=== design 1 ===
===== config.mk =====
export PLATFORM = sky130hd
export DESIGN_NAME = adder_test_port_flat
export DESIGN_NICKNAME = d
export VERILOG_FILES = /design/src/rtl/adder_test_port_if.sv /design/src/rtl/adder_test_port.sv /design/src/flat_wrapper.sv
export SDC_FILE = /design/constraint.sdc
export NUM_CORES = 1
export LEC_CHECK = 0
export CORE_MARGIN = 2
export CORE_UTILIZATION = 55
export DETAILED_ROUTE_END_ITERATION = 16
export GPL_ROUTABILITY_DRIVEN = 1
export GPL_TIMING_DRIVEN = 0
export PLACE_DENSITY = 0.93
export SYNTH_ARGS = -nofsm -noshare
export SYNTH_HDL_FRONTEND = slang
export SYNTH_SLANG_ARGS = --single-unit
export TNS_END_PERCENT = 100

===== constraint.sdc =====
create_clock -name clk -period 4.8 [get_ports clk]
set_input_delay 0.72 -clock clk [delete_from_list [all_inputs] [get_ports clk]]
set_output_delay 0.72 -clock clk [all_outputs]
set_load 0.01 [all_outputs]

===== src/rtl/adder_test_port_if.sv =====
// Test-port bundle between the DFT controller (master) and the adder/mux side (slave).
// Carries the scan handshake, the mux drive signals and the adder response.
interface adder_test_port_if #(
   parameter int N = 16
);
   logic         start;
   logic         scan_in;
   logic         scan_out;
   logic         busy;
   logic         done;
   logic [N-1:0] a;
   logic [N-1:0] b;
   logic         cin;
   logic         sel;
   logic [N-1:0] sum;
   logic         cout;
   logic [N:0]   misr_sig;

   modport master (
      input  start, scan_in, sum, cout,
      output a, b, cin, sel, scan_out, busy, done, misr_sig
   );

   modport slave (
      output start, scan_in, sum, cout,
      input  a, b, cin, sel, scan_out, busy, done, misr_sig
   );
endinterface


===== src/rtl/adder_test_port.sv =====
// DFT test-access controller for an N-bit ripple adder: scan pattern in, drive mux, capture, scan out.
// Optional MISR signature compaction of every captured response when ADDER_TEST_MISR_EN is defined.
module adder_test_port #(
   parameter int N      = 16,
   parameter int SETTLE = 1
) (
   input logic                clk,
   input logic                rst_n,
   adder_test_port_if.master  tp
);

   localparam int CW = $clog2(2*N+2);
   // SETTLE must fit the shared per-state counter (1 .. 2N+2)
   localparam logic [CW-1:0] SHIFT_IN_LAST  = CW'(2*N);
   localparam logic [CW-1:0] APPLY_LAST     = CW'(SETTLE-1);
   localparam logic [CW-1:0] SHIFT_OUT_LAST = CW'(N);

   typedef enum logic [2:0] {
      IDLE      = 3'd0,
      SHIFT_IN  = 3'd1,
      APPLY     = 3'd2,
      CAPTURE   = 3'd3,
      SHIFT_OUT = 3'd4
   } state_t;

   state_t           state_reg, state_next;
   logic [CW-1:0]    cnt_reg, cnt_next;
   logic [2*N-1:0]   pat_reg, pat_next;
   logic [2*N:0]     pat_full;
   logic [N:0]       resp_reg, resp_next;
   logic [N-1:0]     a_reg, a_next;
   logic [N-1:0]     b_reg, b_next;
   logic             cin_reg, cin_next;
   logic             sel_reg, sel_next;
   logic             scan_out_reg, scan_out_next;
   logic             busy_reg, busy_next;
   logic             done_reg, done_next;

   // ---------------- state register ----------------
   always_ff @(posedge clk or negedge rst_n) begin
      if (!rst_n) begin
         state_reg <= IDLE;
         cnt_reg   <= '0;
      end else begin
         state_reg <= state_next;
         cnt_reg   <= cnt_next;
      end
   end

   // ---------------- next-state logic ----------------
   always_comb begin
      state_next = state_reg;
      cnt_next   = cnt_reg + 1'b1;
      case (state_reg)
         IDLE: begin
            cnt_next = '0;
            if (tp.start) state_next = SHIFT_IN;
         end
         SHIFT_IN: begin
            if (cnt_reg == SHIFT_IN_LAST) begin
               state_next = APPLY;
               cnt_next   = '0;
            end
         end
         APPLY: begin
            if (cnt_reg == APPLY_LAST) begin
               state_next = CAPTURE;
               cnt_next   = '0;
            end
         end
         CAPTURE: begin
            state_next = SHIFT_OUT;
            cnt_next   = '0;
         end
         SHIFT_OUT: begin
            if (cnt_reg == SHIFT_OUT_LAST) begin
               state_next = IDLE;
               cnt_next   = '0;
            end
         end
         default: begin
            state_next = IDLE;
            cnt_next   = '0;
         end
      endcase
   end

   // The final pattern bit is taken straight from scan_in on the load edge,
   // so only 2N bits ever need to be stored.
   assign pat_full = {tp.scan_in, pat_reg};

   // ---------------- output / datapath next values ----------------
   always_comb begin
      pat_next      = pat_reg;
      resp_next     = resp_reg;
      a_next        = a_reg;
      b_next        = b_reg;
      cin_next      = cin_reg;
      scan_out_next = 1'b0;
      sel_next      = (state_next == APPLY) || (state_next == CAPTURE);
      busy_next     = (state_next != IDLE);
      done_next     = (state_reg == SHIFT_OUT) && (state_next == IDLE);

      case (state_reg)
         SHIFT_IN: begin
            pat_next = {tp.scan_in, pat_reg[2*N-1:1]};
            if (state_next == APPLY) begin
               cin_next = pat_full[0];
               b_next   = pat_full[N:1];
               a_next   = pat_full[2*N:N+1];
            end
         end
         CAPTURE:   resp_next = {tp.cout, tp.sum};
         SHIFT_OUT: resp_next = {1'b0, resp_reg[N:1]};
         default:   ;
      endcase

      // Release the adder to the functional pins as soon as the response is held
      if (state_next == SHIFT_OUT) begin
         a_next        = '0;
         b_next        = '0;
         cin_next      = 1'b0;
         scan_out_next = resp_next[0];
      end
   end

   always_ff @(posedge clk or negedge rst_n) begin
      if (!rst_n) begin
         pat_reg      <= '0;
         resp_reg     <= '0;
         a_reg        <= '0;
         b_reg        <= '0;
         cin_reg      <= 1'b0;
         sel_reg      <= 1'b0;
         scan_out_reg <= 1'b0;
         busy_reg     <= 1'b0;
         done_reg     <= 1'b0;
      end else begin
         pat_reg      <= pat_next;
         resp_reg     <= resp_next;
         a_reg        <= a_next;
         b_reg        <= b_next;
         cin_reg      <= cin_next;
         sel_reg      <= sel_next;
         scan_out_reg <= scan_out_next;
         busy_reg     <= busy_next;
         done_reg     <= done_next;
      end
   end

   assign tp.a        = a_reg;
   assign tp.b        = b_reg;
   assign tp.cin      = cin_reg;
   assign tp.sel      = sel_reg;
   assign tp.scan_out = scan_out_reg;
   assign tp.busy     = busy_reg;
   assign tp.done     = done_reg;

`ifdef ADDER_TEST_MISR_EN
   logic [N:0] misr_reg, misr_next, capt;

   assign capt = {tp.cout, tp.sum};

   // Feedback from the top bit into bit 0, each other bit takes its lower neighbour
   generate
      for (genvar gi = 0; gi <= N; gi++) begin : g_misr
         if (gi == 0) begin : g_fb
            assign misr_next[gi] = misr_reg[N] ^ capt[gi];
         end else begin : g_sh
            assign misr_next[gi] = misr_reg[gi-1] ^ capt[gi];
         end
      end
   endgenerate

   always_ff @(posedge clk or negedge rst_n) begin
      if (!rst_n)
         misr_reg <= '0;
      else if (state_reg == CAPTURE)
         misr_reg <= misr_next;
   end

   assign tp.misr_sig = misr_reg;
`else
   assign tp.misr_sig = '0;
`endif

endmodule


===== src/flat_wrapper.sv =====
// flat-port wrapper written by rule: the top's interface ports become plain ports
module adder_test_port_flat 
#(
   parameter int N      = 16,
   parameter int SETTLE = 1
)
  (clk, rst_n, tp_start, tp_scan_in, tp_sum, tp_cout, tp_a, tp_b, tp_cin, tp_sel, tp_scan_out, tp_busy, tp_done, tp_misr_sig);
  adder_test_port_if #(.N(N)) tp_i ();
  input logic clk;
  input logic rst_n;
  input wire logic [$bits(tp_i.start)-1:0] tp_start;
  input wire logic [$bits(tp_i.scan_in)-1:0] tp_scan_in;
  input wire logic [$bits(tp_i.sum)-1:0] tp_sum;
  input wire logic [$bits(tp_i.cout)-1:0] tp_cout;
  output wire logic [$bits(tp_i.a)-1:0] tp_a;
  output wire logic [$bits(tp_i.b)-1:0] tp_b;
  output wire logic [$bits(tp_i.cin)-1:0] tp_cin;
  output wire logic [$bits(tp_i.sel)-1:0] tp_sel;
  output wire logic [$bits(tp_i.scan_out)-1:0] tp_scan_out;
  output wire logic [$bits(tp_i.busy)-1:0] tp_busy;
  output wire logic [$bits(tp_i.done)-1:0] tp_done;
  output wire logic [$bits(tp_i.misr_sig)-1:0] tp_misr_sig;
  assign tp_i.start = tp_start;
  assign tp_i.scan_in = tp_scan_in;
  assign tp_i.sum = tp_sum;
  assign tp_i.cout = tp_cout;
  assign tp_a = tp_i.a;
  assign tp_b = tp_i.b;
  assign tp_cin = tp_i.cin;
  assign tp_sel = tp_i.sel;
  assign tp_scan_out = tp_i.scan_out;
  assign tp_busy = tp_i.busy;
  assign tp_done = tp_i.done;
  assign tp_misr_sig = tp_i.misr_sig;
  adder_test_port #(.N(N), .SETTLE(SETTLE)) u_core (.clk(clk), .rst_n(rst_n), .tp(tp_i));
endmodule

==> impl_metrics.csv <==
group,metric,value,unit
setup_path,cp-end-kind,"primary output",
logic_synthesis,ys_area,3930,µm²
grt,grt_antenna_before_repair,0,
die,core_area,6870,µm²
logic_synthesis,ys_sh_simple,8.35,%
power,finalPower,1.42,mW
clocking,holdBufCountCts,0,
setup_path,max_stage_delay,0.57,ns
setup_path,r2r_slack,2.87,ns
status,outcome,"finished, final reports clean",
routing,drt-pass1-iter-count,4,
cells_and_area,lay_top_cells,"95 x dfrtp_1, 56 x clkdlybuf4s50_1, 35 x a22o_1",
routing,wire_per_inst,15.5,µm
cells_and_area,logic_area,1350,µm²
cells_and_area,fin_cells,481,
die,fp_util,57.2,%
power,p_sw,323,µW
grt,grt_max_degree,60,
setup_path,rr_endpoint,"u_core.cnt_reg[4]",
placed_design,post-dp-hpwl,5210,µm
cells_and_area,seq_area_share,48.5,%
power,p_comb,68.0,µW
grt,first_global_vias,2466,
logic_synthesis,ff_type,"dfrtp_1",
final_timing,finalCritPeriodShare,42.4,%
final_timing,rsz0062_at_grt,"no",
routing,vias_per_cell,5.29,
die,die-area,7830,µm²
setup_path,cp.required,4.08,ns
final_timing,clock_skew,0.00678,ns
grt,grt_overflow_total,0,
power,leakage,2.28,nW
cells_and_area,layout-drive-gt1-share,23.4,%
cells_and_area,nets,403,
setup_path,r2r-start,"u_core.cnt_reg[0]",
logic_synthesis,async_flop_share,100,%
clocking,clk_path_buf_depth,2,
grt,grt_pass1_wl,11800,µm
cells_and_area,flop-count,95,
setup_path,rr_worst_depth,6,
final_timing,fin_tns_setup,0,ns
clocking,cts_sinks,95,
-- worst min path at each step --
| stage | startpoint | endpoint | slack [ns] | depth (start not counted) |
|---|---|---|---|---|
| after floorplan | rst_n | u_core.cnt_reg[0] | 0.42 | 0 |
| after global placement | u_core.resp_reg[0] | u_core.resp_reg[0] | 0.45 | 1 |
| after detailed placement | u_core.resp_reg[6] | u_core.resp_reg[6] | 0.46 | 2 |
| after CTS | rst_n | u_core.tp.b[14] | 0.32 | 1 |
| after global routing | rst_n | u_core.pat_reg[19] | 0.33 | 1 |
| final | rst_n | u_core.tp.a[1] | 0.32 | 1 |
Fig. 1: design 1, metal 1
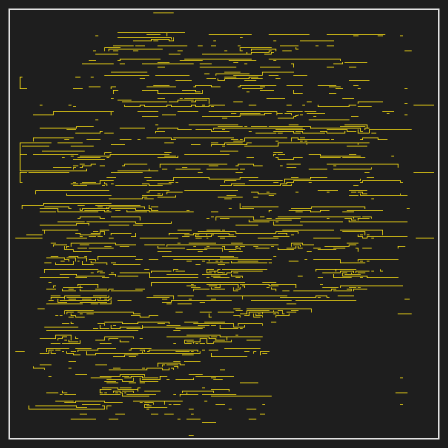
The longest straight run is 23.0 µm. The layer holds 44% of the routed length.
Vias: 2544
M1 GR Usage: 26.6%
overall routed net length: 7430 µm

Fig. 2: design 1, routing congestion
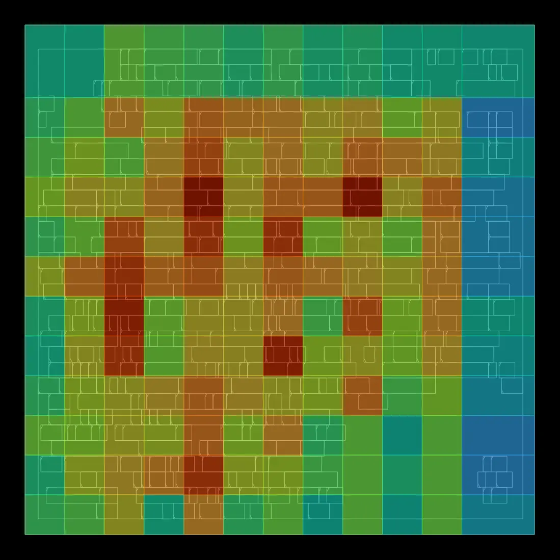
M3 GR Usage: 5.41%
GRT busiest layer: met2
final core utilization: 71.3%
met2 Usage GRT: 32.1%

Fig. 3: design 1, register map, names as in the netlist
Other sequential cells in the stronger gray, the rest of the logic in the fainter gray.
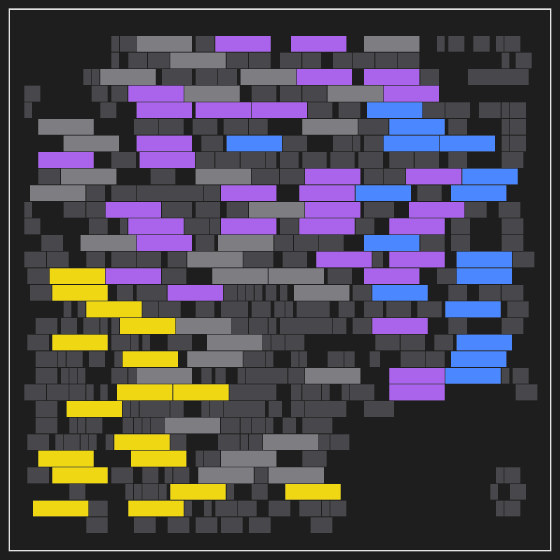
u_core.tp.b: shown in blue, placed flops 16. u_core.pat_reg: shown in purple, placed flops 32. u_core.resp_reg: shown in yellow, placed flops 17.
Power Sequential: 826 µW
Register Area: 2380 µm²


=== design 2 ===
Fig. 4: design 2, register map, names as in the netlist
Other sequential cells in the stronger gray, the rest of the logic in the fainter gray.
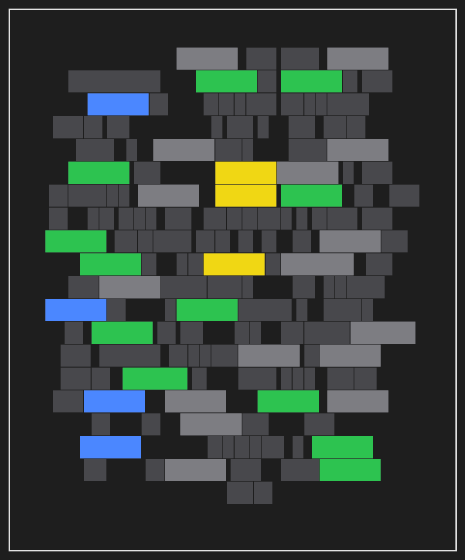
Fig. 5: design 2, metal 1
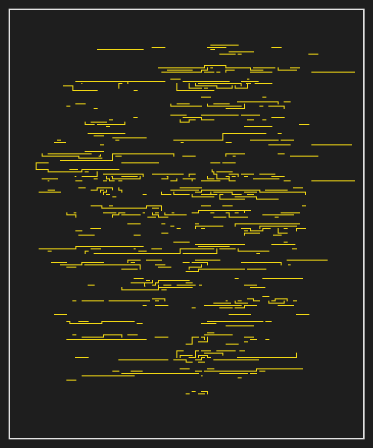
`src/rtl/traffic_req_encoder.sv`:
```
// Front-end for the traffic light controller: synchronises and debounces the
// raw override buttons and maintenance switch, priority-encodes presses into
// a request code, and holds each code for a fixed window followed by a gap.
module traffic_req_encoder #(
    parameter int DEBOUNCE_CYC = 4,
    parameter int HOLD_CYC     = 3
) (
    input  logic       clk,
    input  logic       res,
    input  logic       btn_red,
    input  logic       btn_yel,
    input  logic       btn_grn,
    input  logic       maint,
    output logic [1:0] req,
    output logic       req_valid,
    output logic       en,
    output logic       busy
);

    localparam int CW = $clog2(DEBOUNCE_CYC + 1);
    localparam int HW = (HOLD_CYC > 1) ? $clog2(HOLD_CYC) : 1;
    localparam logic [CW-1:0] DEB_MAX   = CW'(DEBOUNCE_CYC);
    localparam logic [HW-1:0] HOLD_LOAD = HW'(HOLD_CYC - 1);

    // Request codes; bit order of the input vectors is red, yellow, green, maint.
    localparam logic [1:0] CODE_RED  = 2'b00;
    localparam logic [1:0] CODE_YEL  = 2'b01;
    localparam logic [1:0] CODE_GRN  = 2'b10;
    localparam logic [1:0] CODE_NONE = 2'b11;

    typedef enum logic [1:0] {
        IDLE = 2'd0,
        HOLD = 2'd1,
        GAP  = 2'd2
    } state_t;

    logic [3:0]    raw;
    logic [3:0]    sync1_q, sync2_q;
    logic [3:0]    deb_q, deb_d;
    logic [CW-1:0] cnt_q [4];
    logic [CW-1:0] cnt_d [4];
    logic [2:0]    pend_q, pend_d;
    logic [HW-1:0] hold_q, hold_d;
    state_t        state_q, state_d;
    logic [1:0]    req_q, req_d;
    logic          req_valid_q, req_valid_d;
    logic          en_q, en_d;
    logic [2:0]    press;
    logic          maint_on;

    assign raw = {maint, btn_grn, btn_yel, btn_red};

    // Two-flop synchroniser for every raw asynchronous input.
    always_ff @(posedge clk) begin
        if (res) begin
            sync1_q <= '0;
            sync2_q <= '0;
        end else begin
            sync1_q <= raw;
            sync2_q <= sync1_q;
        end
    end

    // Debounce: count cycles of disagreement; flip the level once the count has reached the limit.
    always_comb begin
        for (int i = 0; i < 4; i++) begin
            deb_d[i] = deb_q[i];
            cnt_d[i] = '0;
            if (sync2_q[i] != deb_q[i]) begin
                if (cnt_q[i] == DEB_MAX) begin
                    deb_d[i] = ~deb_q[i];
                end else begin
                    cnt_d[i] = cnt_q[i] + 1'b1;
                end
            end
        end
        press    = deb_d[2:0] & ~deb_q[2:0];
        maint_on = deb_d[3];
    end

    // Request FSM: select by priority in IDLE, hold the code, then insert one gap cycle.
    always_comb begin
        state_d     = state_q;
        hold_d      = hold_q;
        req_d       = req_q;
        req_valid_d = 1'b0;
        pend_d      = pend_q | press;
        en_d        = ~maint_on;
        case (state_q)
            IDLE: begin
                req_d = CODE_NONE;
                if (pend_q != 3'b000) begin
                    state_d     = HOLD;
                    hold_d      = HOLD_LOAD;
                    req_valid_d = 1'b1;
                    if (pend_q[0]) begin
                        req_d     = CODE_RED;
                        pend_d[0] = press[0];
                    end else if (pend_q[2]) begin
                        req_d     = CODE_GRN;
                        pend_d[2] = press[2];
                    end else begin
                        req_d     = CODE_YEL;
                        pend_d[1] = press[1];
                    end
                end
            end
            HOLD: begin
                if (hold_q == '0) begin
                    state_d = GAP;
                    req_d   = CODE_NONE;
                end else begin
                    hold_d = hold_q - 1'b1;
                end
            end
            GAP: begin
                state_d = IDLE;
                req_d   = CODE_NONE;
            end
            default: begin
                state_d = IDLE;
                req_d   = CODE_NONE;
            end
        endcase
        if (maint_on) begin
            state_d     = IDLE;
            hold_d      = '0;
            req_d       = CODE_NONE;
            req_valid_d = 1'b0;
            pend_d      = '0;
        end
    end

    // State and output registers.
    always_ff @(posedge clk) begin
        if (res) begin
            deb_q       <= '0;
            for (int i = 0; i < 4; i++) begin
                cnt_q[i] <= '0;
            end
            pend_q      <= '0;
            hold_q      <= '0;
            state_q     <= IDLE;
            req_q       <= CODE_NONE;
            req_valid_q <= 1'b0;
            en_q        <= 1'b0;
        end else begin
            deb_q       <= deb_d;
            for (int i = 0; i < 4; i++) begin
                cnt_q[i] <= cnt_d[i];
            end
            pend_q      <= pend_d;
            hold_q      <= hold_d;
            state_q     <= state_d;
            req_q       <= req_d;
            req_valid_q <= req_valid_d;
            en_q        <= en_d;
        end
    end

    assign req       = req_q;
    assign req_valid = req_valid_q;
    assign en        = en_q;
    assign busy      = (state_q != IDLE);

endmodule

```
`config.mk`:
```
export PLATFORM = sky130hd
export DESIGN_NAME = traffic_req_encoder
export DESIGN_NICKNAME = d
export VERILOG_FILES = /design/src/rtl/traffic_req_encoder.sv
export SDC_FILE = /design/constraint.sdc
export NUM_CORES = 1
export LEC_CHECK = 0
export CAP_MARGIN = 20
export CORE_ASPECT_RATIO = 1.25
export CORE_MARGIN = 4
export CORE_UTILIZATION = 55
export DETAILED_ROUTE_END_ITERATION = 6
export PLACE_DENSITY = 0.87
export SLEW_MARGIN = 20
export SYNTH_ARGS = -nofsm -noshare
export SYNTH_HDL_FRONTEND = slang
export SYNTH_SLANG_ARGS = --single-unit
export TNS_END_PERCENT = 30
```
`constraint.sdc`:
```
create_clock -name clk -period 1.55 [get_ports clk]
set_input_delay 0.155 -clock clk [delete_from_list [all_inputs] [get_ports clk]]
set_output_delay 0.155 -clock clk [all_outputs]
set_load 0.005 [all_outputs]
```
==> impl_metrics.csv <==
group,metric,value,unit
final_timing,fin_crit,1.43,ns
placed_design,dpl-instance-area,1540,µm²
cells_and_area,clk_share,5.27,%
placed_design,post-dp-hpwl,1690,µm
cells_and_area,syn_to_final_growth,17.7,%
logic_synthesis,yosysWarnings,0,
power,leakage,0.631,nW
final_timing,tightest_slew,0.449,ns
job,warnings,30,
logic_synthesis,synth_nets,156,
routing,wire_per_inst,12.3,µm
clocking,postCtsSetupRepairBufs,0,
grt,first_global_vias,994,
status,outcome,"finished, final reports clean",
final_timing,setup_ws,0.125,ns
setup_path,worstSetupStartpointType,"flop",
clocking,cts_buffers,5,
routing,post-route-drc-count,0,
cells_and_area,n_all_inverters,13,
setup_path,rr_endpoint,"state_q[1]",
setup_path,cp-end-kind,"flop",
routing,drt-pass1-iter-count,4,
power,power.density,1010,nW/µm²
die,ios,11,
logic_synthesis,xor_share,2.52,%
die,fp_util,57.4,%
routing,dr.first_iter.drc_count,13,
cells_and_area,fin_area,1640,µm²
clocking,cts_tree,"built",
grt,use_met3,7.23,%
cells_and_area,clkbuf_count,6,
cells_and_area,logic_area,636,µm²
cells_and_area,comb_share,38.8,%
## Picture notes: Fig. 4
sync1_q: shown in blue, placed flops 4. cnt_q: shown in green, placed flops 12. pend_q: shown in yellow, placed flops 3.
Power Sequential: 918 µW
Register Area: 707 µm²
flop share of the area: 43.1%
final core utilization: 67.5%

## Picture notes: Fig. 5
The layer holds 41% of the routed length. The layer carries 960 µm of wire. 154 nets have wire on it. The wires run mostly horizontal.
Vias: 1004
overall routed net length: 2350 µm
M1 GR Usage: 17.0%

==> worst max-delay path, cell delays in order (launching register included) <==
cell and delay, ns:
dfxtp_2 0.35, inv_1 0.05, ha_2 0.20, and3_4 0.16
a211o_4 0.35, clkinv_2 0.07, and4b_1 0.19
==> power groups by stage <==
stage | logic, mW | registers (mW) | clock network (mW)
finish | 0.0606 | 0.918 | 0.679
floorplan | 0.0331 | 0.939 | 0
detailed placement | 0.0607 | 0.941 | 0
CTS | 0.0612 | 0.918 | 0.701
global route | 0.0677 | 0.920 | 0.725
global placement | 0.0575 | 0.940 | 0

=== design 3 ===
===== config.mk =====
export PLATFORM = sky130hd
export DESIGN_NAME = ft_recovery_ctrl
export DESIGN_NICKNAME = d
export VERILOG_FILES = /design/src/rtl/ft_recovery_ctrl.sv
export SDC_FILE = /design/constraint.sdc
export NUM_CORES = 1
export LEC_CHECK = 0
export ABC_AREA = 1
export CORE_MARGIN = 1
export CORE_UTILIZATION = 30
export CTS_CLUSTER_SIZE = 8
export DETAILED_ROUTE_END_ITERATION = 6
export PLACE_DENSITY = 0.55
export RECOVER_POWER = 50
export SYNTH_ARGS = -nofsm -noshare
export SYNTH_HDL_FRONTEND = slang
export SYNTH_SLANG_ARGS = --single-unit

===== constraint.sdc =====
create_clock -name clk_i -period 1.7 [get_ports clk_i]
set_input_delay 0.34 -clock clk_i [delete_from_list [all_inputs] [get_ports clk_i]]
set_output_delay 0.34 -clock clk_i [all_outputs]
set_load 0.02 [all_outputs]

===== src/rtl/ft_recovery_ctrl.sv =====
// ft_recovery_ctrl: recovery sequencer for N lockstep cores.
// Detects comparator errors, holds the cores in reset, then drives recovery
// until done or a watchdog expires; retries up to MAX_RETRIES, then FATAL.
// Optional: define FT_ERR_COUNT_EN to add err_count_o, a saturating count of
// accepted detections from IDLE (retries are not counted).
module ft_recovery_ctrl #(
  parameter int unsigned NUM_ERR        = 3,
  parameter int unsigned RESET_CYCLES   = 2,
  parameter int unsigned TIMEOUT_CYCLES = 8,
  parameter int unsigned MAX_RETRIES    = 2,
  localparam int unsigned RW            = $clog2(MAX_RETRIES + 1)
) (
  input  logic               clk_i,
  input  logic               rst_i,
  input  logic               enable_i,
  input  logic [NUM_ERR-1:0] error_i,
  input  logic               recovery_done_i,
`ifdef FT_ERR_COUNT_EN
  output logic [15:0]        err_count_o,
`endif
  output logic               reset_core_no,
  output logic               recover_o,
  output logic               busy_o,
  output logic               fatal_o,
  output logic [NUM_ERR-1:0] fault_src_o,
  output logic [RW-1:0]      retry_cnt_o
);

  localparam int unsigned RCW = $clog2(RESET_CYCLES + 1);
  localparam int unsigned TW  = $clog2(TIMEOUT_CYCLES + 1);

  localparam logic [RCW-1:0] RST_LAST = RCW'(RESET_CYCLES);
  localparam logic [TW-1:0]  WD_LAST  = TW'(TIMEOUT_CYCLES);
  localparam logic [RW-1:0]  RETRY_MAX = RW'(MAX_RETRIES);

  typedef enum logic [1:0] {
    S_IDLE,
    S_RESET,
    S_RECOVER,
    S_FATAL
  } state_e;

  state_e             state_q;
  logic [RCW-1:0]     rst_cnt_q;
  logic [TW-1:0]      wd_q;
  logic               reset_core_n_q;
  logic               recover_q;
  logic               busy_q;
  logic               fatal_q;
  logic [NUM_ERR-1:0] fault_src_q;
  logic [RW-1:0]      retry_q;
`ifdef FT_ERR_COUNT_EN
  logic [15:0]        err_count_q;
`endif

  logic any_err;
  assign any_err = |error_i;

  // Recovery FSM: state, counters and all registered outputs.
  always_ff @(posedge clk_i or posedge rst_i) begin
    if (rst_i) begin
      state_q        <= S_IDLE;
      rst_cnt_q      <= '0;
      wd_q           <= '0;
      reset_core_n_q <= 1'b1;
      recover_q      <= 1'b0;
      busy_q         <= 1'b0;
      fatal_q        <= 1'b0;
      fault_src_q    <= '0;
      retry_q        <= '0;
`ifdef FT_ERR_COUNT_EN
      err_count_q    <= '0;
`endif
    end else begin
      case (state_q)
        S_IDLE: begin
          if (enable_i && any_err) begin
            state_q        <= S_RESET;
            rst_cnt_q      <= RCW'(1);
            reset_core_n_q <= 1'b0;
            busy_q         <= 1'b1;
            fault_src_q    <= error_i;
            retry_q        <= '0;
`ifdef FT_ERR_COUNT_EN
            if (err_count_q != 16'hFFFF) err_count_q <= err_count_q + 16'd1;
`endif
          end
        end

        // rst_cnt_q holds the index (1-based) of the current reset cycle.
        S_RESET: begin
          if (rst_cnt_q == RST_LAST) begin
            state_q        <= S_RECOVER;
            reset_core_n_q <= 1'b1;
            recover_q      <= 1'b1;
            wd_q           <= TW'(1);
          end else begin
            rst_cnt_q <= rst_cnt_q + 1'b1;
          end
        end

        // Done has priority over a simultaneous timeout or new error.
        S_RECOVER: begin
          if (recovery_done_i) begin
            state_q   <= S_IDLE;
            recover_q <= 1'b0;
            busy_q    <= 1'b0;
            retry_q   <= '0;
          end else if ((wd_q == WD_LAST) || any_err) begin
            recover_q      <= 1'b0;
            reset_core_n_q <= 1'b0;
            fault_src_q    <= fault_src_q | error_i;
            if (retry_q == RETRY_MAX) begin
              state_q <= S_FATAL;
              busy_q  <= 1'b0;
              fatal_q <= 1'b1;
            end else begin
              state_q   <= S_RESET;
              rst_cnt_q <= RCW'(1);
              retry_q   <= retry_q + 1'b1;
            end
          end else begin
            wd_q <= wd_q + 1'b1;
          end
        end

        S_FATAL: begin
          reset_core_n_q <= 1'b0;
          recover_q      <= 1'b0;
          busy_q         <= 1'b0;
          fatal_q        <= 1'b1;
        end

        default: begin
          state_q <= S_IDLE;
        end
      endcase
    end
  end

  assign reset_core_no = reset_core_n_q;
  assign recover_o     = recover_q;
  assign busy_o        = busy_q;
  assign fatal_o       = fatal_q;
  assign fault_src_o   = fault_src_q;
  assign retry_cnt_o   = retry_q;
`ifdef FT_ERR_COUNT_EN
  assign err_count_o   = err_count_q;
`endif

endmodule


==> impl_metrics.csv <==
group,metric,value,unit
final_timing,finalCritPeriodShare,97.8,%
routing,vias_per_cell,4.52,
logic_synthesis,ff_type,"dfrtp_1",
job,warnings,31,
placed_design,gp_congestion,0.806,
cells_and_area,antennaDiodeCount,0,
die,die-area,3790,µm²
final_timing,drv_slew,0,
min_path,min_from,"reset_core_no",
logic_synthesis,adder_share,10.6,%
cells_and_area,logic_area,587,µm²
clocking,cts_sinks,17,
cells_and_area,flop_area,427,µm²
setup_path,r2r-start,"state_q[0]",
logic_synthesis,synth_area,1060,µm²
clocking,postCtsResizedCells,2,
logic_synthesis,yosysWarnings,0,
routing,vias,940,
final_timing,timing.hold.ws,0.466,ns
power,power.density,1470,nW/µm²
clocking,cts_buffers,3,
grt,grt_pass1_wl,3840,µm
setup_path,crit_arrival,1.32,ns
final_timing,clock_skew,0.00626,ns
routing,post-route-drc-count,0,
final_timing,fmax,0.601,GHz
status,outcome,"finished, final reports clean",
clocking,cts_tree,"built",
logic_synthesis,ys_ff,17,
routing,totalWireLength,2280,µm
logic_synthesis,xor_share,1.65,%
placed_design,dpl-instance-area,1290,µm²
setup_path,crit_type,"flop to primary output",
final_timing,slew_headroom,37.5,%
logic_synthesis,area_leaders,"dfrtp_1 38%, nand2_1 14%, ha_1 11%",
routing,dr.first_iter.drc_count,35,
cells_and_area,largest_cell_class,"multi-input combinational cells",
final_timing,fin_tns_setup,0,ns
power,leakage,0.667,nW
logic_synthesis,common_cells,"40 x nand2_1, 17 x inv_1, 16 x dfrtp_1",
==> routing by layer <==
metal | share of wire [%] | global-route usage, % | vias to the layer above
met5 | 0 | 0 | -
met4 | 1.5 | 4.76 | 0
met3 | 4.1 | 3.78 | 5
met2 | 47 | 22.1 | 16
met1 | 48 | 17.8 | 431
li1 | - | - | 488
==> power breakdown <==
part | switching [mW] | internal (mW) | leakage [nW] | total (mW)
logic | 0.641 | 0.449 | 0.442 | 1.09
clock network | 0.139 | 0.0917 | 0.0150 | 0.231
registers | 0.106 | 0.548 | 0.210 | 0.655
total | 0.886 | 1.09 | 0.667 | 1.98
Fig. 6: design 3, register map, names as in the netlist
Other sequential cells in the stronger gray, the rest of the logic in the fainter gray.
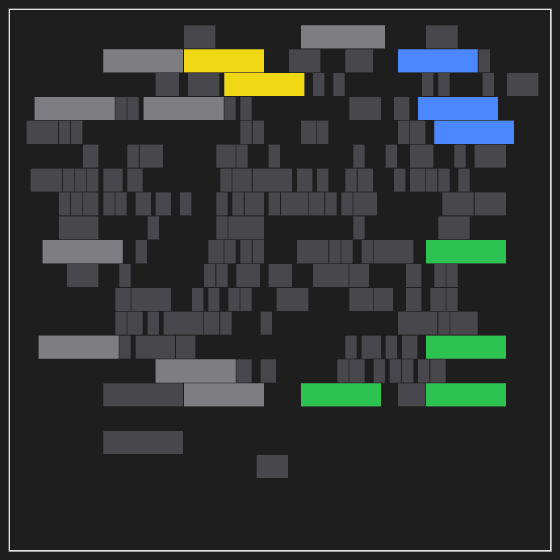
rst_cnt_q: shown in yellow, placed flops 2. wd_q: shown in green, placed flops 4. fault_src_o: shown in blue, placed flops 3.
Another 8 sequential cells are not colored.
Power Sequential: 655 µW
flop share of the area: 31.8%

Fig. 7: design 3, I/O nets highlighted
Scale bar: 20 µm.
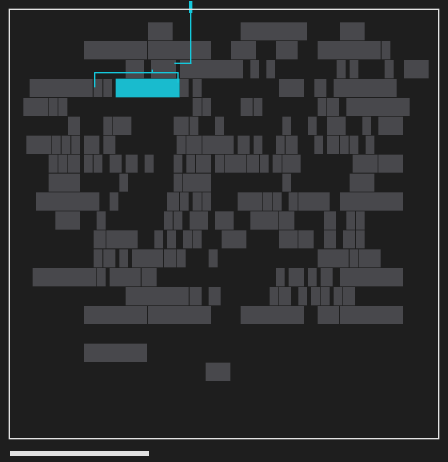
busy_o: shown in cyan, bits 1, direction output, edge top, end cells 1, buffers 1, wire 25.4 µm.
input/output buffers: 15
IO Count: 16


=== design 4 ===
`config.mk`:
```
export PLATFORM = sky130hd
export DESIGN_NAME = mc_ctrl_fsm
export DESIGN_NICKNAME = d
export VERILOG_FILES = /design/src/rtl/mc_ctrl_fsm.sv
export SDC_FILE = /design/constraint.sdc
export NUM_CORES = 1
export LEC_CHECK = 0
export CAP_MARGIN = 20
export CORE_MARGIN = 5
export CORE_UTILIZATION = 46
export CTS_CLUSTER_SIZE = 30
export DETAILED_ROUTE_END_ITERATION = 8
export PLACE_DENSITY_LB_ADDON = 0.12
export SYNTH_ARGS = -nofsm -noshare
export SYNTH_HDL_FRONTEND = slang
export SYNTH_SLANG_ARGS = --single-unit
```
`constraint.sdc`:
```
create_clock -name clk -period 1.9 [get_ports clk]
set_input_delay 0.19 -clock clk [delete_from_list [all_inputs] [get_ports clk]]
set_output_delay 0.19 -clock clk [all_outputs]
set_load 0.005 [all_outputs]
```
`src/rtl/mc_ctrl_fsm.sv`:
```
// Multi-cycle MIPS control FSM: FETCH/DECODE/EXECUTE/MEMORY/WRITEBACK sequencing.
// Outputs decode combinationally from state; FETCH/MEM_RD/MEM_WR stall on mem_rdy.
module mc_ctrl_fsm #(
    parameter int RST_PC_HOLD = 1
) (
    input  logic       clk,
    input  logic       rst,
    input  logic [5:0] opcode,
    input  logic [5:0] funct,
    input  logic       zero,
    input  logic       mem_rdy,
    output logic       pc_wr,
    output logic [1:0] pc_sel,
    output logic       ir_wr,
    output logic       reg_wr,
    output logic [1:0] reg_dst,
    output logic [1:0] wd_sel,
    output logic       alu_srcb,
    output logic       ext_op,
    output logic [2:0] alu_op,
    output logic       dm_rd,
    output logic       dm_wr,
    output logic       ill_op
);
    localparam logic [5:0] OP_R     = 6'b000000;
    localparam logic [5:0] OP_LW    = 6'b100011;
    localparam logic [5:0] OP_SW    = 6'b101011;
    localparam logic [5:0] OP_BEQ   = 6'b000100;
    localparam logic [5:0] OP_ORI   = 6'b001101;
    localparam logic [5:0] OP_ADDIU = 6'b001001;
    localparam logic [5:0] OP_J     = 6'b000010;
    localparam logic [5:0] OP_JAL   = 6'b000011;

    localparam logic [5:0] FN_ADDU = 6'b100001;
    localparam logic [5:0] FN_SUBU = 6'b100011;
    localparam logic [5:0] FN_AND  = 6'b100100;
    localparam logic [5:0] FN_OR   = 6'b100101;
    localparam logic [5:0] FN_SLT  = 6'b101010;
    localparam logic [5:0] FN_JR   = 6'b001000;

    localparam logic [2:0] ALU_ADD = 3'd0;
    localparam logic [2:0] ALU_SUB = 3'd1;
    localparam logic [2:0] ALU_OR  = 3'd2;
    localparam logic [2:0] ALU_AND = 3'd3;
    localparam logic [2:0] ALU_SLT = 3'd4;

    localparam logic [2:0] HOLD_LAST = 3'(RST_PC_HOLD - 1);

    typedef enum logic [3:0] {
        S_INIT, FETCH, DECODE, EXE_R, EXE_I, MEM_ADR, MEM_RD,
        MEM_WB, MEM_WR, WB_R, WB_I, BRANCH, JUMP
    } state_t;

    state_t     state, next_state;
    logic [2:0] hold_cnt;

    // R-type funct decode shared by DECODE (legality) and EXE_R (ALU select)
    logic       r_alu_ok;
    logic [2:0] r_alu_op;
    always_comb begin
        r_alu_ok = 1'b1;
        r_alu_op = ALU_ADD;
        unique case (funct)
            FN_ADDU: r_alu_op = ALU_ADD;
            FN_SUBU: r_alu_op = ALU_SUB;
            FN_AND:  r_alu_op = ALU_AND;
            FN_OR:   r_alu_op = ALU_OR;
            FN_SLT:  r_alu_op = ALU_SLT;
            default: r_alu_ok = 1'b0;
        endcase
    end

    logic is_jr;
    logic i_is_addiu;
    assign is_jr      = (opcode == OP_R) && (funct == FN_JR);
    assign i_is_addiu = (opcode == OP_ADDIU);

    always_ff @(posedge clk or posedge rst) begin
        if (rst) begin
            state    <= S_INIT;
            hold_cnt <= 3'd0;
        end else begin
            state <= next_state;
            if (state == S_INIT && hold_cnt != HOLD_LAST)
                hold_cnt <= hold_cnt + 3'd1;
            else
                hold_cnt <= 3'd0;
        end
    end

    always_comb begin
        next_state = state;
        pc_wr      = 1'b0;
        pc_sel     = 2'd0;
        ir_wr      = 1'b0;
        reg_wr     = 1'b0;
        reg_dst    = 2'd0;
        wd_sel     = 2'd0;
        alu_srcb   = 1'b0;
        ext_op     = 1'b0;
        alu_op     = ALU_ADD;
        dm_rd      = 1'b0;
        dm_wr      = 1'b0;
        ill_op     = 1'b0;
        // Gating on rst keeps memory/write enables low the instant reset rises
        if (!rst) begin
            unique case (state)
                S_INIT: if (hold_cnt == HOLD_LAST) next_state = FETCH;
                FETCH: if (mem_rdy) begin
                    ir_wr      = 1'b1;
                    pc_wr      = 1'b1;
                    next_state = DECODE;
                end
                DECODE: begin
                    unique case (opcode)
                        OP_R: begin
                            if (is_jr)         next_state = JUMP;
                            else if (r_alu_ok) next_state = EXE_R;
                            else begin
                                next_state = FETCH;
                                ill_op     = 1'b1;
                            end
                        end
                        OP_LW, OP_SW:      next_state = MEM_ADR;
                        OP_ORI, OP_ADDIU:  next_state = EXE_I;
                        OP_BEQ:            next_state = BRANCH;
                        OP_J, OP_JAL:      next_state = JUMP;
                        default: begin
                            next_state = FETCH;
                            ill_op     = 1'b1;
                        end
                    endcase
                end
                EXE_R: begin
                    alu_op     = r_alu_op;
                    next_state = WB_R;
                end
                WB_R: begin
                    reg_wr     = 1'b1;
                    reg_dst    = 2'd1;
                    next_state = FETCH;
                end
                EXE_I, WB_I: begin
                    alu_srcb = 1'b1;
                    ext_op   = i_is_addiu;
                    alu_op   = i_is_addiu ? ALU_ADD : ALU_OR;
                    if (state == WB_I) begin
                        reg_wr     = 1'b1;
                        next_state = FETCH;
                    end else begin
                        next_state = WB_I;
                    end
                end
                MEM_ADR: begin
                    alu_srcb   = 1'b1;
                    ext_op     = 1'b1;
                    next_state = (opcode == OP_SW) ? MEM_WR : MEM_RD;
                end
                MEM_RD: begin
                    dm_rd = 1'b1;
                    if (mem_rdy) next_state = MEM_WB;
                end
                MEM_WB: begin
                    reg_wr     = 1'b1;
                    wd_sel     = 2'd1;
                    next_state = FETCH;
                end
                MEM_WR: begin
                    dm_wr = 1'b1;
                    if (mem_rdy) next_state = FETCH;
                end
                BRANCH: begin
                    alu_op     = ALU_SUB;
                    pc_sel     = 2'd1;
                    pc_wr      = zero;
                    next_state = FETCH;
                end
                JUMP: begin
                    pc_wr      = 1'b1;
                    next_state = FETCH;
                    if (is_jr) begin
                        pc_sel = 2'd3;
                    end else begin
                        pc_sel = 2'd2;
                        if (opcode == OP_JAL) begin
                            reg_wr  = 1'b1;
                            reg_dst = 2'd2;
                            wd_sel  = 2'd2;
                        end
                    end
                end
                default: next_state = FETCH;
            endcase
        end
    end
endmodule
```
==> impl_metrics.csv <==
group,metric,value,unit
cells_and_area,nonClockBufferCount,88,
setup_path,crit_chain,"buf_4 > nor2b_4 > nand2_1 > buf_4 > o22ai_1 > and2_1 > dlygate4sd2_1",
placed_design,place_ws,-0.488,ns
power,leakage,0.888,nW
placed_design,post-dp-hpwl,2860,µm
status,violations,"setup timing",
final_timing,drv_slew,0,
power,power_leader,"combinational logic",
final_timing,timing.hold.ws,0.307,ns
final_timing,setup_violations,3,
die,fp_util,47.4,%
setup_path,crit_type,"flop to primary output",
setup_path,r2r-start,"state[1]",
cells_and_area,layout-drive-gt1-share,39.2,%
final_timing,slew_headroom,77.7,%
power,pwr-share-clk,11.3,%
status,outcome,"finished, violations left",
logic_synthesis,synth.most_common_cell,"nor2_1",
logic_synthesis,ys_seq_share,17.0,%
logic_synthesis,yosysWarnings,0,
grt,grt_pass1_wl,7040,µm
power,p_sw,654,µW
cells_and_area,logic_area,912,µm²
logic_synthesis,synth_nets,174,
setup_path,r2r_slack,0.17,ns
die,die_x,57.3,µm
logic_synthesis,syn_inst,156,
logic_synthesis,adder_share,2.43,%
setup_path,crit_cells,7,
placed_design,dpl-instance-area,1660,µm²
cells_and_area,nets,256,
final_timing,clock_skew,0.000364,ns
logic_synthesis,largest_area_cell,"dfrtp_1",
power,combPwrFrac,73.3,%
setup_path,path_common_cell,"buf_4",
final_timing,fmax,0.515,GHz
logic_synthesis,ys_cells,156,
grt,grt_max_degree,17,
job,warnings,29,
power,power.density,727,nW/µm²
cells_and_area,lay_top_cells,"49 x buf_4, 18 x nor2_1, 15 x dlygate4sd2_1",
logic_synthesis,edf_count,0,
final_timing,rsz0062_at_grt,"yes",
logic_synthesis,ys_sh_mux,1.95,%
final_timing,setup_ws,-0.0425,ns
==> metal layers <==
metal  GRT usage, %  routed length [µm]  up-vias
li1               -                   -      736
met1           32.8                1880      795
met2           47.5                2420      133
met3           4.07                 448       24
met4           10.3                 166        0
met5              0                   0        -
==> tightest hold or removal path, delay by kind of cell <==
family | cells | cell delay, ns
buf+inv | 3 | 0.74
==> repair_timing <==
item	CTS	global route
resized	62	23
pin swaps	14	14
buffers inserted	8	6
endpoints found under the setup margin	19	9
==> registers in the layout, indices dropped and copies added (netlist names) <==
signal and cells:
hold_cnt 3, state 4
Fig. 8: design 4, metal 1
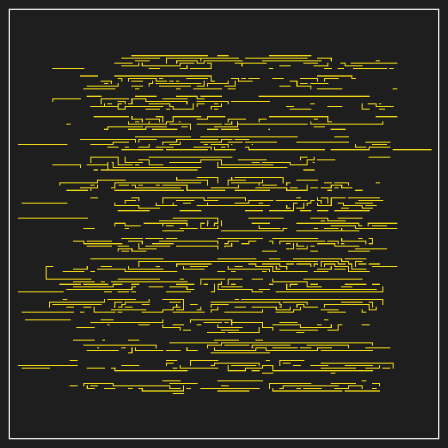
The layer holds 38% of the routed length. 235 nets have wire on it. The longest straight run is 23.9 µm.
M1 GR Usage: 32.8%
Vias: 1688
overall routed net length: 4910 µm

Fig. 9: design 4, I/O nets highlighted
Scale bar: 20 µm.
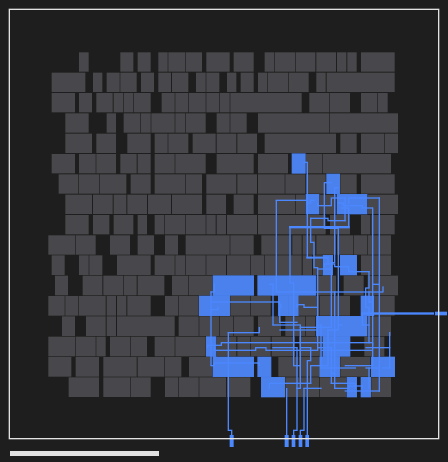
opcode: shown in blue, bits 6, direction input, edge 5 bottom, 1 right, end cells 22, buffers 11, wire 500 µm.
IO Count: 33
input/output buffers: 32


=== design 5 ===
Fig. 10: design 5, metal 1
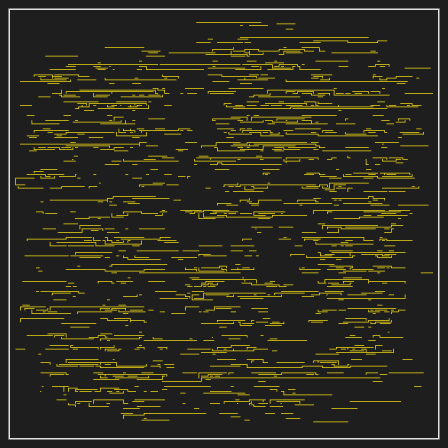
--- src/rtl/wash_timer.sv ---
// wash_timer: prescaled cycle/spin timeouts plus fill/drain valve watchdog
module wash_timer #(
    parameter int TICK_DIV      = 1000,
    parameter int CYCLE_SEC     = 8,
    parameter int SPIN_SEC      = 4,
    parameter int FILL_MAX_SEC  = 30,
    parameter int DRAIN_MAX_SEC = 20
) (
    input  logic       clk,
    input  logic       rst_n,
    input  logic       cycle_run,
    input  logic       spin_run,
    input  logic       fillvalve,
    input  logic       drainvalve,
    input  logic       filled,
    input  logic       drained,
    input  logic       clr_fault,
    output logic       cycletout,
    output logic       spintout,
    output logic [7:0] time_left,
    output logic       fault,
    output logic [1:0] fault_code
);
    localparam logic [1:0] S_IDLE    = 2'd0;
    localparam logic [1:0] S_CYCLE   = 2'd1;
    localparam logic [1:0] S_SPIN    = 2'd2;
    localparam logic [1:0] S_EXPIRED = 2'd3;
    localparam int PW = $clog2(TICK_DIV);
    localparam logic [PW-1:0] P_LAST = PW'(TICK_DIV - 1);
    localparam logic [7:0] CYC_LD  = 8'(CYCLE_SEC);
    localparam logic [7:0] SPN_LD  = 8'(SPIN_SEC);
    localparam logic [7:0] FILL_LIM  = 8'(FILL_MAX_SEC);
    localparam logic [7:0] DRAIN_LIM = 8'(DRAIN_MAX_SEC);

    logic [1:0]    state_q, state_d;
    logic [PW-1:0] presc_q, presc_d;
    logic [7:0]    sec_q, sec_d;
    logic          cycletout_q, cycletout_d;
    logic          spintout_q, spintout_d;
    logic [PW-1:0] wd_presc_q, wd_presc_d;
    logic [7:0]    fill_cnt_q, fill_cnt_d;
    logic [7:0]    drain_cnt_q, drain_cnt_d;
    logic          fault_q, fault_d;
    logic [1:0]    code_q, code_d;
    logic          run_act, wd_tick, fill_open, drain_open, fill_hit, drain_hit, record;

    // Timer FSM: the run input owning the active timer keeps it alive; sec_q is zero whenever no countdown is running
    always_comb begin
        state_d     = state_q;
        presc_d     = presc_q;
        sec_d       = sec_q;
        cycletout_d = cycletout_q;
        spintout_d  = spintout_q;
        run_act     = (state_q == S_CYCLE || cycletout_q) ? cycle_run : spin_run;
        if (state_q == S_IDLE) begin
            if (cycle_run || spin_run) begin
                state_d = cycle_run ? S_CYCLE : S_SPIN;
                sec_d   = cycle_run ? CYC_LD : SPN_LD;
                presc_d = '0;
            end
        end else if (!run_act) begin
            state_d     = S_IDLE;
            presc_d     = '0;
            sec_d       = '0;
            cycletout_d = 1'b0;
            spintout_d  = 1'b0;
        end else if (state_q != S_EXPIRED) begin
            presc_d = (presc_q == P_LAST) ? '0 : presc_q + 1'b1;
            if (presc_q == P_LAST) begin
                sec_d = sec_q - 8'd1;
                if (sec_q == 8'd1) begin
                    state_d     = S_EXPIRED;
                    cycletout_d = (state_q == S_CYCLE);
                    spintout_d  = (state_q == S_SPIN);
                end
            end
        end
    end

    // Watchdog: free-running tick, saturating open-valve counters, first fault wins until cleared
    always_comb begin
        wd_tick     = (wd_presc_q == P_LAST);
        wd_presc_d  = wd_tick ? '0 : wd_presc_q + 1'b1;
        fill_open   = fillvalve & ~filled;
        drain_open  = drainvalve & ~drained;
        fill_hit    = fill_open & wd_tick & (fill_cnt_q == FILL_LIM - 8'd1);
        drain_hit   = drain_open & wd_tick & (drain_cnt_q == DRAIN_LIM - 8'd1);
        fill_cnt_d  = !fill_open ? 8'd0 : (wd_tick && fill_cnt_q != FILL_LIM) ? fill_cnt_q + 8'd1 : fill_cnt_q;
        drain_cnt_d = !drain_open ? 8'd0 : (wd_tick && drain_cnt_q != DRAIN_LIM) ? drain_cnt_q + 8'd1 : drain_cnt_q;
        record      = (fill_hit | drain_hit) & (clr_fault | ~fault_q);
        fault_d     = record | (fault_q & ~clr_fault);
        code_d      = record ? (fill_hit ? 2'b01 : 2'b10) : clr_fault ? 2'b00 : code_q;
    end

    // State registers, all cleared by the asynchronous reset
    always_ff @(posedge clk or negedge rst_n) begin
        if (!rst_n) begin
            state_q     <= S_IDLE;
            presc_q     <= '0;
            sec_q       <= '0;
            cycletout_q <= 1'b0;
            spintout_q  <= 1'b0;
            wd_presc_q  <= '0;
            fill_cnt_q  <= '0;
            drain_cnt_q <= '0;
            fault_q     <= 1'b0;
            code_q      <= 2'b00;
        end else begin
            state_q     <= state_d;
            presc_q     <= presc_d;
            sec_q       <= sec_d;
            cycletout_q <= cycletout_d;
            spintout_q  <= spintout_d;
            wd_presc_q  <= wd_presc_d;
            fill_cnt_q  <= fill_cnt_d;
            drain_cnt_q <= drain_cnt_d;
            fault_q     <= fault_d;
            code_q      <= code_d;
        end
    end

    assign cycletout  = cycletout_q;
    assign spintout   = spintout_q;
    assign time_left  = sec_q;
    assign fault      = fault_q;
    assign fault_code = code_q;
endmodule

--- config.mk ---
export PLATFORM = sky130hd
export DESIGN_NAME = wash_timer
export DESIGN_NICKNAME = d
export VERILOG_FILES = /design/src/rtl/wash_timer.sv
export SDC_FILE = /design/constraint.sdc
export NUM_CORES = 1
export LEC_CHECK = 0
export ABC_AREA = 1
export CAP_MARGIN = 20
export CELL_PAD_IN_SITES_DETAIL_PLACEMENT = 1
export CELL_PAD_IN_SITES_GLOBAL_PLACEMENT = 1
export CORE_UTILIZATION = 45
export CTS_CLUSTER_DIAMETER = 30
export CTS_CLUSTER_SIZE = 24
export DETAILED_ROUTE_END_ITERATION = 8
export PLACE_DENSITY = 0.87
export SETUP_SLACK_MARGIN = 0.3
export SYNTH_ARGS = -nofsm -noshare
export SYNTH_HDL_FRONTEND = slang
export SYNTH_SLANG_ARGS = --single-unit
--- constraint.sdc ---
create_clock -name clk -period 4.4 [get_ports clk]
set_clock_uncertainty 0.1 [all_clocks]
set_input_delay 0.66 -clock clk [delete_from_list [all_inputs] [get_ports clk]]
set_output_delay 0.66 -clock clk [all_outputs]
set_load 0.02 [all_outputs]
==> impl_metrics.csv <==
group,metric,value,unit
status,outcome,"finished, final reports clean",
logic_synthesis,yosysWarnings,0,
setup_path,crit_arrival,1.39,ns
setup_path,worstSetupStartpointType,"flop",
logic_synthesis,adder_share,3.55,%
clocking,clk_path_buf_depth,2,
logic_synthesis,top_area_share,40.3,%
final_timing,tightest_slew,0.513,ns
final_timing,timing.hold.ws,0.163,ns
logic_synthesis,area_leaders,"dfrtp_1 40%, nand2_1 12%, nand3_1 7.3%",
setup_path,crit_start,"time_left[3]",
logic_synthesis,ys_sh_mux,0,%
min_path,worstHoldPathType,"input pin to asynchronous set/reset pin",
logic_synthesis,syn_area_per_cell,7.43,µm²
logic_synthesis,common_cells,"105 x nand2_1, 53 x nor2_1, 51 x dfrtp_1",
final_timing,fin_crit,2.15,ns
placed_design,io_buffers,21,
setup_path,r2r-start,"wd_presc_q[0]",
setup_path,max_stage_delay,0.64,ns
die,fp_util,46.7,%
clocking,cts_sinks,51,
setup_path,r2r_slack,2.55,ns
logic_synthesis,synth.most_common_cell,"nand2_1",
final_timing,setup_violations,0,
cells_and_area,syn_to_final_growth,13.1,%
logic_synthesis,synth_nets,445,
setup_path,critPathMaxFanout,5,
routing,dr.first_iter.drc_count,119,
grt,grt_pass1_wl,13000,µm
logic_synthesis,ys_sh_simple,38.6,%
Notes on Fig. 10 above:
The wires run mostly horizontal. The longest straight run is 35.9 µm. 426 nets have wire on it.
Vias: 2801
overall routed net length: 7400 µm

## final cells by class
cell class                      count  area, µm²
Fill cell                         861       3210
Clock inverter                      3       67.6
Tap cell                           96        120
Clock buffer                        5       68.8
Inverter                           54        208
Timing Repair Buffer               23        220
Multi-Input combinational cell    315       1630
Sequential cell                    51       1280
## state kept, by name, summed over array words and instances, names as in the netlist
| signal | flops |
|---|---|
| drain_cnt_q | 8 |
| fault_code | 2 |
| presc_q | 10 |
| spintout | 1 |
| cycletout | 1 |
| time_left | 8 |
| fault | 1 |
| wd_presc_q | 10 |
| state_q | 2 |
| fill_cnt_q | 8 |

=== design 6 ===
Fig. 11: design 6, register map, names as in the netlist
Other sequential cells in the stronger gray, the rest of the logic in the fainter gray.
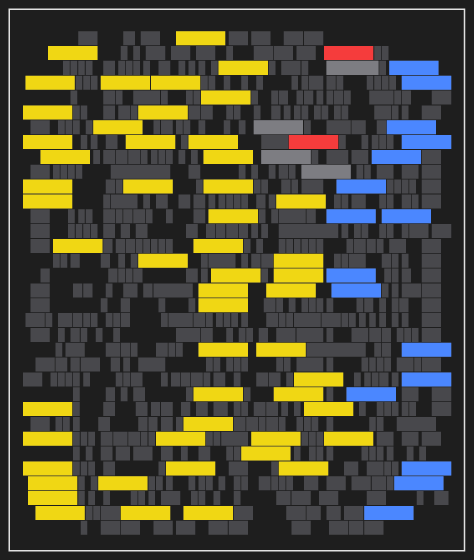
Fig. 12: design 6, I/O nets highlighted
Scale bar: 20 µm.
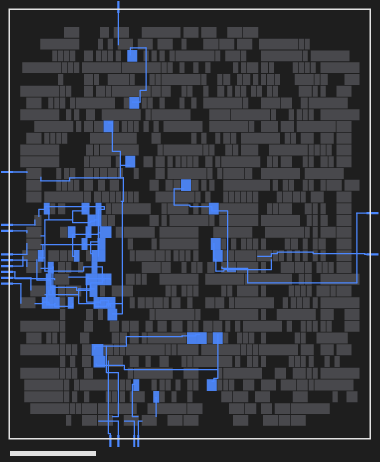
## src/rtl/alu_instr_decoder_pkg.sv

```systemverilog
// Shared types for the ALU instruction decode stage: opcodes, instruction
// classes, the decoded FIFO entry and the func3 legality limits.
package alu_instr_decoder_pkg;

    localparam int WIDTH = 16;

    typedef enum logic [4:0] {
        ALU_ADD, ALU_SUB, ALU_AND, ALU_OR,  ALU_XOR, ALU_NOT,
        ALU_SLL, ALU_SRL, ALU_SLA, ALU_SRA,
        ALU_EQ,  ALU_GRT, ALU_GTU, ALU_GTE, ALU_LTE, ALU_GEU, ALU_LEU,
        ALU_BSL
    } alu_opcode_t;

    typedef enum logic [3:0] {
        CLS_RTYPE = 4'd0,
        CLS_SHIFT = 4'd1,
        CLS_CMP   = 4'd2,
        CLS_ADDI  = 4'd3,
        CLS_LUI   = 4'd4
    } instr_class_t;

    typedef struct packed {
        alu_opcode_t      alu_op;
        logic [2:0]       rd;
        logic [2:0]       rs1;
        logic [2:0]       rs2;
        logic [WIDTH-1:0] imm;
        logic             use_imm;
        logic             is_cmp;
        logic             wr_en;
    } dec_entry_t;

    // First illegal func3 per class; every func3 at or above it is rejected.
    localparam logic [2:0] RTYPE_F3_ILLEGAL = 3'd6;
    localparam logic [2:0] SHIFT_F3_ILLEGAL = 3'd4;
    localparam logic [2:0] CMP_F3_ILLEGAL   = 3'd7;

endpackage

```

## src/rtl/alu_instr_decode_comb.sv

```systemverilog
// Purely combinational decode of one 16-bit instruction word into a
// dec_entry_t plus an illegal-encoding flag.
module alu_instr_decode_comb
    import alu_instr_decoder_pkg::*;
(
    input  logic [15:0] instr_i,
    output dec_entry_t  entry_o,
    output logic        illegal_o
);

    instr_class_t cls;
    logic [2:0]   func3;

    assign cls   = instr_class_t'(instr_i[15:12]);
    assign func3 = instr_i[2:0];

    always_comb begin
        // NOTE: every output gets a default before the case so no path leaves
        // it unassigned, which would otherwise infer a latch.
        entry_o     = '0;
        entry_o.rd  = instr_i[11:9];
        entry_o.rs1 = instr_i[8:6];
        entry_o.rs2 = instr_i[5:3];
        illegal_o   = 1'b0;

        case (cls)
            CLS_RTYPE: begin
                entry_o.wr_en = 1'b1;
                illegal_o     = (func3 >= RTYPE_F3_ILLEGAL);
                case (func3)
                    3'd1:    entry_o.alu_op = ALU_SUB;
                    3'd2:    entry_o.alu_op = ALU_AND;
                    3'd3:    entry_o.alu_op = ALU_OR;
                    3'd4:    entry_o.alu_op = ALU_XOR;
                    3'd5:    entry_o.alu_op = ALU_NOT;
                    default: entry_o.alu_op = ALU_ADD;
                endcase
            end
            CLS_SHIFT: begin
                entry_o.wr_en = 1'b1;
                illegal_o     = (func3 >= SHIFT_F3_ILLEGAL);
                case (func3)
                    3'd1:    entry_o.alu_op = ALU_SRL;
                    3'd2:    entry_o.alu_op = ALU_SLA;
                    3'd3:    entry_o.alu_op = ALU_SRA;
                    default: entry_o.alu_op = ALU_SLL;
                endcase
            end
            CLS_CMP: begin
                entry_o.is_cmp = 1'b1;
                illegal_o      = (func3 == CMP_F3_ILLEGAL);
                case (func3)
                    3'd1:    entry_o.alu_op = ALU_GRT;
                    3'd2:    entry_o.alu_op = ALU_GTU;
                    3'd3:    entry_o.alu_op = ALU_GTE;
                    3'd4:    entry_o.alu_op = ALU_LTE;
                    3'd5:    entry_o.alu_op = ALU_GEU;
                    3'd6:    entry_o.alu_op = ALU_LEU;
                    default: entry_o.alu_op = ALU_EQ;
                endcase
            end
            CLS_ADDI: begin
                entry_o.alu_op  = ALU_ADD;
                entry_o.use_imm = 1'b1;
                entry_o.wr_en   = 1'b1;
                entry_o.imm     = {{(WIDTH-6){instr_i[5]}}, instr_i[5:0]};
            end
            CLS_LUI: begin
                entry_o.alu_op  = ALU_BSL;
                entry_o.use_imm = 1'b1;
                entry_o.wr_en   = 1'b1;
                entry_o.rs1     = 3'd0;
                entry_o.imm     = {{(WIDTH-8){1'b0}}, instr_i[7:0]};
            end
            default: illegal_o = 1'b1;
        endcase
    end

endmodule

```

## src/rtl/alu_instr_decoder.sv

```systemverilog
// Decode stage in front of the ALU: decodes accepted words into a 2-entry
// FIFO, pulses on illegal words, counts legal words and supports flush.
module alu_instr_decoder
    import alu_instr_decoder_pkg::*;
(
    input  logic             clk,
    input  logic             rst_n,
    input  logic             in_valid,
    output logic             in_ready,
    input  logic [15:0]      instr,
    input  logic             flush,
    output logic             out_valid,
    input  logic             out_ready,
    output alu_opcode_t      alu_op,
    output logic [2:0]       rd,
    output logic [2:0]       rs1,
    output logic [2:0]       rs2,
    output logic [WIDTH-1:0] imm,
    output logic             use_imm,
    output logic             is_cmp,
    output logic             wr_en,
    output logic             illegal_instr,
    output logic [15:0]      dec_count
);

    dec_entry_t dec_entry;
    logic       dec_illegal;

    alu_instr_decode_comb u_decode (
        .instr_i   (instr),
        .entry_o   (dec_entry),
        .illegal_o (dec_illegal)
    );

    dec_entry_t  fifo_q [2];
    logic        head_q, head_d;
    logic        tail_q, tail_d;
    logic [1:0]  count_q, count_d;
    logic        in_ready_q, in_ready_d;
    logic        illegal_q, illegal_d;
    logic [15:0] dec_count_q, dec_count_d;
    logic        accept, push, pop;

    assign accept = in_valid && in_ready_q;
    assign push   = accept && !dec_illegal && !flush;
    assign pop    = (count_q != 2'd0) && out_ready && !flush;

    always_comb begin
        head_d      = head_q;
        tail_d      = tail_q;
        count_d     = count_q;
        dec_count_d = dec_count_q;
        illegal_d   = accept && dec_illegal && !flush;

        if (flush) begin
            head_d  = 1'b0;
            tail_d  = 1'b0;
            count_d = 2'd0;
        end else begin
            if (pop) begin
                head_d = ~head_q;
            end
            if (push) begin
                tail_d      = ~tail_q;
                dec_count_d = dec_count_q + 16'd1;
            end
            case ({push, pop})
                2'b10:   count_d = count_q + 2'd1;
                2'b01:   count_d = count_q - 2'd1;
                default: count_d = count_q;
            endcase
        end
        // Registered from next-state count so out_ready never reaches in_ready combinationally.
        in_ready_d = (count_d != 2'd2);
    end

    // NOTE: state registers use non-blocking assignments so every flop samples
    // the pre-edge values regardless of statement order.
    always_ff @(posedge clk or negedge rst_n) begin
        if (!rst_n) begin
            head_q      <= 1'b0;
            tail_q      <= 1'b0;
            count_q     <= 2'd0;
            in_ready_q  <= 1'b1;
            illegal_q   <= 1'b0;
            dec_count_q <= 16'd0;
            // NOTE: the storage is reset because the head fields are visible
            // outputs and must read zero (ALU_ADD) out of reset.
            for (int i = 0; i < 2; i++) begin
                fifo_q[i] <= '0;
            end
        end else begin
            head_q      <= head_d;
            tail_q      <= tail_d;
            count_q     <= count_d;
            in_ready_q  <= in_ready_d;
            illegal_q   <= illegal_d;
            dec_count_q <= dec_count_d;
            if (push) begin
                fifo_q[tail_q] <= dec_entry;
            end
        end
    end

    dec_entry_t head;
    assign head = fifo_q[head_q];

    assign in_ready      = in_ready_q;
    assign out_valid     = (count_q != 2'd0);
    assign illegal_instr = illegal_q;
    assign dec_count     = dec_count_q;
    assign alu_op        = head.alu_op;
    assign rd            = head.rd;
    assign rs1           = head.rs1;
    assign rs2           = head.rs2;
    assign imm           = head.imm;
    assign use_imm       = head.use_imm;
    assign is_cmp        = head.is_cmp;
    assign wr_en         = head.wr_en;

endmodule

```

## config.mk

```make
export PLATFORM = sky130hd
export DESIGN_NAME = alu_instr_decoder
export DESIGN_NICKNAME = d
export VERILOG_FILES = /design/src/rtl/alu_instr_decoder_pkg.sv /design/src/rtl/alu_instr_decode_comb.sv /design/src/rtl/alu_instr_decoder.sv
export SDC_FILE = /design/constraint.sdc
export NUM_CORES = 1
export LEC_CHECK = 0
export ABC_AREA = 1
export CAP_MARGIN = 10
export CORE_ASPECT_RATIO = 1.2
export CORE_MARGIN = 2
export CORE_UTILIZATION = 54
export CTS_CLUSTER_SIZE = 24
export DETAILED_ROUTE_END_ITERATION = 8
export GPL_TIMING_DRIVEN = 0
export PLACE_DENSITY = 0.79
export SYNTH_ARGS = -nofsm -noshare
export SYNTH_HDL_FRONTEND = slang
export SYNTH_SLANG_ARGS = --single-unit
```

## constraint.sdc

```tcl
create_clock -name clk -period 5 [get_ports clk]
set_clock_uncertainty 0.05 [all_clocks]
set_input_delay 1 -clock clk [delete_from_list [all_inputs] [get_ports clk]]
set_output_delay 1 -clock clk [all_outputs]
set_load 0.05 [all_outputs]
```

==> impl_metrics.csv <==
group,metric,value,unit
cells_and_area,layout-drive-gt1-share,7.43,%
final_timing,timing.hold.ws,0.436,ns
logic_synthesis,syn_inst,558,
placed_design,post-dp-hpwl,8100,µm
cells_and_area,syn_to_final_growth,26.7,%
routing,ant_nets,0,
final_timing,setup_ws,0.877,ns
power,ir_drop,0.235,mV
setup_path,max_stage_delay,0.69,ns
setup_path,cp_top_family,"buffers and inverters",
placed_design,dpl-instance-area,4900,µm²
logic_synthesis,ys_seq_share,45.6,%
clocking,postCtsResizedCells,0,
status,outcome,"finished, final reports clean",
grt,grt_overflow_total,0,
cells_and_area,nonClockBufferCount,109,
logic_synthesis,ys_ff,74,
logic_synthesis,area_leaders,"dfrtp_1 45%, nand2_1 25%, nand4_1 8.5%",
logic_synthesis,yosysWarnings,0,
setup_path,crit_path_top_delay_cell,"clkdlybuf4s50_1",
routing,wire_per_inst,15.5,µm
logic_synthesis,syn_area_per_cell,7.28,µm²
cells_and_area,nets,664,
routing,drt-pass1-iter-count,5,
clocking,cts_tree,"built",
power,intPower,1.17,mW
final_timing,finalCritPeriodShare,82.5,%
About Fig. 11:
dec_count: shown in blue, placed flops 16. fifo_q: shown in yellow, placed flops 52. count_q: shown in red, placed flops 2.
Register Area: 1850 µm²
flop share of the area: 36.0%

About Fig. 12:
instr: shown in blue, bits 16, direction input, edge 9 left, 4 bottom, 2 right, 1 top, end cells 46, buffers 16, wire 654 µm.
IO Count: 73
input/output buffers: 71

## final timing paths
path / start / endpoint / slack [ns] / cells after the start
max: head_q / imm[10] / 0.88 / 7
min: fifo_q[43] / fifo_q[43] / 0.44 / 2
max reg2reg: in_ready / in_ready / 2.70 / 10
min reg2reg: fifo_q[43] / fifo_q[43] / 0.44 / 2
max in group asynchronous: rst_n / fifo_q[36] / 3.79 / 2
min in group asynchronous: rst_n / dec_count[8] / 0.52 / 1
## layer usage
layer / track usage (%) / part of all wire [%]
met1: 36.2 / 41
met2: 49.9 / 49
met3: 5.61 / 6.7
met4: 15.9 / 3.3
met5: 0 / 0

=== design 7 ===
Fig. 13: design 7, routing congestion
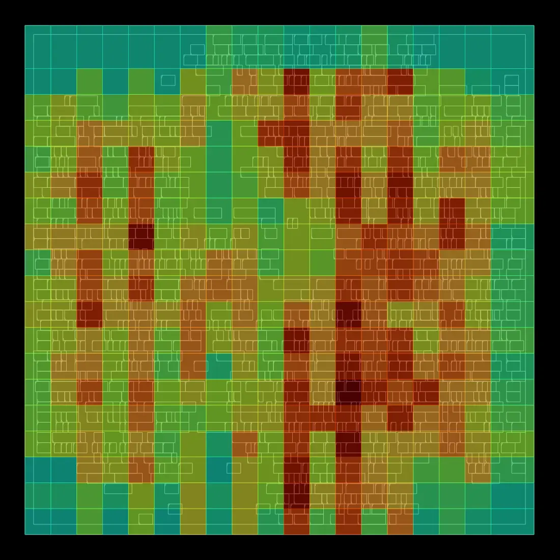
Fig. 14: design 7, clock wires, drivers and flops
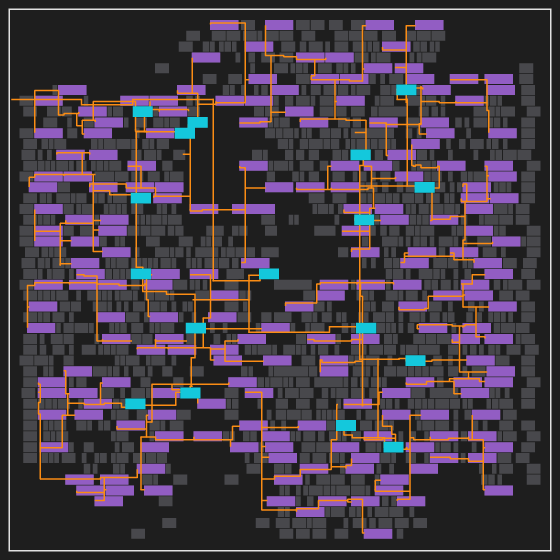
Fig. 15: design 7, cell classes on the final placement
Fill, decap, tap and diode cells in gray.
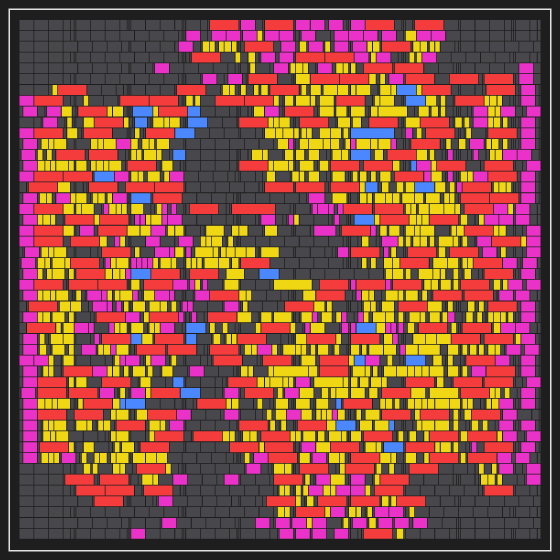
## config.mk

```make
export PLATFORM = sky130hd
export DESIGN_NAME = fetch_stage
export DESIGN_NICKNAME = d
export VERILOG_FILES = /design/src/rtl/fetch_pkg.sv /design/src/rtl/fetch_hold_buf.sv /design/src/rtl/fetch_stage.sv
export SDC_FILE = /design/constraint.sdc
export NUM_CORES = 1
export LEC_CHECK = 0
export CAP_MARGIN = 5
export CORE_MARGIN = 2
export CORE_UTILIZATION = 46
export CTS_BUF_LIST = sky130_fd_sc_hd__clkbuf_8
export DETAILED_ROUTE_END_ITERATION = 10
export GPL_TIMING_DRIVEN = 0
export PLACE_DENSITY = 0.88
export RECOVER_POWER = 100
export SYNTH_ARGS = -nofsm -noshare
export SYNTH_HDL_FRONTEND = slang
export SYNTH_SLANG_ARGS = --single-unit
```

## constraint.sdc

```tcl
create_clock -name clk -period 3 [get_ports clk]
set_clock_uncertainty 0.15 [all_clocks]
set_input_delay 0.45 -clock clk [delete_from_list [all_inputs] [get_ports clk]]
set_output_delay 0.45 -clock clk [all_outputs]
set_load 0.02 [all_outputs]
```

## src/rtl/fetch_pkg.sv

```systemverilog
// Shared types and constants for the instruction fetch stage.
// Latency: n/a (definitions only).
// Backpressure: n/a (definitions only).
package fetch_pkg;

    // Fetch FSM: ISSUE drives the request, WAIT holds for the response,
    // HOLD parks a response that arrived while ID was stalled.
    typedef enum logic [1:0] {
        ISSUE = 2'd0,
        WAIT  = 2'd1,
        HOLD  = 2'd2
    } fetch_state_e;

    // All-zero word decodes as a nop in the decoder.
    localparam logic [31:0] NOP_WORD    = 32'h0000_0000;
    localparam int          INSTR_BYTES = 4;

endpackage

```

## src/rtl/fetch_hold_buf.sv

```systemverilog
// One-entry skid register that parks a fetched word while ID is stalled.
// Latency: 1 cycle from load to vld_o; drain frees the entry at the next edge.
// Backpressure: the owner never loads while full; load wins over drain.
//
// Ports: clk/rst_n (sync active-low), load_i + dat_i capture a word,
//        drain_i empties the entry, vld_o/dat_o present the parked word.
module fetch_hold_buf
    import fetch_pkg::*;
(
    input  logic        clk,
    input  logic        rst_n,
    input  logic        load_i,
    input  logic        drain_i,
    input  logic [31:0] dat_i,
    output logic        vld_o,
    output logic [31:0] dat_o
);

    logic        vld_q, vld_d;
    logic [31:0] dat_q, dat_d;

    always_comb begin
        vld_d = vld_q;
        dat_d = dat_q;
        if (load_i) begin
            vld_d = 1'b1;
            dat_d = dat_i;
        end else if (drain_i) begin
            vld_d = 1'b0;
        end
    end

    always_ff @(posedge clk) begin
        if (!rst_n) begin
            vld_q <= 1'b0;
            dat_q <= NOP_WORD;
        end else begin
            vld_q <= vld_d;
            dat_q <= dat_d;
        end
    end

    assign vld_o = vld_q;
    assign dat_o = dat_q;

endmodule

```

## src/rtl/fetch_stage.sv

```systemverilog
// IF stage: SPARC PC/nPC, single-outstanding imem fetch, IF/ID register.
// Latency: >=2 cycles ISSUE->IF/ID valid (grant + rvalid); 1 instr / 2 cycles.
// Backpressure: LE=0 stalls IF/ID; a response arriving then parks in HOLD.
//
// Ports: clk, rst_n (sync active-low); imem_req/imem_addr/imem_gnt/
//        imem_rvalid/imem_rdata to instruction memory; LE from the hazard
//        unit; redirect/redirect_target/redirect_annul from ID; if_id_* to
//        the decoder.
// Optional build macro FETCH_ANNUL_EN: when defined, redirect_annul squashes
// the delay-slot instruction (delivered as an invalid nop).
module fetch_stage
    import fetch_pkg::*;
#(
    parameter int                ADDR_W   = 32,
    parameter logic [ADDR_W-1:0] RESET_PC = '0
) (
    input  logic              clk,
    input  logic              rst_n,
    output logic              imem_req,
    output logic [ADDR_W-1:0] imem_addr,
    input  logic              imem_gnt,
    input  logic              imem_rvalid,
    input  logic [31:0]       imem_rdata,
    input  logic              LE,
    input  logic              redirect,
    input  logic [ADDR_W-1:0] redirect_target,
    input  logic              redirect_annul,
    output logic [31:0]       if_id_instr,
    output logic [ADDR_W-1:0] if_id_pc,
    output logic [ADDR_W-1:0] if_id_npc,
    output logic              if_id_valid
);

    localparam logic [ADDR_W-1:0] STEP = ADDR_W'(INSTR_BYTES);

    fetch_state_e      state_q, state_d;
    logic [ADDR_W-1:0] pc_q, pc_d, npc_q, npc_d;
    logic [31:0]       instr_q, instr_d;
    logic [ADDR_W-1:0] ifpc_q, ifpc_d, ifnpc_q, ifnpc_d;
    logic              ifvld_q, ifvld_d;
    logic              drop_q, drop_d;

    logic              rvalid_eff;
    logic              deliver;
    logic [31:0]       deliver_word;
    logic              buf_load, buf_drain, buf_vld;
    logic [31:0]       buf_dat;
    logic              squash;

    // A response whose request was issued before a reset belongs to nobody.
    assign rvalid_eff = imem_rvalid && !drop_q;

    // The request is held off while a pre-reset response is still in flight,
    // so at most one response can ever be outstanding.
    assign imem_req  = (state_q == ISSUE) && rst_n && !drop_q;
    assign imem_addr = pc_q;

    fetch_hold_buf u_hold_buf (
        .clk     (clk),
        .rst_n   (rst_n),
        .load_i  (buf_load),
        .drain_i (buf_drain),
        .dat_i   (imem_rdata),
        .vld_o   (buf_vld),
        .dat_o   (buf_dat)
    );

    // Next state and delivery decision.
    always_comb begin
        state_d      = state_q;
        deliver      = 1'b0;
        deliver_word = NOP_WORD;
        buf_load     = 1'b0;
        buf_drain    = 1'b0;
        case (state_q)
            ISSUE: begin
                if (imem_req && imem_gnt) state_d = WAIT;
            end
            WAIT: begin
                if (rvalid_eff) begin
                    if (LE) begin
                        deliver      = 1'b1;
                        deliver_word = imem_rdata;
                        state_d      = ISSUE;
                    end else begin
                        buf_load = 1'b1;
                        state_d  = HOLD;
                    end
                end
            end
            HOLD: begin
                if (LE && buf_vld) begin
                    deliver      = 1'b1;
                    deliver_word = buf_dat;
                    buf_drain    = 1'b1;
                    state_d      = ISSUE;
                end
            end
            default: state_d = ISSUE;
        endcase
    end

    // Drop flag: armed by a reset that lands while a response is owed,
    // cleared by the response itself (even if it arrives during reset).
    always_comb begin
        drop_d = drop_q;
        if (!rst_n) begin
            drop_d = (drop_q || (state_q == WAIT)) && !imem_rvalid;
        end else if (imem_rvalid) begin
            drop_d = 1'b0;
        end
    end

`ifdef FETCH_ANNUL_EN
    logic annul_q, annul_d;

    // The slot is squashed by a pending annul, or by an annulling redirect
    // that coincides with the slot's own delivery.
    assign squash = annul_q || (redirect && redirect_annul);

    always_comb begin
        annul_d = annul_q;
        if (deliver) begin
            annul_d = 1'b0;
        end else if (redirect) begin
            annul_d = redirect_annul;
        end
    end

    always_ff @(posedge clk) begin
        if (!rst_n) annul_q <= 1'b0;
        else        annul_q <= annul_d;
    end
`else
    logic unused_annul;
    assign unused_annul = redirect_annul;
    assign squash       = 1'b0;
`endif

    // PC/nPC: a redirect only retargets nPC, so the delay slot at PC is still
    // fetched. If the slot is delivering in the same cycle, jump directly.
    always_comb begin
        pc_d  = pc_q;
        npc_d = npc_q;
        if (deliver) begin
            if (redirect) begin
                pc_d  = redirect_target;
                npc_d = redirect_target + STEP;
            end else begin
                pc_d  = npc_q;
                npc_d = npc_q + STEP;
            end
        end else if (redirect) begin
            npc_d = redirect_target;
        end
    end

    // IF/ID register: load on delivery, bubble when ID advances with nothing
    // new, otherwise hold for the stalled decoder.
    always_comb begin
        instr_d = instr_q;
        ifpc_d  = ifpc_q;
        ifnpc_d = ifnpc_q;
        ifvld_d = ifvld_q;
        if (deliver) begin
            instr_d = squash ? NOP_WORD : deliver_word;
            ifvld_d = !squash;
            ifpc_d  = pc_q;
            ifnpc_d = npc_q;
        end else if (LE) begin
            instr_d = NOP_WORD;
            ifvld_d = 1'b0;
        end
    end

    always_ff @(posedge clk) begin
        if (!rst_n) begin
            state_q <= ISSUE;
            pc_q    <= RESET_PC;
            npc_q   <= RESET_PC + STEP;
            instr_q <= NOP_WORD;
            ifpc_q  <= '0;
            ifnpc_q <= '0;
            ifvld_q <= 1'b0;
        end else begin
            state_q <= state_d;
            pc_q    <= pc_d;
            npc_q   <= npc_d;
            instr_q <= instr_d;
            ifpc_q  <= ifpc_d;
            ifnpc_q <= ifnpc_d;
            ifvld_q <= ifvld_d;
        end
        drop_q <= drop_d;
    end

    assign if_id_instr = instr_q;
    assign if_id_pc    = ifpc_q;
    assign if_id_npc   = ifnpc_q;
    assign if_id_valid = ifvld_q;

endmodule

```

==> impl_metrics.csv <==
group,metric,value,unit
status,outcome,"finished, final reports clean",
setup_path,max_stage_delay,0.67,ns
routing,totalWireLength,23800,µm
routing,wl_met2,11500,µm
die,die-area,18400,µm²
routing,ant_nets,0,
setup_path,crit_arrival,2.33,ns
grt,first_global_vias,7309,
logic_synthesis,synth.most_common_cell,"nand2_1",
setup_path,worstSetupStartpointType,"input pin",
cells_and_area,flop_area,3950,µm²
cells_and_area,lay_top_count,"nand2_1",
grt,grt_max_degree,20,
power,finalPower,5.07,mW
clocking,cts_tree,"built",
cells_and_area,clkbuf_count,19,
routing,top_layer,"met5",
logic_synthesis,area_leaders,"dfxtp_1 49%, nand2_1 10%, a21oi_1 6.4%",
clocking,clk_path_buf_depth,2,
grt,grt_overflow_total,0,
logic_synthesis,common_cells,"218 x nand2_1, 196 x dfxtp_1, 102 x a21oi_1",
setup_path,crit_chain,"clkdlybuf4s50_1 > inv_2 > nor3b_2 > clkdlybuf4s50_1",
cells_and_area,syn_to_final_growth,33.4,%
setup_path,rr_endpoint,"if_id_pc[30]",
placed_design,place_ws,-0.563,ns
setup_path,r2r-start,"state_q[1]",
cells_and_area,fillers,1481,
cells_and_area,antennaDiodeCount,0,
power,power_leader,"registers",
min_path,worstHoldPathType,"flop to flop",
die,fp.dieH,136,µm
Notes on Fig. 13 above:
GRT busiest layer: met2
final core utilization: 62.1%
M3 GR Usage: 8.53%
M1 GR Usage: 28.8%
post-DR wirelength/cell: 17.1 µm

Notes on Fig. 14 above:
flip-flops: shown in purple, count 197. clock wires: shown in orange, length 2160 µm. clock-net drivers: shown in cyan, count 17.
There are 18 routed clock nets.
Clk Latency, worst-skew pair: 0.48 ns
clock network fraction of design power: 32.3%

Notes on Fig. 15 above:
remaining buffers and delay cells: shown in magenta, cells 267, share of their area 22%. clock drivers and dummy loads: shown in blue, cells 32, share of their area 3.6%. remaining logic cells: shown in yellow, cells 670, share of their area 36%. registers: shown in red, cells 197, share of their area 38%.
Core Rows: 48
flop share of the area: 37.2%
core footprint: 17100 µm²

-- worst min-delay path: cells and delay by family (launching register included) --
family          cells  cell delay (ns)
flops               1             0.31
simple gates        1             0.05
compound gates      1             0.05
-- worst max path at each step --
stage,from,to,slack (ns),depth (start not counted)
after floorplan,redirect,npc_q[30],0.02,13
after global placement,redirect,npc_q[30],-0.52,13
after detailed placement,redirect,npc_q[30],-0.56,13
after CTS,redirect,npc_q[30],0.02,13
after global routing,state_q[0],if_id_pc[29],-0.07,9
final,rst_n,imem_req,0.07,4

=== design 8 ===
Fig. 16: design 8, metal 1
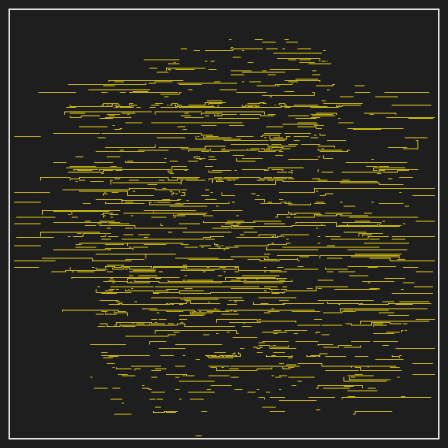
Fig. 17: design 8, I/O nets highlighted
Scale bar: 20 µm.
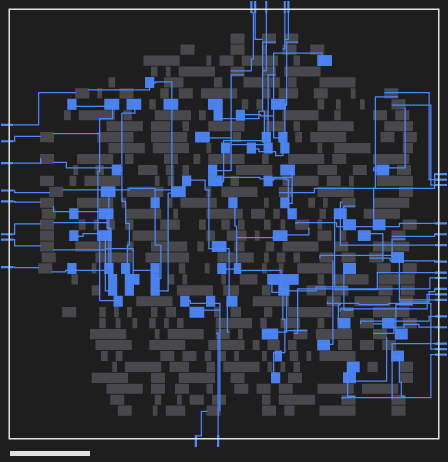
[config.mk]
export PLATFORM = sky130hd
export DESIGN_NAME = transmitter_decode
export DESIGN_NICKNAME = d
export VERILOG_FILES = /design/src/rtl/transmitter_decode.sv
export SDC_FILE = /design/constraint.sdc
export NUM_CORES = 1
export LEC_CHECK = 0
export ABC_AREA = 0
export CAP_MARGIN = 20
export CELL_PAD_IN_SITES_DETAIL_PLACEMENT = 2
export CELL_PAD_IN_SITES_GLOBAL_PLACEMENT = 2
export CORE_MARGIN = 5
export CORE_UTILIZATION = 31
export CTS_CLUSTER_DIAMETER = 60
export DETAILED_ROUTE_END_ITERATION = 10
export GPL_TIMING_DRIVEN = 0
export PLACE_DENSITY = 0.95
export SLEW_MARGIN = 15
export SYNTH_ARGS = -nofsm -noshare
export SYNTH_HDL_FRONTEND = slang
export SYNTH_SLANG_ARGS = --single-unit
[constraint.sdc]
create_clock -name clk_r -period 3.3 [get_ports clk_r]
set_input_delay 0.33 -clock clk_r [delete_from_list [all_inputs] [get_ports clk_r]]
set_output_delay 0.33 -clock clk_r [all_outputs]
set_load 0.02 [all_outputs]
[src/rtl/transmitter_decode.sv]
// Decode-stage transmitter: splits fetched words into opcode/register/immediate fields,
// merges a trailing long immediate, and drives a registered NOP bubble whenever no instruction is presented.
module transmitter_decode #(
    parameter int                  OPCODE_W   = 5,
    parameter int                  REG_W      = 4,
    parameter int                  DATA_W     = 32,
    parameter logic [OPCODE_W-1:0] NOP_OPCODE = '0
) (
    input  logic                clk_r,
    input  logic                reset_n_r,
    input  logic [DATA_W-1:0]   instr_in_d_t,
    input  logic                instr_valid_d_t,
    output logic                instr_ready_d_t,
    input  logic                flush_d_t,
    input  logic                ready_in_d_t,
    output logic [OPCODE_W-1:0] opcode_out_d_t,
    output logic [REG_W-1:0]    dest_out_d_t,
    output logic [REG_W-1:0]    s1_out_d_t,
    output logic [REG_W-1:0]    s2_out_d_t,
    output logic [DATA_W-1:0]   ime_data_out_d_t,
    output logic                valid_out_d_t
);

    localparam int OP_LSB   = DATA_W - OPCODE_W;
    localparam int DEST_LSB = OP_LSB - REG_W;
    localparam int S1_LSB   = DEST_LSB - REG_W;
    localparam int S2_LSB   = S1_LSB - REG_W;
    localparam int EXT_BIT  = S2_LSB - 1;
    localparam int SIMM_W   = EXT_BIT;

    typedef enum logic {S_INSTR, S_IMM} state_t;

    function automatic logic signed [DATA_W-1:0] sext_short(input logic [DATA_W-1:0] w);
        return {{(DATA_W-SIMM_W){w[SIMM_W-1]}}, w[SIMM_W-1:0]};
    endfunction

    state_t                     state;
    logic [OPCODE_W-1:0]        hold_op;
    logic [REG_W-1:0]           hold_dest;
    logic [REG_W-1:0]           hold_s1;
    logic [REG_W-1:0]           hold_s2;

    logic [OPCODE_W-1:0]        opcode_p1;
    logic [REG_W-1:0]           dest_p1;
    logic [REG_W-1:0]           s1_p1;
    logic [REG_W-1:0]           s2_p1;
    logic signed [DATA_W-1:0]   ime_p1;
    logic                       vld_p1;

    logic [OPCODE_W-1:0]        op_p0;
    logic [REG_W-1:0]           dest_p0;
    logic [REG_W-1:0]           s1_p0;
    logic [REG_W-1:0]           s2_p0;
    logic                       ext_p0;
    logic                       accept_p0;
    logic                       out_free;

    // Stage p0: field split of the word on the input bus
    assign op_p0   = instr_in_d_t[OP_LSB +: OPCODE_W];
    assign dest_p0 = instr_in_d_t[DEST_LSB +: REG_W];
    assign s1_p0   = instr_in_d_t[S1_LSB +: REG_W];
    assign s2_p0   = instr_in_d_t[S2_LSB +: REG_W];
    assign ext_p0  = instr_in_d_t[EXT_BIT];

    assign out_free        = !vld_p1 || ready_in_d_t;
    assign instr_ready_d_t = !flush_d_t && out_free;
    assign accept_p0       = instr_valid_d_t && instr_ready_d_t;

    // Stage p1: registered fields facing the decode pipeline register
    always_ff @(posedge clk_r or negedge reset_n_r) begin
        if (!reset_n_r) begin
            state     <= S_INSTR;
            hold_op   <= '0;
            hold_dest <= '0;
            hold_s1   <= '0;
            hold_s2   <= '0;
            opcode_p1 <= NOP_OPCODE;
            dest_p1   <= '0;
            s1_p1     <= '0;
            s2_p1     <= '0;
            ime_p1    <= '0;
            vld_p1    <= 1'b0;
        end else if (flush_d_t) begin
            state     <= S_INSTR;
            hold_op   <= '0;
            hold_dest <= '0;
            hold_s1   <= '0;
            hold_s2   <= '0;
            opcode_p1 <= NOP_OPCODE;
            dest_p1   <= '0;
            s1_p1     <= '0;
            s2_p1     <= '0;
            ime_p1    <= '0;
            vld_p1    <= 1'b0;
        end else if (out_free) begin
            if (accept_p0 && state == S_IMM) begin
                opcode_p1 <= hold_op;
                dest_p1   <= hold_dest;
                s1_p1     <= hold_s1;
                s2_p1     <= hold_s2;
                ime_p1    <= instr_in_d_t;
                vld_p1    <= 1'b1;
                state     <= S_INSTR;
            end else if (accept_p0 && !ext_p0) begin
                opcode_p1 <= op_p0;
                dest_p1   <= dest_p0;
                s1_p1     <= s1_p0;
                s2_p1     <= s2_p0;
                ime_p1    <= sext_short(instr_in_d_t);
                vld_p1    <= 1'b1;
            end else begin
                // Nothing completes: bubble, and park the header if it needs an immediate word
                opcode_p1 <= NOP_OPCODE;
                dest_p1   <= '0;
                s1_p1     <= '0;
                s2_p1     <= '0;
                ime_p1    <= '0;
                vld_p1    <= 1'b0;
                if (accept_p0) begin
                    hold_op   <= op_p0;
                    hold_dest <= dest_p0;
                    hold_s1   <= s1_p0;
                    hold_s2   <= s2_p0;
                    state     <= S_IMM;
                end
            end
        end
    end

    assign opcode_out_d_t   = opcode_p1;
    assign dest_out_d_t     = dest_p1;
    assign s1_out_d_t       = s1_p1;
    assign s2_out_d_t       = s2_p1;
    assign ime_data_out_d_t = ime_p1;
    assign valid_out_d_t    = vld_p1;

endmodule

==> impl_metrics.csv <==
group,metric,value,unit
cells_and_area,clkbuf_count,12,
clocking,cts_tree,"built",
placed_design,place_inst,460,
setup_path,max_stage_delay,0.61,ns
cells_and_area,fillers,930,
job,warnings,26,
logic_synthesis,area_leaders,"dfrtp_1 59%, a221o_1 5.9%, nand2_1 4.6%",
logic_synthesis,xor_share,0,%
setup_path,crit_cells,6,
final_timing,timing.hold.ws,0.435,ns
cells_and_area,antennaDiodeCount,0,
die,rows,35,
logic_synthesis,adder_share,0,%
cells_and_area,largest_reg_flops,32,
status,outcome,"finished, final reports clean",
die,die_x,106,µm
cells_and_area,layout-drive-gt1-share,9.84,%
setup_path,rr_worst_depth,4,
logic_synthesis,ys_ff,68,
logic_synthesis,top_area_share,59.1,%
logic_synthesis,synth.distinct_cells,29,
clocking,path_clk_slew,0.07,ns
cells_and_area,nonClockBufferCount,110,
setup_path,crit_type,"input pin to primary output",
cells_and_area,largest_cell_class,"sequential cells",
cells_and_area,syn_to_final_growth,43.8,%
placed_design,post-dp-hpwl,7780,µm
setup_path,cp-end-kind,"primary output",
grt,use_met2,35.8,%
power,powerClk,814,µW
die,tapCellCount,111,
cells_and_area,nets,398,
cells_and_area,lay_top_count,"clkdlybuf4s50_1",
About Fig. 16:
The layer holds 41% of the routed length. 366 nets have wire on it.
Vias: 2547
overall routed net length: 10600 µm
M1 GR Usage: 23.2%

About Fig. 17:
instr_in_d_t: shown in blue, bits 32, direction input, edge 17 right, 8 left, 5 top, 2 bottom, end cells 71, buffers 32, wire 1820 µm.
input/output buffers: 86
IO Count: 88

## synthesized netlist by cell type, drive strengths merged
| cell | count |
|---|---|
| a21boi | 1 |
| a21oi | 3 |
| a221o | 17 |
| a22o | 14 |
| a31oi | 17 |
| and2 | 18 |
| buf | 13 |
| clkbuf | 9 |
| dfrtp | 68 |
| inv | 1 |
| nand2 | 36 |
| nand2b | 18 |
| nand3 | 1 |
| nor2 | 2 |
| nor2b | 2 |
| nor3 | 1 |
| nor3b | 3 |
| nor4 | 1 |
| o21ai | 34 |
| o22a | 1 |
| o31ai | 1 |
| or3 | 1 |

=== design 9 ===
===== src/rtl/board_pkg.sv =====
// Shared definitions for the board store: cell codes, FSM states and default board geometry.
package board_pkg;

    localparam logic [1:0] CELL_EMPTY = 2'b00;
    localparam logic [1:0] CELL_TRI   = 2'b01;
    localparam logic [1:0] CELL_CIRC  = 2'b10;
    localparam logic [1:0] CELL_MARK  = 2'b11;

    localparam int unsigned DEF_BOARD_W = 10;
    localparam int unsigned DEF_BOARD_H = 10;
    localparam int unsigned DEF_ADDR_W  = 7;
    localparam int unsigned DEF_CNT_W   = 4;

    typedef enum logic [1:0] {
        StIdle,
        StCheck,
        StClear
    } state_e;

endpackage


===== src/rtl/board_store_if.sv =====
// Move-request handshake between the game controller (master) and the board store (slave).
interface board_store_if;

    logic       mv_valid;
    logic       mv_ready;
    logic [3:0] mv_x;
    logic [3:0] mv_y;
    logic [1:0] mv_player;
    logic       mv_done;
    logic       mv_ok;

    modport master (
        output mv_valid, mv_x, mv_y, mv_player,
        input  mv_ready, mv_done, mv_ok
    );

    modport slave (
        input  mv_valid, mv_x, mv_y, mv_player,
        output mv_ready, mv_done, mv_ok
    );

endinterface


===== src/rtl/board_cell_array.sv =====
// Flop array of 2-bit cell codes: async reset, one synchronous write port and two
// combinational read ports (display and move checker). Out-of-range reads return empty.
module board_cell_array
    import board_pkg::*;
#(
    parameter int unsigned NCELLS = 100,
    parameter int unsigned ADDR_W = 7
) (
    input  logic              clk,
    input  logic              rst_n,
    input  logic [ADDR_W-1:0] rd_addr,
    output logic [1:0]        rd_data,
    input  logic [ADDR_W-1:0] chk_addr,
    output logic [1:0]        chk_data,
    input  logic              wr_en,
    input  logic [ADDR_W-1:0] wr_addr,
    input  logic [1:0]        wr_data
);

    logic [1:0] cells_q [NCELLS];

    always_ff @(posedge clk or negedge rst_n) begin
        if (!rst_n) begin
            for (int i = 0; i < NCELLS; i++) begin
                cells_q[i] <= CELL_EMPTY;
            end
        end else if (wr_en && (32'(wr_addr) < NCELLS)) begin
            cells_q[wr_addr] <= wr_data;
        end
    end

    always_comb begin
        rd_data = CELL_EMPTY;
        if (32'(rd_addr) < NCELLS) begin
            rd_data = cells_q[rd_addr];
        end
    end

    always_comb begin
        chk_data = CELL_EMPTY;
        if (32'(chk_addr) < NCELLS) begin
            chk_data = cells_q[chk_addr];
        end
    end

endmodule


===== src/rtl/board_store.sv =====
// Board state memory with move validation, per-player move counters, last-position
// registers and a one-cell-per-cycle clear sequencer.
module board_store
    import board_pkg::*;
#(
    parameter int unsigned BOARD_W = DEF_BOARD_W,
    parameter int unsigned BOARD_H = DEF_BOARD_H,
    parameter int unsigned ADDR_W  = DEF_ADDR_W,
    parameter int unsigned CNT_W   = DEF_CNT_W
) (
    input  logic              clk,
    input  logic              rst_n,
    input  logic [ADDR_W-1:0] rd_addr,
    output logic [1:0]        rd_data,
    board_store_if.slave      mv,
    input  logic              clr_start,
    output logic              clr_busy,
    output logic [CNT_W-1:0]  mov_tri,
    output logic [CNT_W-1:0]  mov_circ,
    output logic [4:0]        rp_x,
    output logic [4:0]        rp_y
);

    localparam int unsigned NCELLS = BOARD_W * BOARD_H;

    state_e              state_q, state_d;
    logic [3:0]          x_q, x_d;
    logic [3:0]          y_q, y_d;
    logic [1:0]          player_q, player_d;
    logic                pending_q, pending_d;
    logic [ADDR_W-1:0]   idx_q, idx_d;
    logic [CNT_W-1:0]    cnt_tri_q, cnt_tri_d;
    logic [CNT_W-1:0]    cnt_circ_q, cnt_circ_d;
    logic [4:0]          rp_x_q, rp_x_d;
    logic [4:0]          rp_y_q, rp_y_d;
    logic                done_q, done_d;
    logic                ok_q, ok_d;

    logic [ADDR_W-1:0]   cell_addr;
    logic [1:0]          chk_data;
    logic                legal;
    logic                wr_en;
    logic [ADDR_W-1:0]   wr_addr;
    logic [1:0]          wr_data;

    board_cell_array #(
        .NCELLS (NCELLS),
        .ADDR_W (ADDR_W)
    ) u_cells (
        .clk      (clk),
        .rst_n    (rst_n),
        .rd_addr  (rd_addr),
        .rd_data  (rd_data),
        .chk_addr (cell_addr),
        .chk_data (chk_data),
        .wr_en    (wr_en),
        .wr_addr  (wr_addr),
        .wr_data  (wr_data)
    );

    assign cell_addr = ADDR_W'(32'(x_q) + 32'(y_q) * BOARD_W);

    // Marks overwrite anything; pieces need an in-range, empty target.
    always_comb begin
        legal = (32'(x_q) < BOARD_W) && (32'(y_q) < BOARD_H) && (player_q != CELL_EMPTY);
        if ((player_q == CELL_TRI || player_q == CELL_CIRC) && chk_data != CELL_EMPTY) begin
            legal = 1'b0;
        end
    end

    always_comb begin
        state_d    = state_q;
        x_d        = x_q;
        y_d        = y_q;
        player_d   = player_q;
        pending_d  = pending_q;
        idx_d      = idx_q;
        cnt_tri_d  = cnt_tri_q;
        cnt_circ_d = cnt_circ_q;
        rp_x_d     = rp_x_q;
        rp_y_d     = rp_y_q;
        done_d     = 1'b0;
        ok_d       = ok_q;
        wr_en      = 1'b0;
        wr_addr    = cell_addr;
        wr_data    = player_q;

        unique case (state_q)
            StIdle: begin
                if (mv.mv_valid) begin
                    x_d       = mv.mv_x;
                    y_d       = mv.mv_y;
                    player_d  = mv.mv_player;
                    pending_d = clr_start;
                    state_d   = StCheck;
                end else if (clr_start) begin
                    state_d    = StClear;
                    idx_d      = '0;
                    cnt_tri_d  = '0;
                    cnt_circ_d = '0;
                    rp_x_d     = '0;
                    rp_y_d     = '0;
                end
            end
            StCheck: begin
                done_d = 1'b1;
                ok_d   = legal;
                if (legal) begin
                    wr_en = 1'b1;
                    if (player_q == CELL_TRI) begin
                        if (cnt_tri_q != '1) cnt_tri_d = cnt_tri_q + CNT_W'(1);
                        rp_x_d = {1'b0, x_q};
                        rp_y_d = {1'b0, y_q};
                    end else if (player_q == CELL_CIRC) begin
                        if (cnt_circ_q != '1) cnt_circ_d = cnt_circ_q + CNT_W'(1);
                        rp_x_d = {1'b0, x_q};
                        rp_y_d = {1'b0, y_q};
                    end
                end
                if (pending_q || clr_start) begin
                    state_d    = StClear;
                    pending_d  = 1'b0;
                    idx_d      = '0;
                    cnt_tri_d  = '0;
                    cnt_circ_d = '0;
                    rp_x_d     = '0;
                    rp_y_d     = '0;
                end else begin
                    state_d = StIdle;
                end
            end
            StClear: begin
                wr_en   = 1'b1;
                wr_addr = idx_q;
                wr_data = CELL_EMPTY;
                if (idx_q == ADDR_W'(NCELLS - 1)) begin
                    state_d = StIdle;
                end else begin
                    idx_d = idx_q + ADDR_W'(1);
                end
            end
            default: state_d = StIdle;
        endcase
    end

    always_ff @(posedge clk or negedge rst_n) begin
        if (!rst_n) begin
            state_q    <= StIdle;
            x_q        <= '0;
            y_q        <= '0;
            player_q   <= CELL_EMPTY;
            pending_q  <= 1'b0;
            idx_q      <= '0;
            cnt_tri_q  <= '0;
            cnt_circ_q <= '0;
            rp_x_q     <= '0;
            rp_y_q     <= '0;
            done_q     <= 1'b0;
            ok_q       <= 1'b0;
        end else begin
            state_q    <= state_d;
            x_q        <= x_d;
            y_q        <= y_d;
            player_q   <= player_d;
            pending_q  <= pending_d;
            idx_q      <= idx_d;
            cnt_tri_q  <= cnt_tri_d;
            cnt_circ_q <= cnt_circ_d;
            rp_x_q     <= rp_x_d;
            rp_y_q     <= rp_y_d;
            done_q     <= done_d;
            ok_q       <= ok_d;
        end
    end

    assign mv.mv_ready = (state_q == StIdle);
    assign mv.mv_done  = done_q;
    assign mv.mv_ok    = ok_q;
    assign clr_busy    = (state_q == StClear);
    assign mov_tri     = cnt_tri_q;
    assign mov_circ    = cnt_circ_q;
    assign rp_x        = rp_x_q;
    assign rp_y        = rp_y_q;

endmodule


===== src/flat_wrapper.sv =====
// flat-port wrapper written by rule: the top's interface ports become plain ports
module board_store_flat import board_pkg::*;
#(
    parameter int unsigned BOARD_W = DEF_BOARD_W,
    parameter int unsigned BOARD_H = DEF_BOARD_H,
    parameter int unsigned ADDR_W  = DEF_ADDR_W,
    parameter int unsigned CNT_W   = DEF_CNT_W
)
  (clk, rst_n, rd_addr, rd_data, clr_start, clr_busy, mov_tri, mov_circ, rp_x, rp_y, mv_mv_valid, mv_mv_x, mv_mv_y, mv_mv_player, mv_mv_ready, mv_mv_done, mv_mv_ok);
  board_store_if mv_i ();
  input  logic clk;
  input  logic rst_n;
  input  logic [ADDR_W-1:0] rd_addr;
  output logic [1:0] rd_data;
  input  logic clr_start;
  output logic clr_busy;
  output logic [CNT_W-1:0] mov_tri;
  output logic [CNT_W-1:0] mov_circ;
  output logic [4:0] rp_x;
  output logic [4:0] rp_y;
  input wire logic [$bits(mv_i.mv_valid)-1:0] mv_mv_valid;
  input wire logic [$bits(mv_i.mv_x)-1:0] mv_mv_x;
  input wire logic [$bits(mv_i.mv_y)-1:0] mv_mv_y;
  input wire logic [$bits(mv_i.mv_player)-1:0] mv_mv_player;
  output wire logic [$bits(mv_i.mv_ready)-1:0] mv_mv_ready;
  output wire logic [$bits(mv_i.mv_done)-1:0] mv_mv_done;
  output wire logic [$bits(mv_i.mv_ok)-1:0] mv_mv_ok;
  assign mv_i.mv_valid = mv_mv_valid;
  assign mv_i.mv_x = mv_mv_x;
  assign mv_i.mv_y = mv_mv_y;
  assign mv_i.mv_player = mv_mv_player;
  assign mv_mv_ready = mv_i.mv_ready;
  assign mv_mv_done = mv_i.mv_done;
  assign mv_mv_ok = mv_i.mv_ok;
  board_store #(.BOARD_W(BOARD_W), .BOARD_H(BOARD_H), .ADDR_W(ADDR_W), .CNT_W(CNT_W)) u_core (.clk(clk), .rst_n(rst_n), .rd_addr(rd_addr), .rd_data(rd_data), .mv(mv_i), .clr_start(clr_start), .clr_busy(clr_busy), .mov_tri(mov_tri), .mov_circ(mov_circ), .rp_x(rp_x), .rp_y(rp_y));
endmodule

===== config.mk =====
export PLATFORM = sky130hd
export DESIGN_NAME = board_store_flat
export DESIGN_NICKNAME = d
export VERILOG_FILES = /design/src/rtl/board_pkg.sv /design/src/rtl/board_store_if.sv /design/src/rtl/board_cell_array.sv /design/src/rtl/board_store.sv /design/src/flat_wrapper.sv
export SDC_FILE = /design/constraint.sdc
export NUM_CORES = 1
export LEC_CHECK = 0
export CAP_MARGIN = 0
export CORE_MARGIN = 8
export CORE_UTILIZATION = 65
export DETAILED_ROUTE_END_ITERATION = 8
export PLACE_DENSITY = 0.84
export SYNTH_ARGS = -nofsm -noshare
export SYNTH_HDL_FRONTEND = slang
export SYNTH_SLANG_ARGS = --single-unit

===== constraint.sdc =====
create_clock -name clk -period 9.16 [get_ports clk]
set_clock_uncertainty 0.1 [all_clocks]
set_input_delay 1.374 -clock clk [delete_from_list [all_inputs] [get_ports clk]]
set_output_delay 1.374 -clock clk [all_outputs]
set_load 0.02 [all_outputs]

Fig. 18: design 9, I/O nets highlighted
Scale bar: 50 µm.
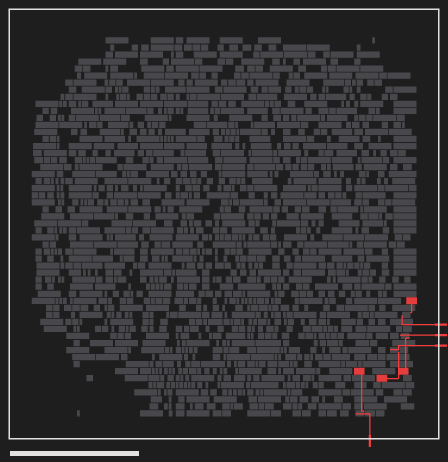
mv_mv_x: shown in red, bits 4, direction input, edge 3 right, 1 bottom, end cells 4, buffers 4, wire 116 µm.
IO Count: 45
input/output buffers: 42

Fig. 19: design 9, routing congestion
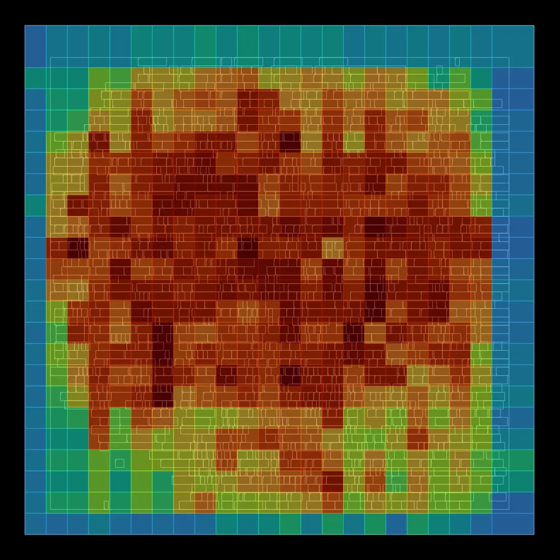
gr usage total: 36.7%
met2 Usage GRT: 53.3%

Fig. 20: design 9, metal 1
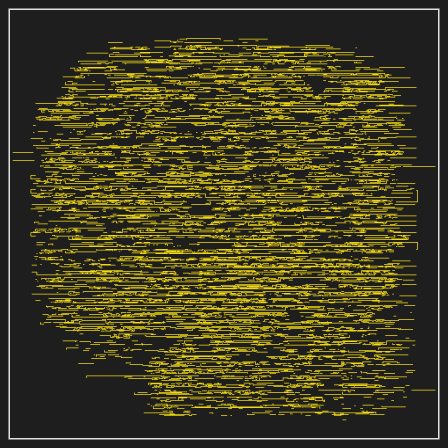
The longest straight run is 39.6 µm. 1319 nets have wire on it. The layer holds 34% of the routed length. The wires run mostly horizontal. The layer carries 16700 µm of wire.
M1 GR Usage: 45.5%
overall routed net length: 49600 µm

## metal layers
metal  up-vias  part of all wire, %  track usage [%]
met5         -                0.054                0
met4         4                  8.4             26.6
met3       372                   14             12.0
met2      1176                   43             53.3
met1      6551                   34             45.5
li1       5499                    -                -
## worst max-delay path: cells and delay by family
| family | cells | cell delay, ns |
|---|---|---|
| and+or+nand+nor | 1 | 0.08 |
| muxes | 3 | 1.66 |
| AOI/OAI and AO/OA | 1 | 0.12 |
| buffers and inverters | 2 | 1.26 |
==> impl_metrics.csv <==
group,metric,value,unit
logic_synthesis,adder_share,1.65,%
routing,ant_nets,0,
routing,vias,13600,
logic_synthesis,synth.distinct_cells,77,
cells_and_area,antennaDiodeCount,2,
min_path,min_from,"u_core.mv.mv_ok",
logic_synthesis,area_leaders,"dfrtp_1 41%, mux4_2 11%, o211ai_1 6.7%",
power,powerClk,1.12,mW
logic_synthesis,largest_area_cell,"dfrtp_1",
cells_and_area,clk_share,5.68,%
placed_design,place_inst,1620,
setup_path,crit_arrival,4.51,ns
logic_synthesis,synthAoiAreaFrac,27.4,%
setup_path,rr_endpoint,"u_core.u_cells.cells_q[15]",
logic_synthesis,edf_count,0,
routing,post-route-drc-count,0,
logic_synthesis,yosysWarnings,0,
final_timing,tightest_slew,1.35,ns
die,fp_util,66.3,%
cells_and_area,lay_top_cells,"238 x dfrtp_1, 129 x o211ai_1, 112 x o31ai_1",
power,p_comb,3.96,mW
setup_path,crit_path_top_delay_cell,"buf_4",
status,outcome,"finished, final reports clean",
logic_synthesis,ys_ff,238,
final_timing,setup_violations,0,
logic_synthesis,synth.most_common_cell,"dfrtp_1",
die,die-area,27400,µm²

=== design 10 ===
--- src/rtl/mfm_pkg.sv ---
// Shared definitions for the MFM-family sync detectors: FSM state codes,
// well-known sync words and a constant-foldable ceil(log2) helper.
package mfm_pkg;

  typedef enum logic [1:0] {
    IDLE     = 2'd0,
    HUNT     = 2'd1,
    MATCHING = 2'd2,
    LOCKED   = 2'd3
  } mfm_state_e;

  // A1 and C2 address-mark bytes with their missing clock bit, as seen in MFM.
  localparam logic [15:0] MFM_SYNC_A1 = 16'h4489;
  localparam logic [15:0] MFM_SYNC_C2 = 16'h5224;

  // Smallest r with 2**r >= value; used to size counters from parameters.
  function automatic int clog2(input int value);
    int r;
    r = 0;
    for (int i = 0; i < 31; i++) begin
      if ((1 << r) < value) r = r + 1;
    end
    return r;
  endfunction

endpackage

--- src/rtl/popcount_masked.sv ---
// Combinational count of differing bits between data and reference,
// restricted to positions where the mask is 1.
module popcount_masked
  import mfm_pkg::*;
#(
  parameter int WIDTH     = 16,
  parameter int CNT_WIDTH = clog2(WIDTH + 1)
) (
  input  logic [WIDTH-1:0]     data_i,
  input  logic [WIDTH-1:0]     ref_i,
  input  logic [WIDTH-1:0]     mask_i,
  output logic [CNT_WIDTH-1:0] count_o
);

  logic [WIDTH-1:0] diff;

  assign diff = (data_i ^ ref_i) & mask_i;

  // Sum the set bits of the masked difference.
  always_comb begin
    count_o = '0;
    for (int i = 0; i < WIDTH; i++) begin
      count_o = count_o + CNT_WIDTH'(diff[i]);
    end
  end

endmodule

--- src/rtl/mfm_sync_detector_multi.sv ---
// Maskable, error-tolerant MFM sync-word detector that requires a
// programmable number of back-to-back word matches before declaring lock.
module mfm_sync_detector_multi
  import mfm_pkg::*;
#(
  parameter int SYNC_WIDTH   = 16,
  parameter int ERR_WIDTH    = 3,
  parameter int REPEAT_WIDTH = 3
) (
  input  logic                    CLK_PLL32MHZ,
  input  logic                    RESET,
  input  logic                    ARM,
  input  logic                    BIT_IN,
  input  logic                    BIT_VALID,
  input  logic [SYNC_WIDTH-1:0]   SYNC_WORD_IN,
  input  logic [SYNC_WIDTH-1:0]   SYNC_MASK_IN,
  input  logic [ERR_WIDTH-1:0]    ERROR_TOL,
  input  logic [REPEAT_WIDTH-1:0] REPEAT_COUNT,
  output logic                    SYNC_WORD_DETECTED,
  output logic                    SYNC_LOCKED,
  output logic [REPEAT_WIDTH-1:0] REPEATS_SEEN
);

  localparam int CNT_W = clog2(SYNC_WIDTH + 1);
  localparam int CTR_W = clog2(SYNC_WIDTH);
  localparam int CMP_W = (CNT_W > ERR_WIDTH) ? CNT_W : ERR_WIDTH;

  localparam logic [CNT_W-1:0]        FULL     = CNT_W'(SYNC_WIDTH);
  localparam logic [CTR_W-1:0]        LAST_BIT = CTR_W'(SYNC_WIDTH - 1);
  localparam logic [REPEAT_WIDTH-1:0] REP_MAX  = '1;

  localparam logic [1:0] ST_IDLE     = IDLE;
  localparam logic [1:0] ST_HUNT     = HUNT;
  localparam logic [1:0] ST_MATCHING = MATCHING;
  localparam logic [1:0] ST_LOCKED   = LOCKED;

  // Only the older W-1 bits are stored: the candidate word is always the
  // stored history plus the bit arriving this cycle.
  logic [SYNC_WIDTH-2:0]   hist_q, hist_d;
  logic [CNT_W-1:0]        bits_seen_q, bits_seen_d;
  logic [CTR_W-1:0]        bit_ctr_q, bit_ctr_d;
  logic [REPEAT_WIDTH-1:0] repeat_ctr_q, repeat_ctr_d;
  logic [1:0]              state_q, state_d;
  logic                    det_q, det_d;

  logic [SYNC_WIDTH-1:0]   window;
  logic [CNT_W-1:0]        bits_seen_next;
  logic [CNT_W-1:0]        errs;
  logic                    word_match;
  logic [REPEAT_WIDTH-1:0] eff_count;
  logic [REPEAT_WIDTH-1:0] rep_sat;
  logic [REPEAT_WIDTH:0]   rep_inc;
  logic                    reaches_lock;
  logic                    at_boundary;

  assign window         = {hist_q, BIT_IN};
  assign bits_seen_next = (bits_seen_q == FULL) ? FULL : bits_seen_q + 1'b1;

  popcount_masked #(
    .WIDTH     (SYNC_WIDTH),
    .CNT_WIDTH (CNT_W)
  ) u_popcount (
    .data_i  (window),
    .ref_i   (SYNC_WORD_IN),
    .mask_i  (SYNC_MASK_IN),
    .count_o (errs)
  );

  assign word_match   = (bits_seen_next == FULL) && (CMP_W'(errs) <= CMP_W'(ERROR_TOL));
  assign eff_count    = (REPEAT_COUNT == '0) ? REPEAT_WIDTH'(1) : REPEAT_COUNT;
  assign rep_inc      = {1'b0, repeat_ctr_q} + 1'b1;
  assign rep_sat      = (repeat_ctr_q == REP_MAX) ? REP_MAX : repeat_ctr_q + 1'b1;
  // >= rather than == so a count lowered while armed cannot strand MATCHING.
  assign reaches_lock = rep_inc >= {1'b0, eff_count};
  assign at_boundary  = (bit_ctr_q == LAST_BIT);

  // Next-state logic: shifting, word-boundary evaluation and lock sequencing.
  always_comb begin
    // NOTE: every _d gets a hold/default value first so no path through the
    // case statement leaves it unassigned, which would infer a latch.
    hist_d       = hist_q;
    bits_seen_d  = bits_seen_q;
    bit_ctr_d    = bit_ctr_q;
    repeat_ctr_d = repeat_ctr_q;
    state_d      = state_q;
    det_d        = 1'b0;

    if (!ARM) begin
      // Disarm wins over a bit arriving in the same cycle; that bit is dropped.
      hist_d       = '0;
      bits_seen_d  = '0;
      bit_ctr_d    = '0;
      repeat_ctr_d = '0;
      state_d      = ST_IDLE;
    end else begin
      if (BIT_VALID) begin
        hist_d      = window[SYNC_WIDTH-2:0];
        bits_seen_d = bits_seen_next;
      end

      case (state_q)
        ST_IDLE: state_d = ST_HUNT;

        ST_HUNT: begin
          if (BIT_VALID && word_match) begin
            det_d        = 1'b1;
            repeat_ctr_d = REPEAT_WIDTH'(1);
            bit_ctr_d    = '0;
            state_d      = (eff_count == REPEAT_WIDTH'(1)) ? ST_LOCKED : ST_MATCHING;
          end
        end

        ST_MATCHING: begin
          if (BIT_VALID) begin
            if (at_boundary) begin
              bit_ctr_d = '0;
              if (word_match) begin
                det_d        = 1'b1;
                repeat_ctr_d = rep_sat;
                if (reaches_lock) state_d = ST_LOCKED;
              end else begin
                // The failing bit is not reconsidered as a new first match.
                repeat_ctr_d = '0;
                state_d      = ST_HUNT;
              end
            end else begin
              bit_ctr_d = bit_ctr_q + 1'b1;
            end
          end
        end

        ST_LOCKED: begin
          if (BIT_VALID) begin
            if (at_boundary) begin
              bit_ctr_d = '0;
              if (word_match) begin
                det_d        = 1'b1;
                repeat_ctr_d = rep_sat;
              end
            end else begin
              bit_ctr_d = bit_ctr_q + 1'b1;
            end
          end
        end

        default: state_d = ST_IDLE;
      endcase
    end
  end

  // State registers with synchronous active-high reset.
  always_ff @(posedge CLK_PLL32MHZ) begin
    // NOTE: non-blocking assignments so every register samples pre-edge values.
    if (RESET) begin
      hist_q       <= '0;
      bits_seen_q  <= '0;
      bit_ctr_q    <= '0;
      repeat_ctr_q <= '0;
      state_q      <= ST_IDLE;
      det_q        <= 1'b0;
    end else begin
      hist_q       <= hist_d;
      bits_seen_q  <= bits_seen_d;
      bit_ctr_q    <= bit_ctr_d;
      repeat_ctr_q <= repeat_ctr_d;
      state_q      <= state_d;
      det_q        <= det_d;
    end
  end

  assign SYNC_WORD_DETECTED = det_q;
  assign SYNC_LOCKED        = (state_q == ST_LOCKED);
  assign REPEATS_SEEN       = repeat_ctr_q;

endmodule

--- config.mk ---
export PLATFORM = sky130hd
export DESIGN_NAME = mfm_sync_detector_multi
export DESIGN_NICKNAME = d
export VERILOG_FILES = /design/src/rtl/mfm_pkg.sv /design/src/rtl/popcount_masked.sv /design/src/rtl/mfm_sync_detector_multi.sv
export SDC_FILE = /design/constraint.sdc
export NUM_CORES = 1
export LEC_CHECK = 0
export ABC_CLOCK_PERIOD_IN_PS = 12100
export CAP_MARGIN = 15
export CORE_UTILIZATION = 45
export CTS_CLUSTER_DIAMETER = 40
export DETAILED_ROUTE_END_ITERATION = 7
export PLACE_DENSITY = 0.72
export SLEW_MARGIN = 20
export SYNTH_ARGS = -nofsm -noshare
export SYNTH_HDL_FRONTEND = slang
export SYNTH_SLANG_ARGS = --single-unit
--- constraint.sdc ---
create_clock -name CLK_PLL32MHZ -period 12.1 [get_ports CLK_PLL32MHZ]
set_clock_uncertainty 0.1 [all_clocks]
set_input_delay 2.42 -clock CLK_PLL32MHZ [delete_from_list [all_inputs] [get_ports CLK_PLL32MHZ]]
set_output_delay 2.42 -clock CLK_PLL32MHZ [all_outputs]
set_load 0.02 [all_outputs]
Fig. 21: design 10, routing congestion
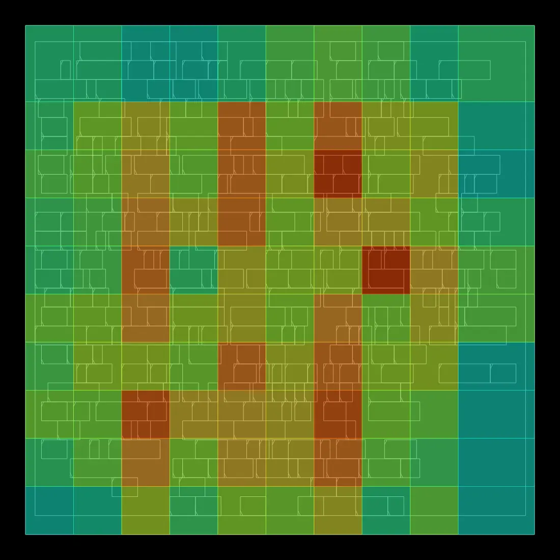
post-DR wirelength/cell: 12.5 µm
GRT busiest layer: met2
final core utilization: 60.4%

==> impl_metrics.csv <==
group,metric,value,unit
setup_path,crit_chain,"clkdlybuf4s50_1 > xor2_1 > and2_1 > ha_1 > inv_1 > fa_1 > inv_1 > fa_1 > fa_1 > fa_1 > fa_1 > fa_1 > xor2_1 > ha_1 > nand3_1 > o21ai_0 > o21ai_1 > a211oi_1 > o21a_1 > mux2_2",
logic_synthesis,synth_nets,329,
final_timing,fin_tns_setup,0,ns
power,combPwrFrac,36.3,%
power,power_frac_seq,34.9,%
logic_synthesis,logic_family,"adder cells",
setup_path,endpoint,"REPEATS_SEEN[1]",
power,intPower,198,µW
die,core_area,4790,µm²
setup_path,r2r_slack,6.09,ns
setup_path,r2r-start,"hist_q[0]",
setup_path,worstSetupStartpointType,"input pin",
final_timing,finalCritPeriodShare,68.4,%
logic_synthesis,common_cells,"31 x nor2_1, 30 x dfxtp_1, 25 x inv_1",
cells_and_area,lay_top_count,"clkdlybuf4s50_1",
power,swShare,31.2,%
power,seq-power,101,µW
power,p_comb,105,µW
setup_path,rr_worst_depth,19,
cells_and_area,logic_area,1540,µm²
min_path,min_path_cells,2,
power,pwr-share-clk,28.7,%
final_timing,fin_crit,8.27,ns
routing,dr.first_iter.drc_count,79,
routing,top_layer,"met4",
min_path,min_from,"REPEATS_SEEN[2]",
placed_design,post-dp-hpwl,3680,µm
cells_and_area,lay_top_cells,"47 x clkdlybuf4s50_1, 31 x nor2_1, 30 x dfxtp_1",
logic_synthesis,yosysWarnings,0,
routing,drt-pass1-iter-count,4,
logic_synthesis,synth_area,2270,µm²
placed_design,place_inst,361,
status,outcome,"finished, final reports clean",
job,cap_violations,0,
cells_and_area,nonClockBufferCount,48,
final_timing,drv_slew,0,
cells_and_area,nets,376,
logic_synthesis,adder_share,20.9,%
cells_and_area,fin_cells,369,
min_path,worstHoldPathType,"flop to flop",
setup_path,crit_cells,20,
grt,grt_pass1_wl,7780,µm
die,fp.dieH,73.0,µm
die,ios,48,
Fig. 22: design 10, metal 1
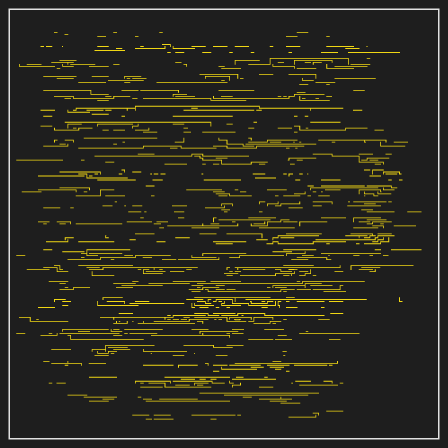
336 nets have wire on it. The wires run mostly horizontal.
M1 GR Usage: 24.9%
overall routed net length: 4600 µm

==> stage by stage <==
stage                     total power, mW  instance area, µm²  hold WS (ns)  util (%)  setup slack [ns]
after floorplan                     0.178                2270         0.379         -              4.34
after global placement              0.204                2800         0.407      58.4              3.70
after detailed placement            0.208                2800         0.419      58.4              3.58
after CTS                           0.292                2890         0.430      60.3              3.84
after global routing                0.312                2890         0.470      60.4              3.58
final                               0.288                2890         0.425      60.4              3.83

=== design 11 ===
Fig. 23: design 11, routing congestion
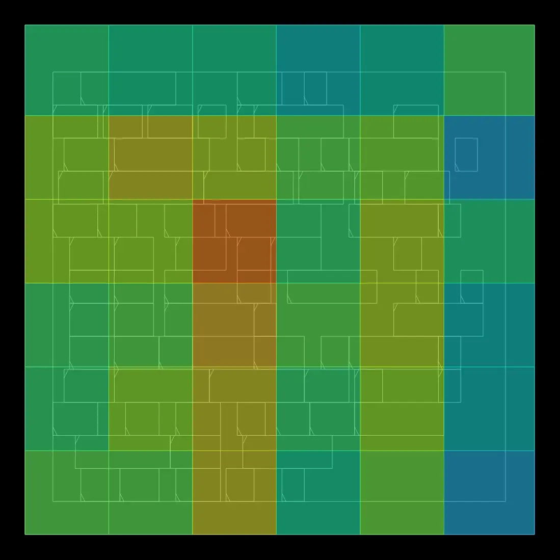
Fig. 24: design 11, metal 1
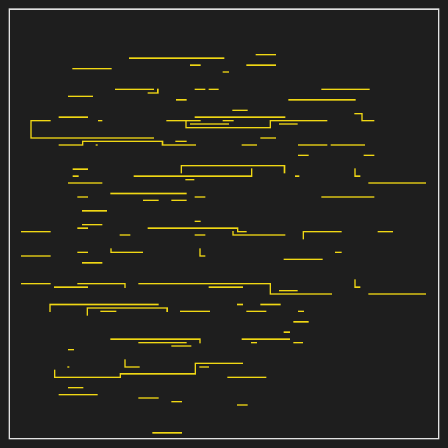
Fig. 25: design 11, clock wires, drivers and flops
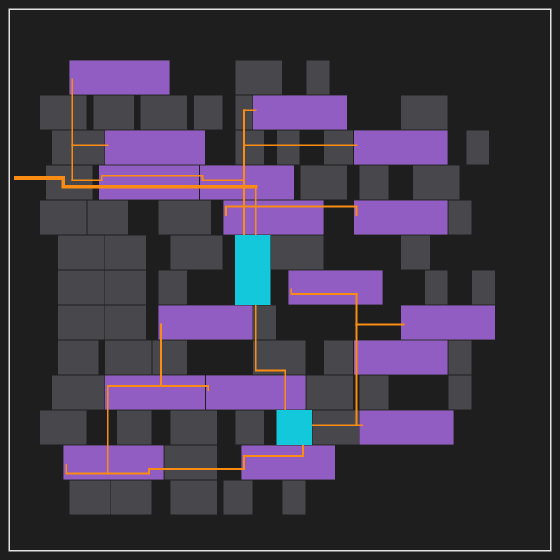
===== src/rtl/pkt_seq_checker_word_rev_reg.sv =====
// word_rev_reg: one-cycle register stage that reverses word order across the bus.
// Output word k takes input word WORD_NUM-1-k; synchronous active-high reset.
module word_rev_reg #(
  parameter int unsigned WORD_SIZE = 4,
  parameter int unsigned WORD_NUM  = 4
) (
  input  logic                          clk,
  input  logic                          reset,
  input  logic                          valid_in,
  input  logic [WORD_SIZE*WORD_NUM-1:0] bus_data_in,
  output logic                          valid_out,
  output logic [WORD_SIZE*WORD_NUM-1:0] bus_data_out
);

  always_ff @(posedge clk) begin
    if (reset) valid_out <= 1'b0;
    else       valid_out <= valid_in;
  end

  for (genvar k = 0; k < WORD_NUM; k++) begin : g_word
    always_ff @(posedge clk) begin
      if (reset) bus_data_out[k*WORD_SIZE +: WORD_SIZE] <= '0;
      else       bus_data_out[k*WORD_SIZE +: WORD_SIZE] <=
                   bus_data_in[(WORD_NUM-1-k)*WORD_SIZE +: WORD_SIZE];
    end
  end

endmodule


===== config.mk =====
export PLATFORM = sky130hd
export DESIGN_NAME = word_rev_reg
export DESIGN_NICKNAME = d
export VERILOG_FILES = /design/src/rtl/pkt_seq_checker_word_rev_reg.sv
export SDC_FILE = /design/constraint.sdc
export NUM_CORES = 1
export LEC_CHECK = 0
export CORE_MARGIN = 2
export CORE_UTILIZATION = 33
export CTS_CLUSTER_DIAMETER = 100
export DETAILED_ROUTE_END_ITERATION = 10
export PLACE_DENSITY = 0.79
export SKIP_LAST_GASP = 1
export SYNTH_ARGS = -nofsm -noshare
export SYNTH_HDL_FRONTEND = slang
export SYNTH_SLANG_ARGS = --single-unit

===== constraint.sdc =====
create_clock -name clk -period 0.8 [get_ports clk]
set_input_delay 0.16 -clock clk [delete_from_list [all_inputs] [get_ports clk]]
set_output_delay 0.16 -clock clk [all_outputs]
set_load 0.01 [all_outputs]

==> impl_metrics.csv <==
group,metric,value,unit
placed_design,place_inst,86,
logic_synthesis,xor_share,0,%
cells_and_area,comb_cells,17,
logic_synthesis,ff_type,"dfxtp_1",
die,die_x,42.0,µm
cells_and_area,utilization,63.8,%
logic_synthesis,yosysWarnings,0,
final_timing,setup_ws,-0.0771,ns
setup_path,cp-end-kind,"primary output",
die,fp.dieH,42.0,µm
cells_and_area,layout-drive-gt1-share,48.0,%
final_timing,final-hold-violation-count,0,
cells_and_area,fin_cells,90,
min_path,min_path_cells,3,
final_timing,tightest_slew,0.210,ns
cells_and_area,regMostFlops,"bus_data_out",
grt,grt_max_degree,10,
logic_synthesis,ys_ff,17,
grt,grt_pass1_wl,1530,µm
placed_design,dpl-instance-area,848,µm²
clocking,cts_max_level,1,
routing,wl_met2,432,µm
cells_and_area,nonClockBufferCount,37,
final_timing,setup_violations,17,
status,violations,"setup timing",
placed_design,gp_congestion,0.605,
final_timing,fin_crit,0.877,ns
status,outcome,"finished, violations left",
About Fig. 23:
post-DR wirelength/cell: 10.3 µm
M1 GR Usage: 14.4%

About Fig. 24:
77 nets have wire on it. The wires run mostly horizontal. The layer carries 353 µm of wire. The layer holds 38% of the routed length.
overall routed net length: 926 µm
Vias: 352

About Fig. 25:
flip-flops: shown in purple, count 17. clock-net drivers: shown in cyan, count 3. clock wires: shown in orange, length 166 µm.
There are 4 routed clock nets.
Clock net power: 428 µW
clock network fraction of design power: 27.4%

[placed cells by master (no fill, tap or decap)]
master and count:
clkbuf_1 1, buf_6 7, dlygate4sd2_1 1, dfxtp_1 10
and2b_2 7, clkdlybuf4s50_1 17, clkbuf_4 3, buf_4 2
nor2b_1 10, buf_2 10, dfxtp_2 7
[how the worst max path moves through the flow]
stage / endpoint / cells after the start
2_1_floorplan: bus_data_out[0] / 0
3_3_place_gp: bus_data_out[2] / 3
3_5_place_dp: bus_data_out[13] / 3
4_1_cts: bus_data_out[1] / 1
5_1_grt: valid_out / 1
6_report: valid_out / 1


==> gallery <==
Clock wires, drivers and flops.
image #1
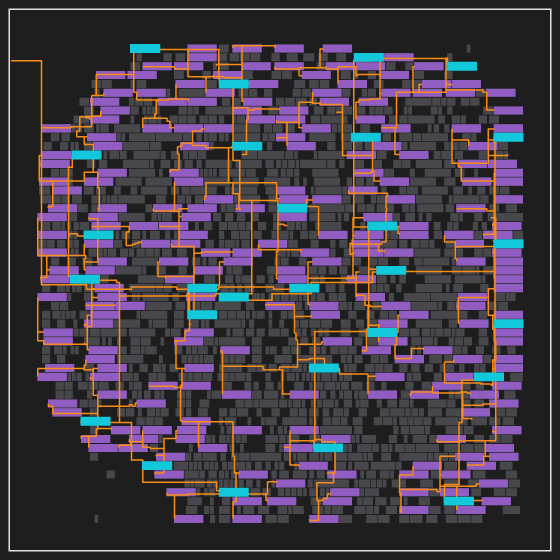
image #2
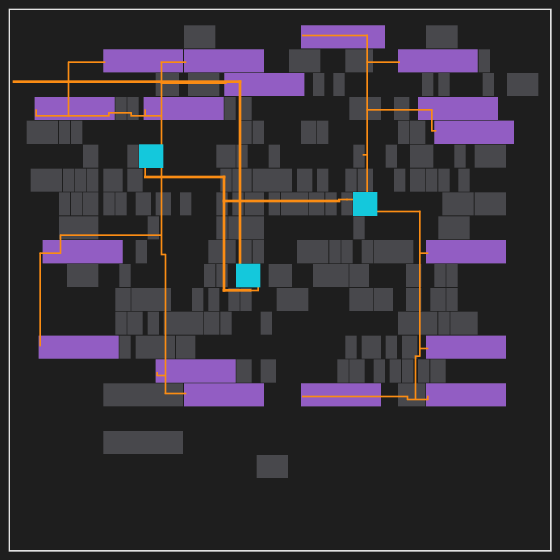
image #3
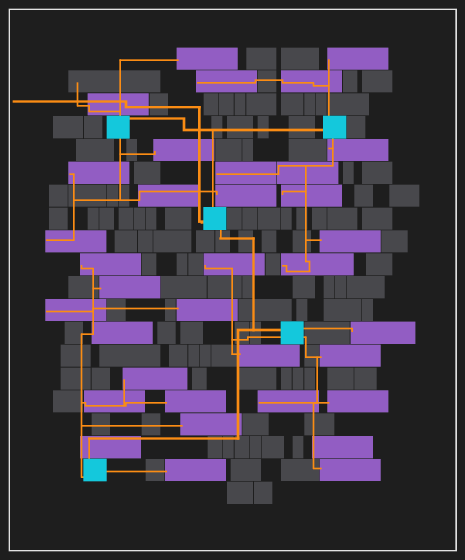
image #4
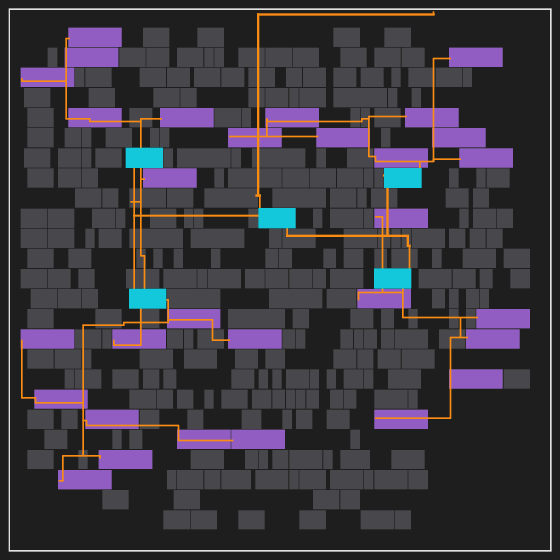
image #5
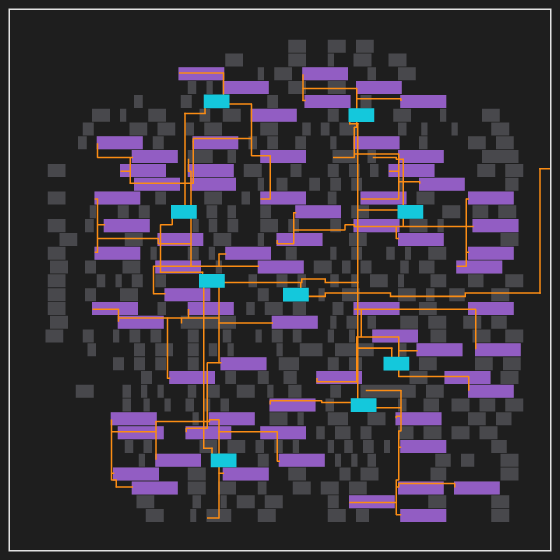
image #6
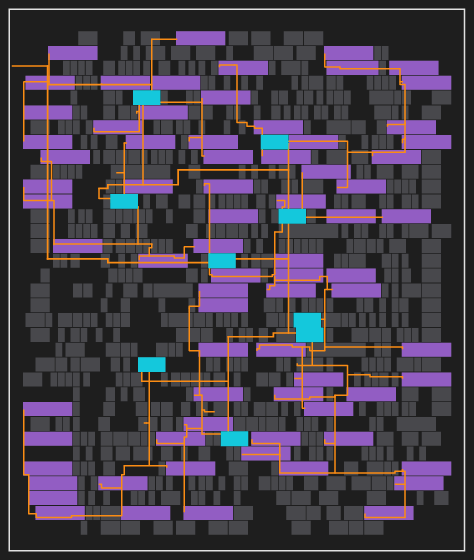
Design 2 is image #3.
Design 3 is image #2.
Design 9 is image #1.
Design 10 is image #4.
Design 8 is image #5.
Design 6 is image #6.
Of these, fewest sequential cells: image #2
Of these, most sequential cells: image #1

Key to image #6:
clock wires: shown in orange, length 944 µm. clock-net drivers: shown in cyan, count 9. flip-flops: shown in purple, count 74.
There are 10 routed clock nets. Position of the flops: spread over the die.


==> layout pictures side by side <==
Routing congestion.
(a)
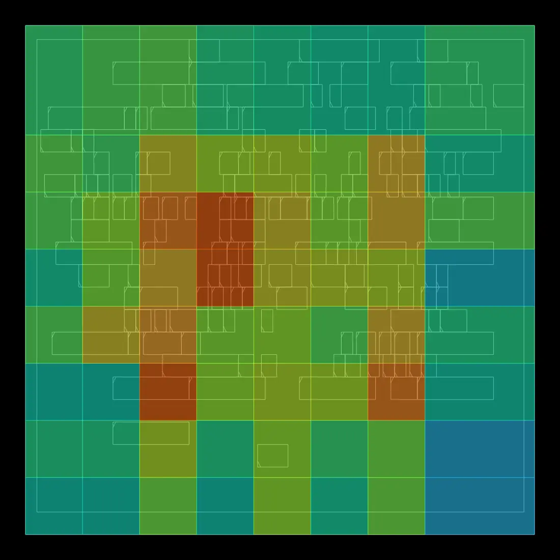
(b)
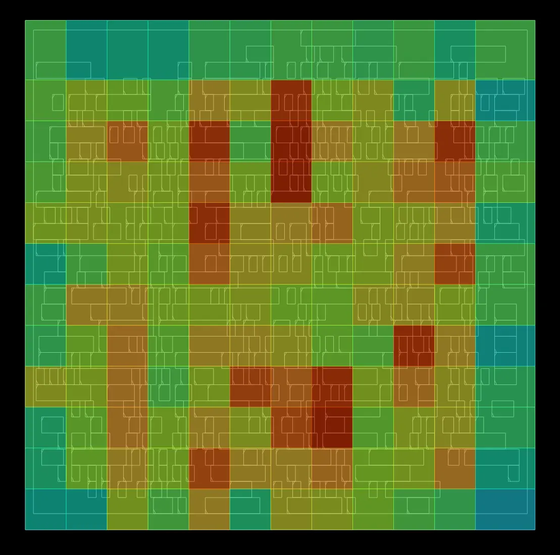
(c)
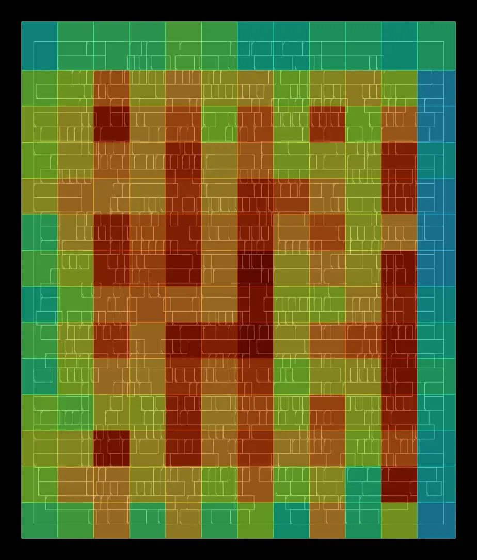
(d)
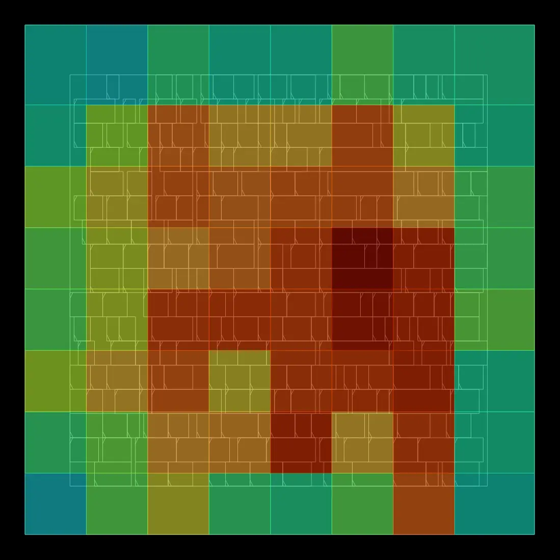
(e)
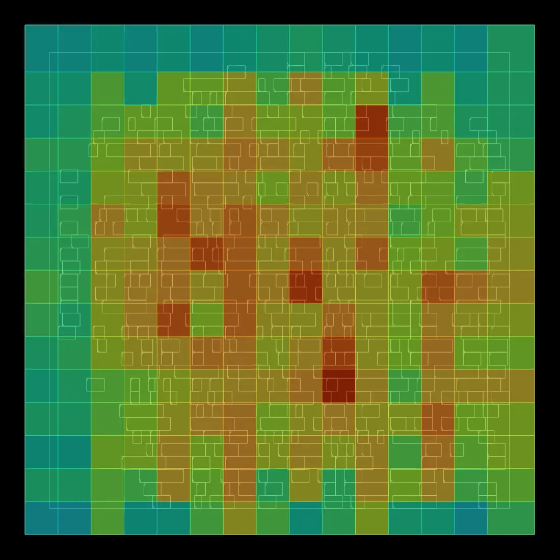
The one with the highest utilization is (d).
For design 4, see (d).
For design 6, see (c).
For design 5, see (b).
For design 3, see (a).
For design 8, see (e).

No activity file was given, so power comes from the tool's default toggle rates.
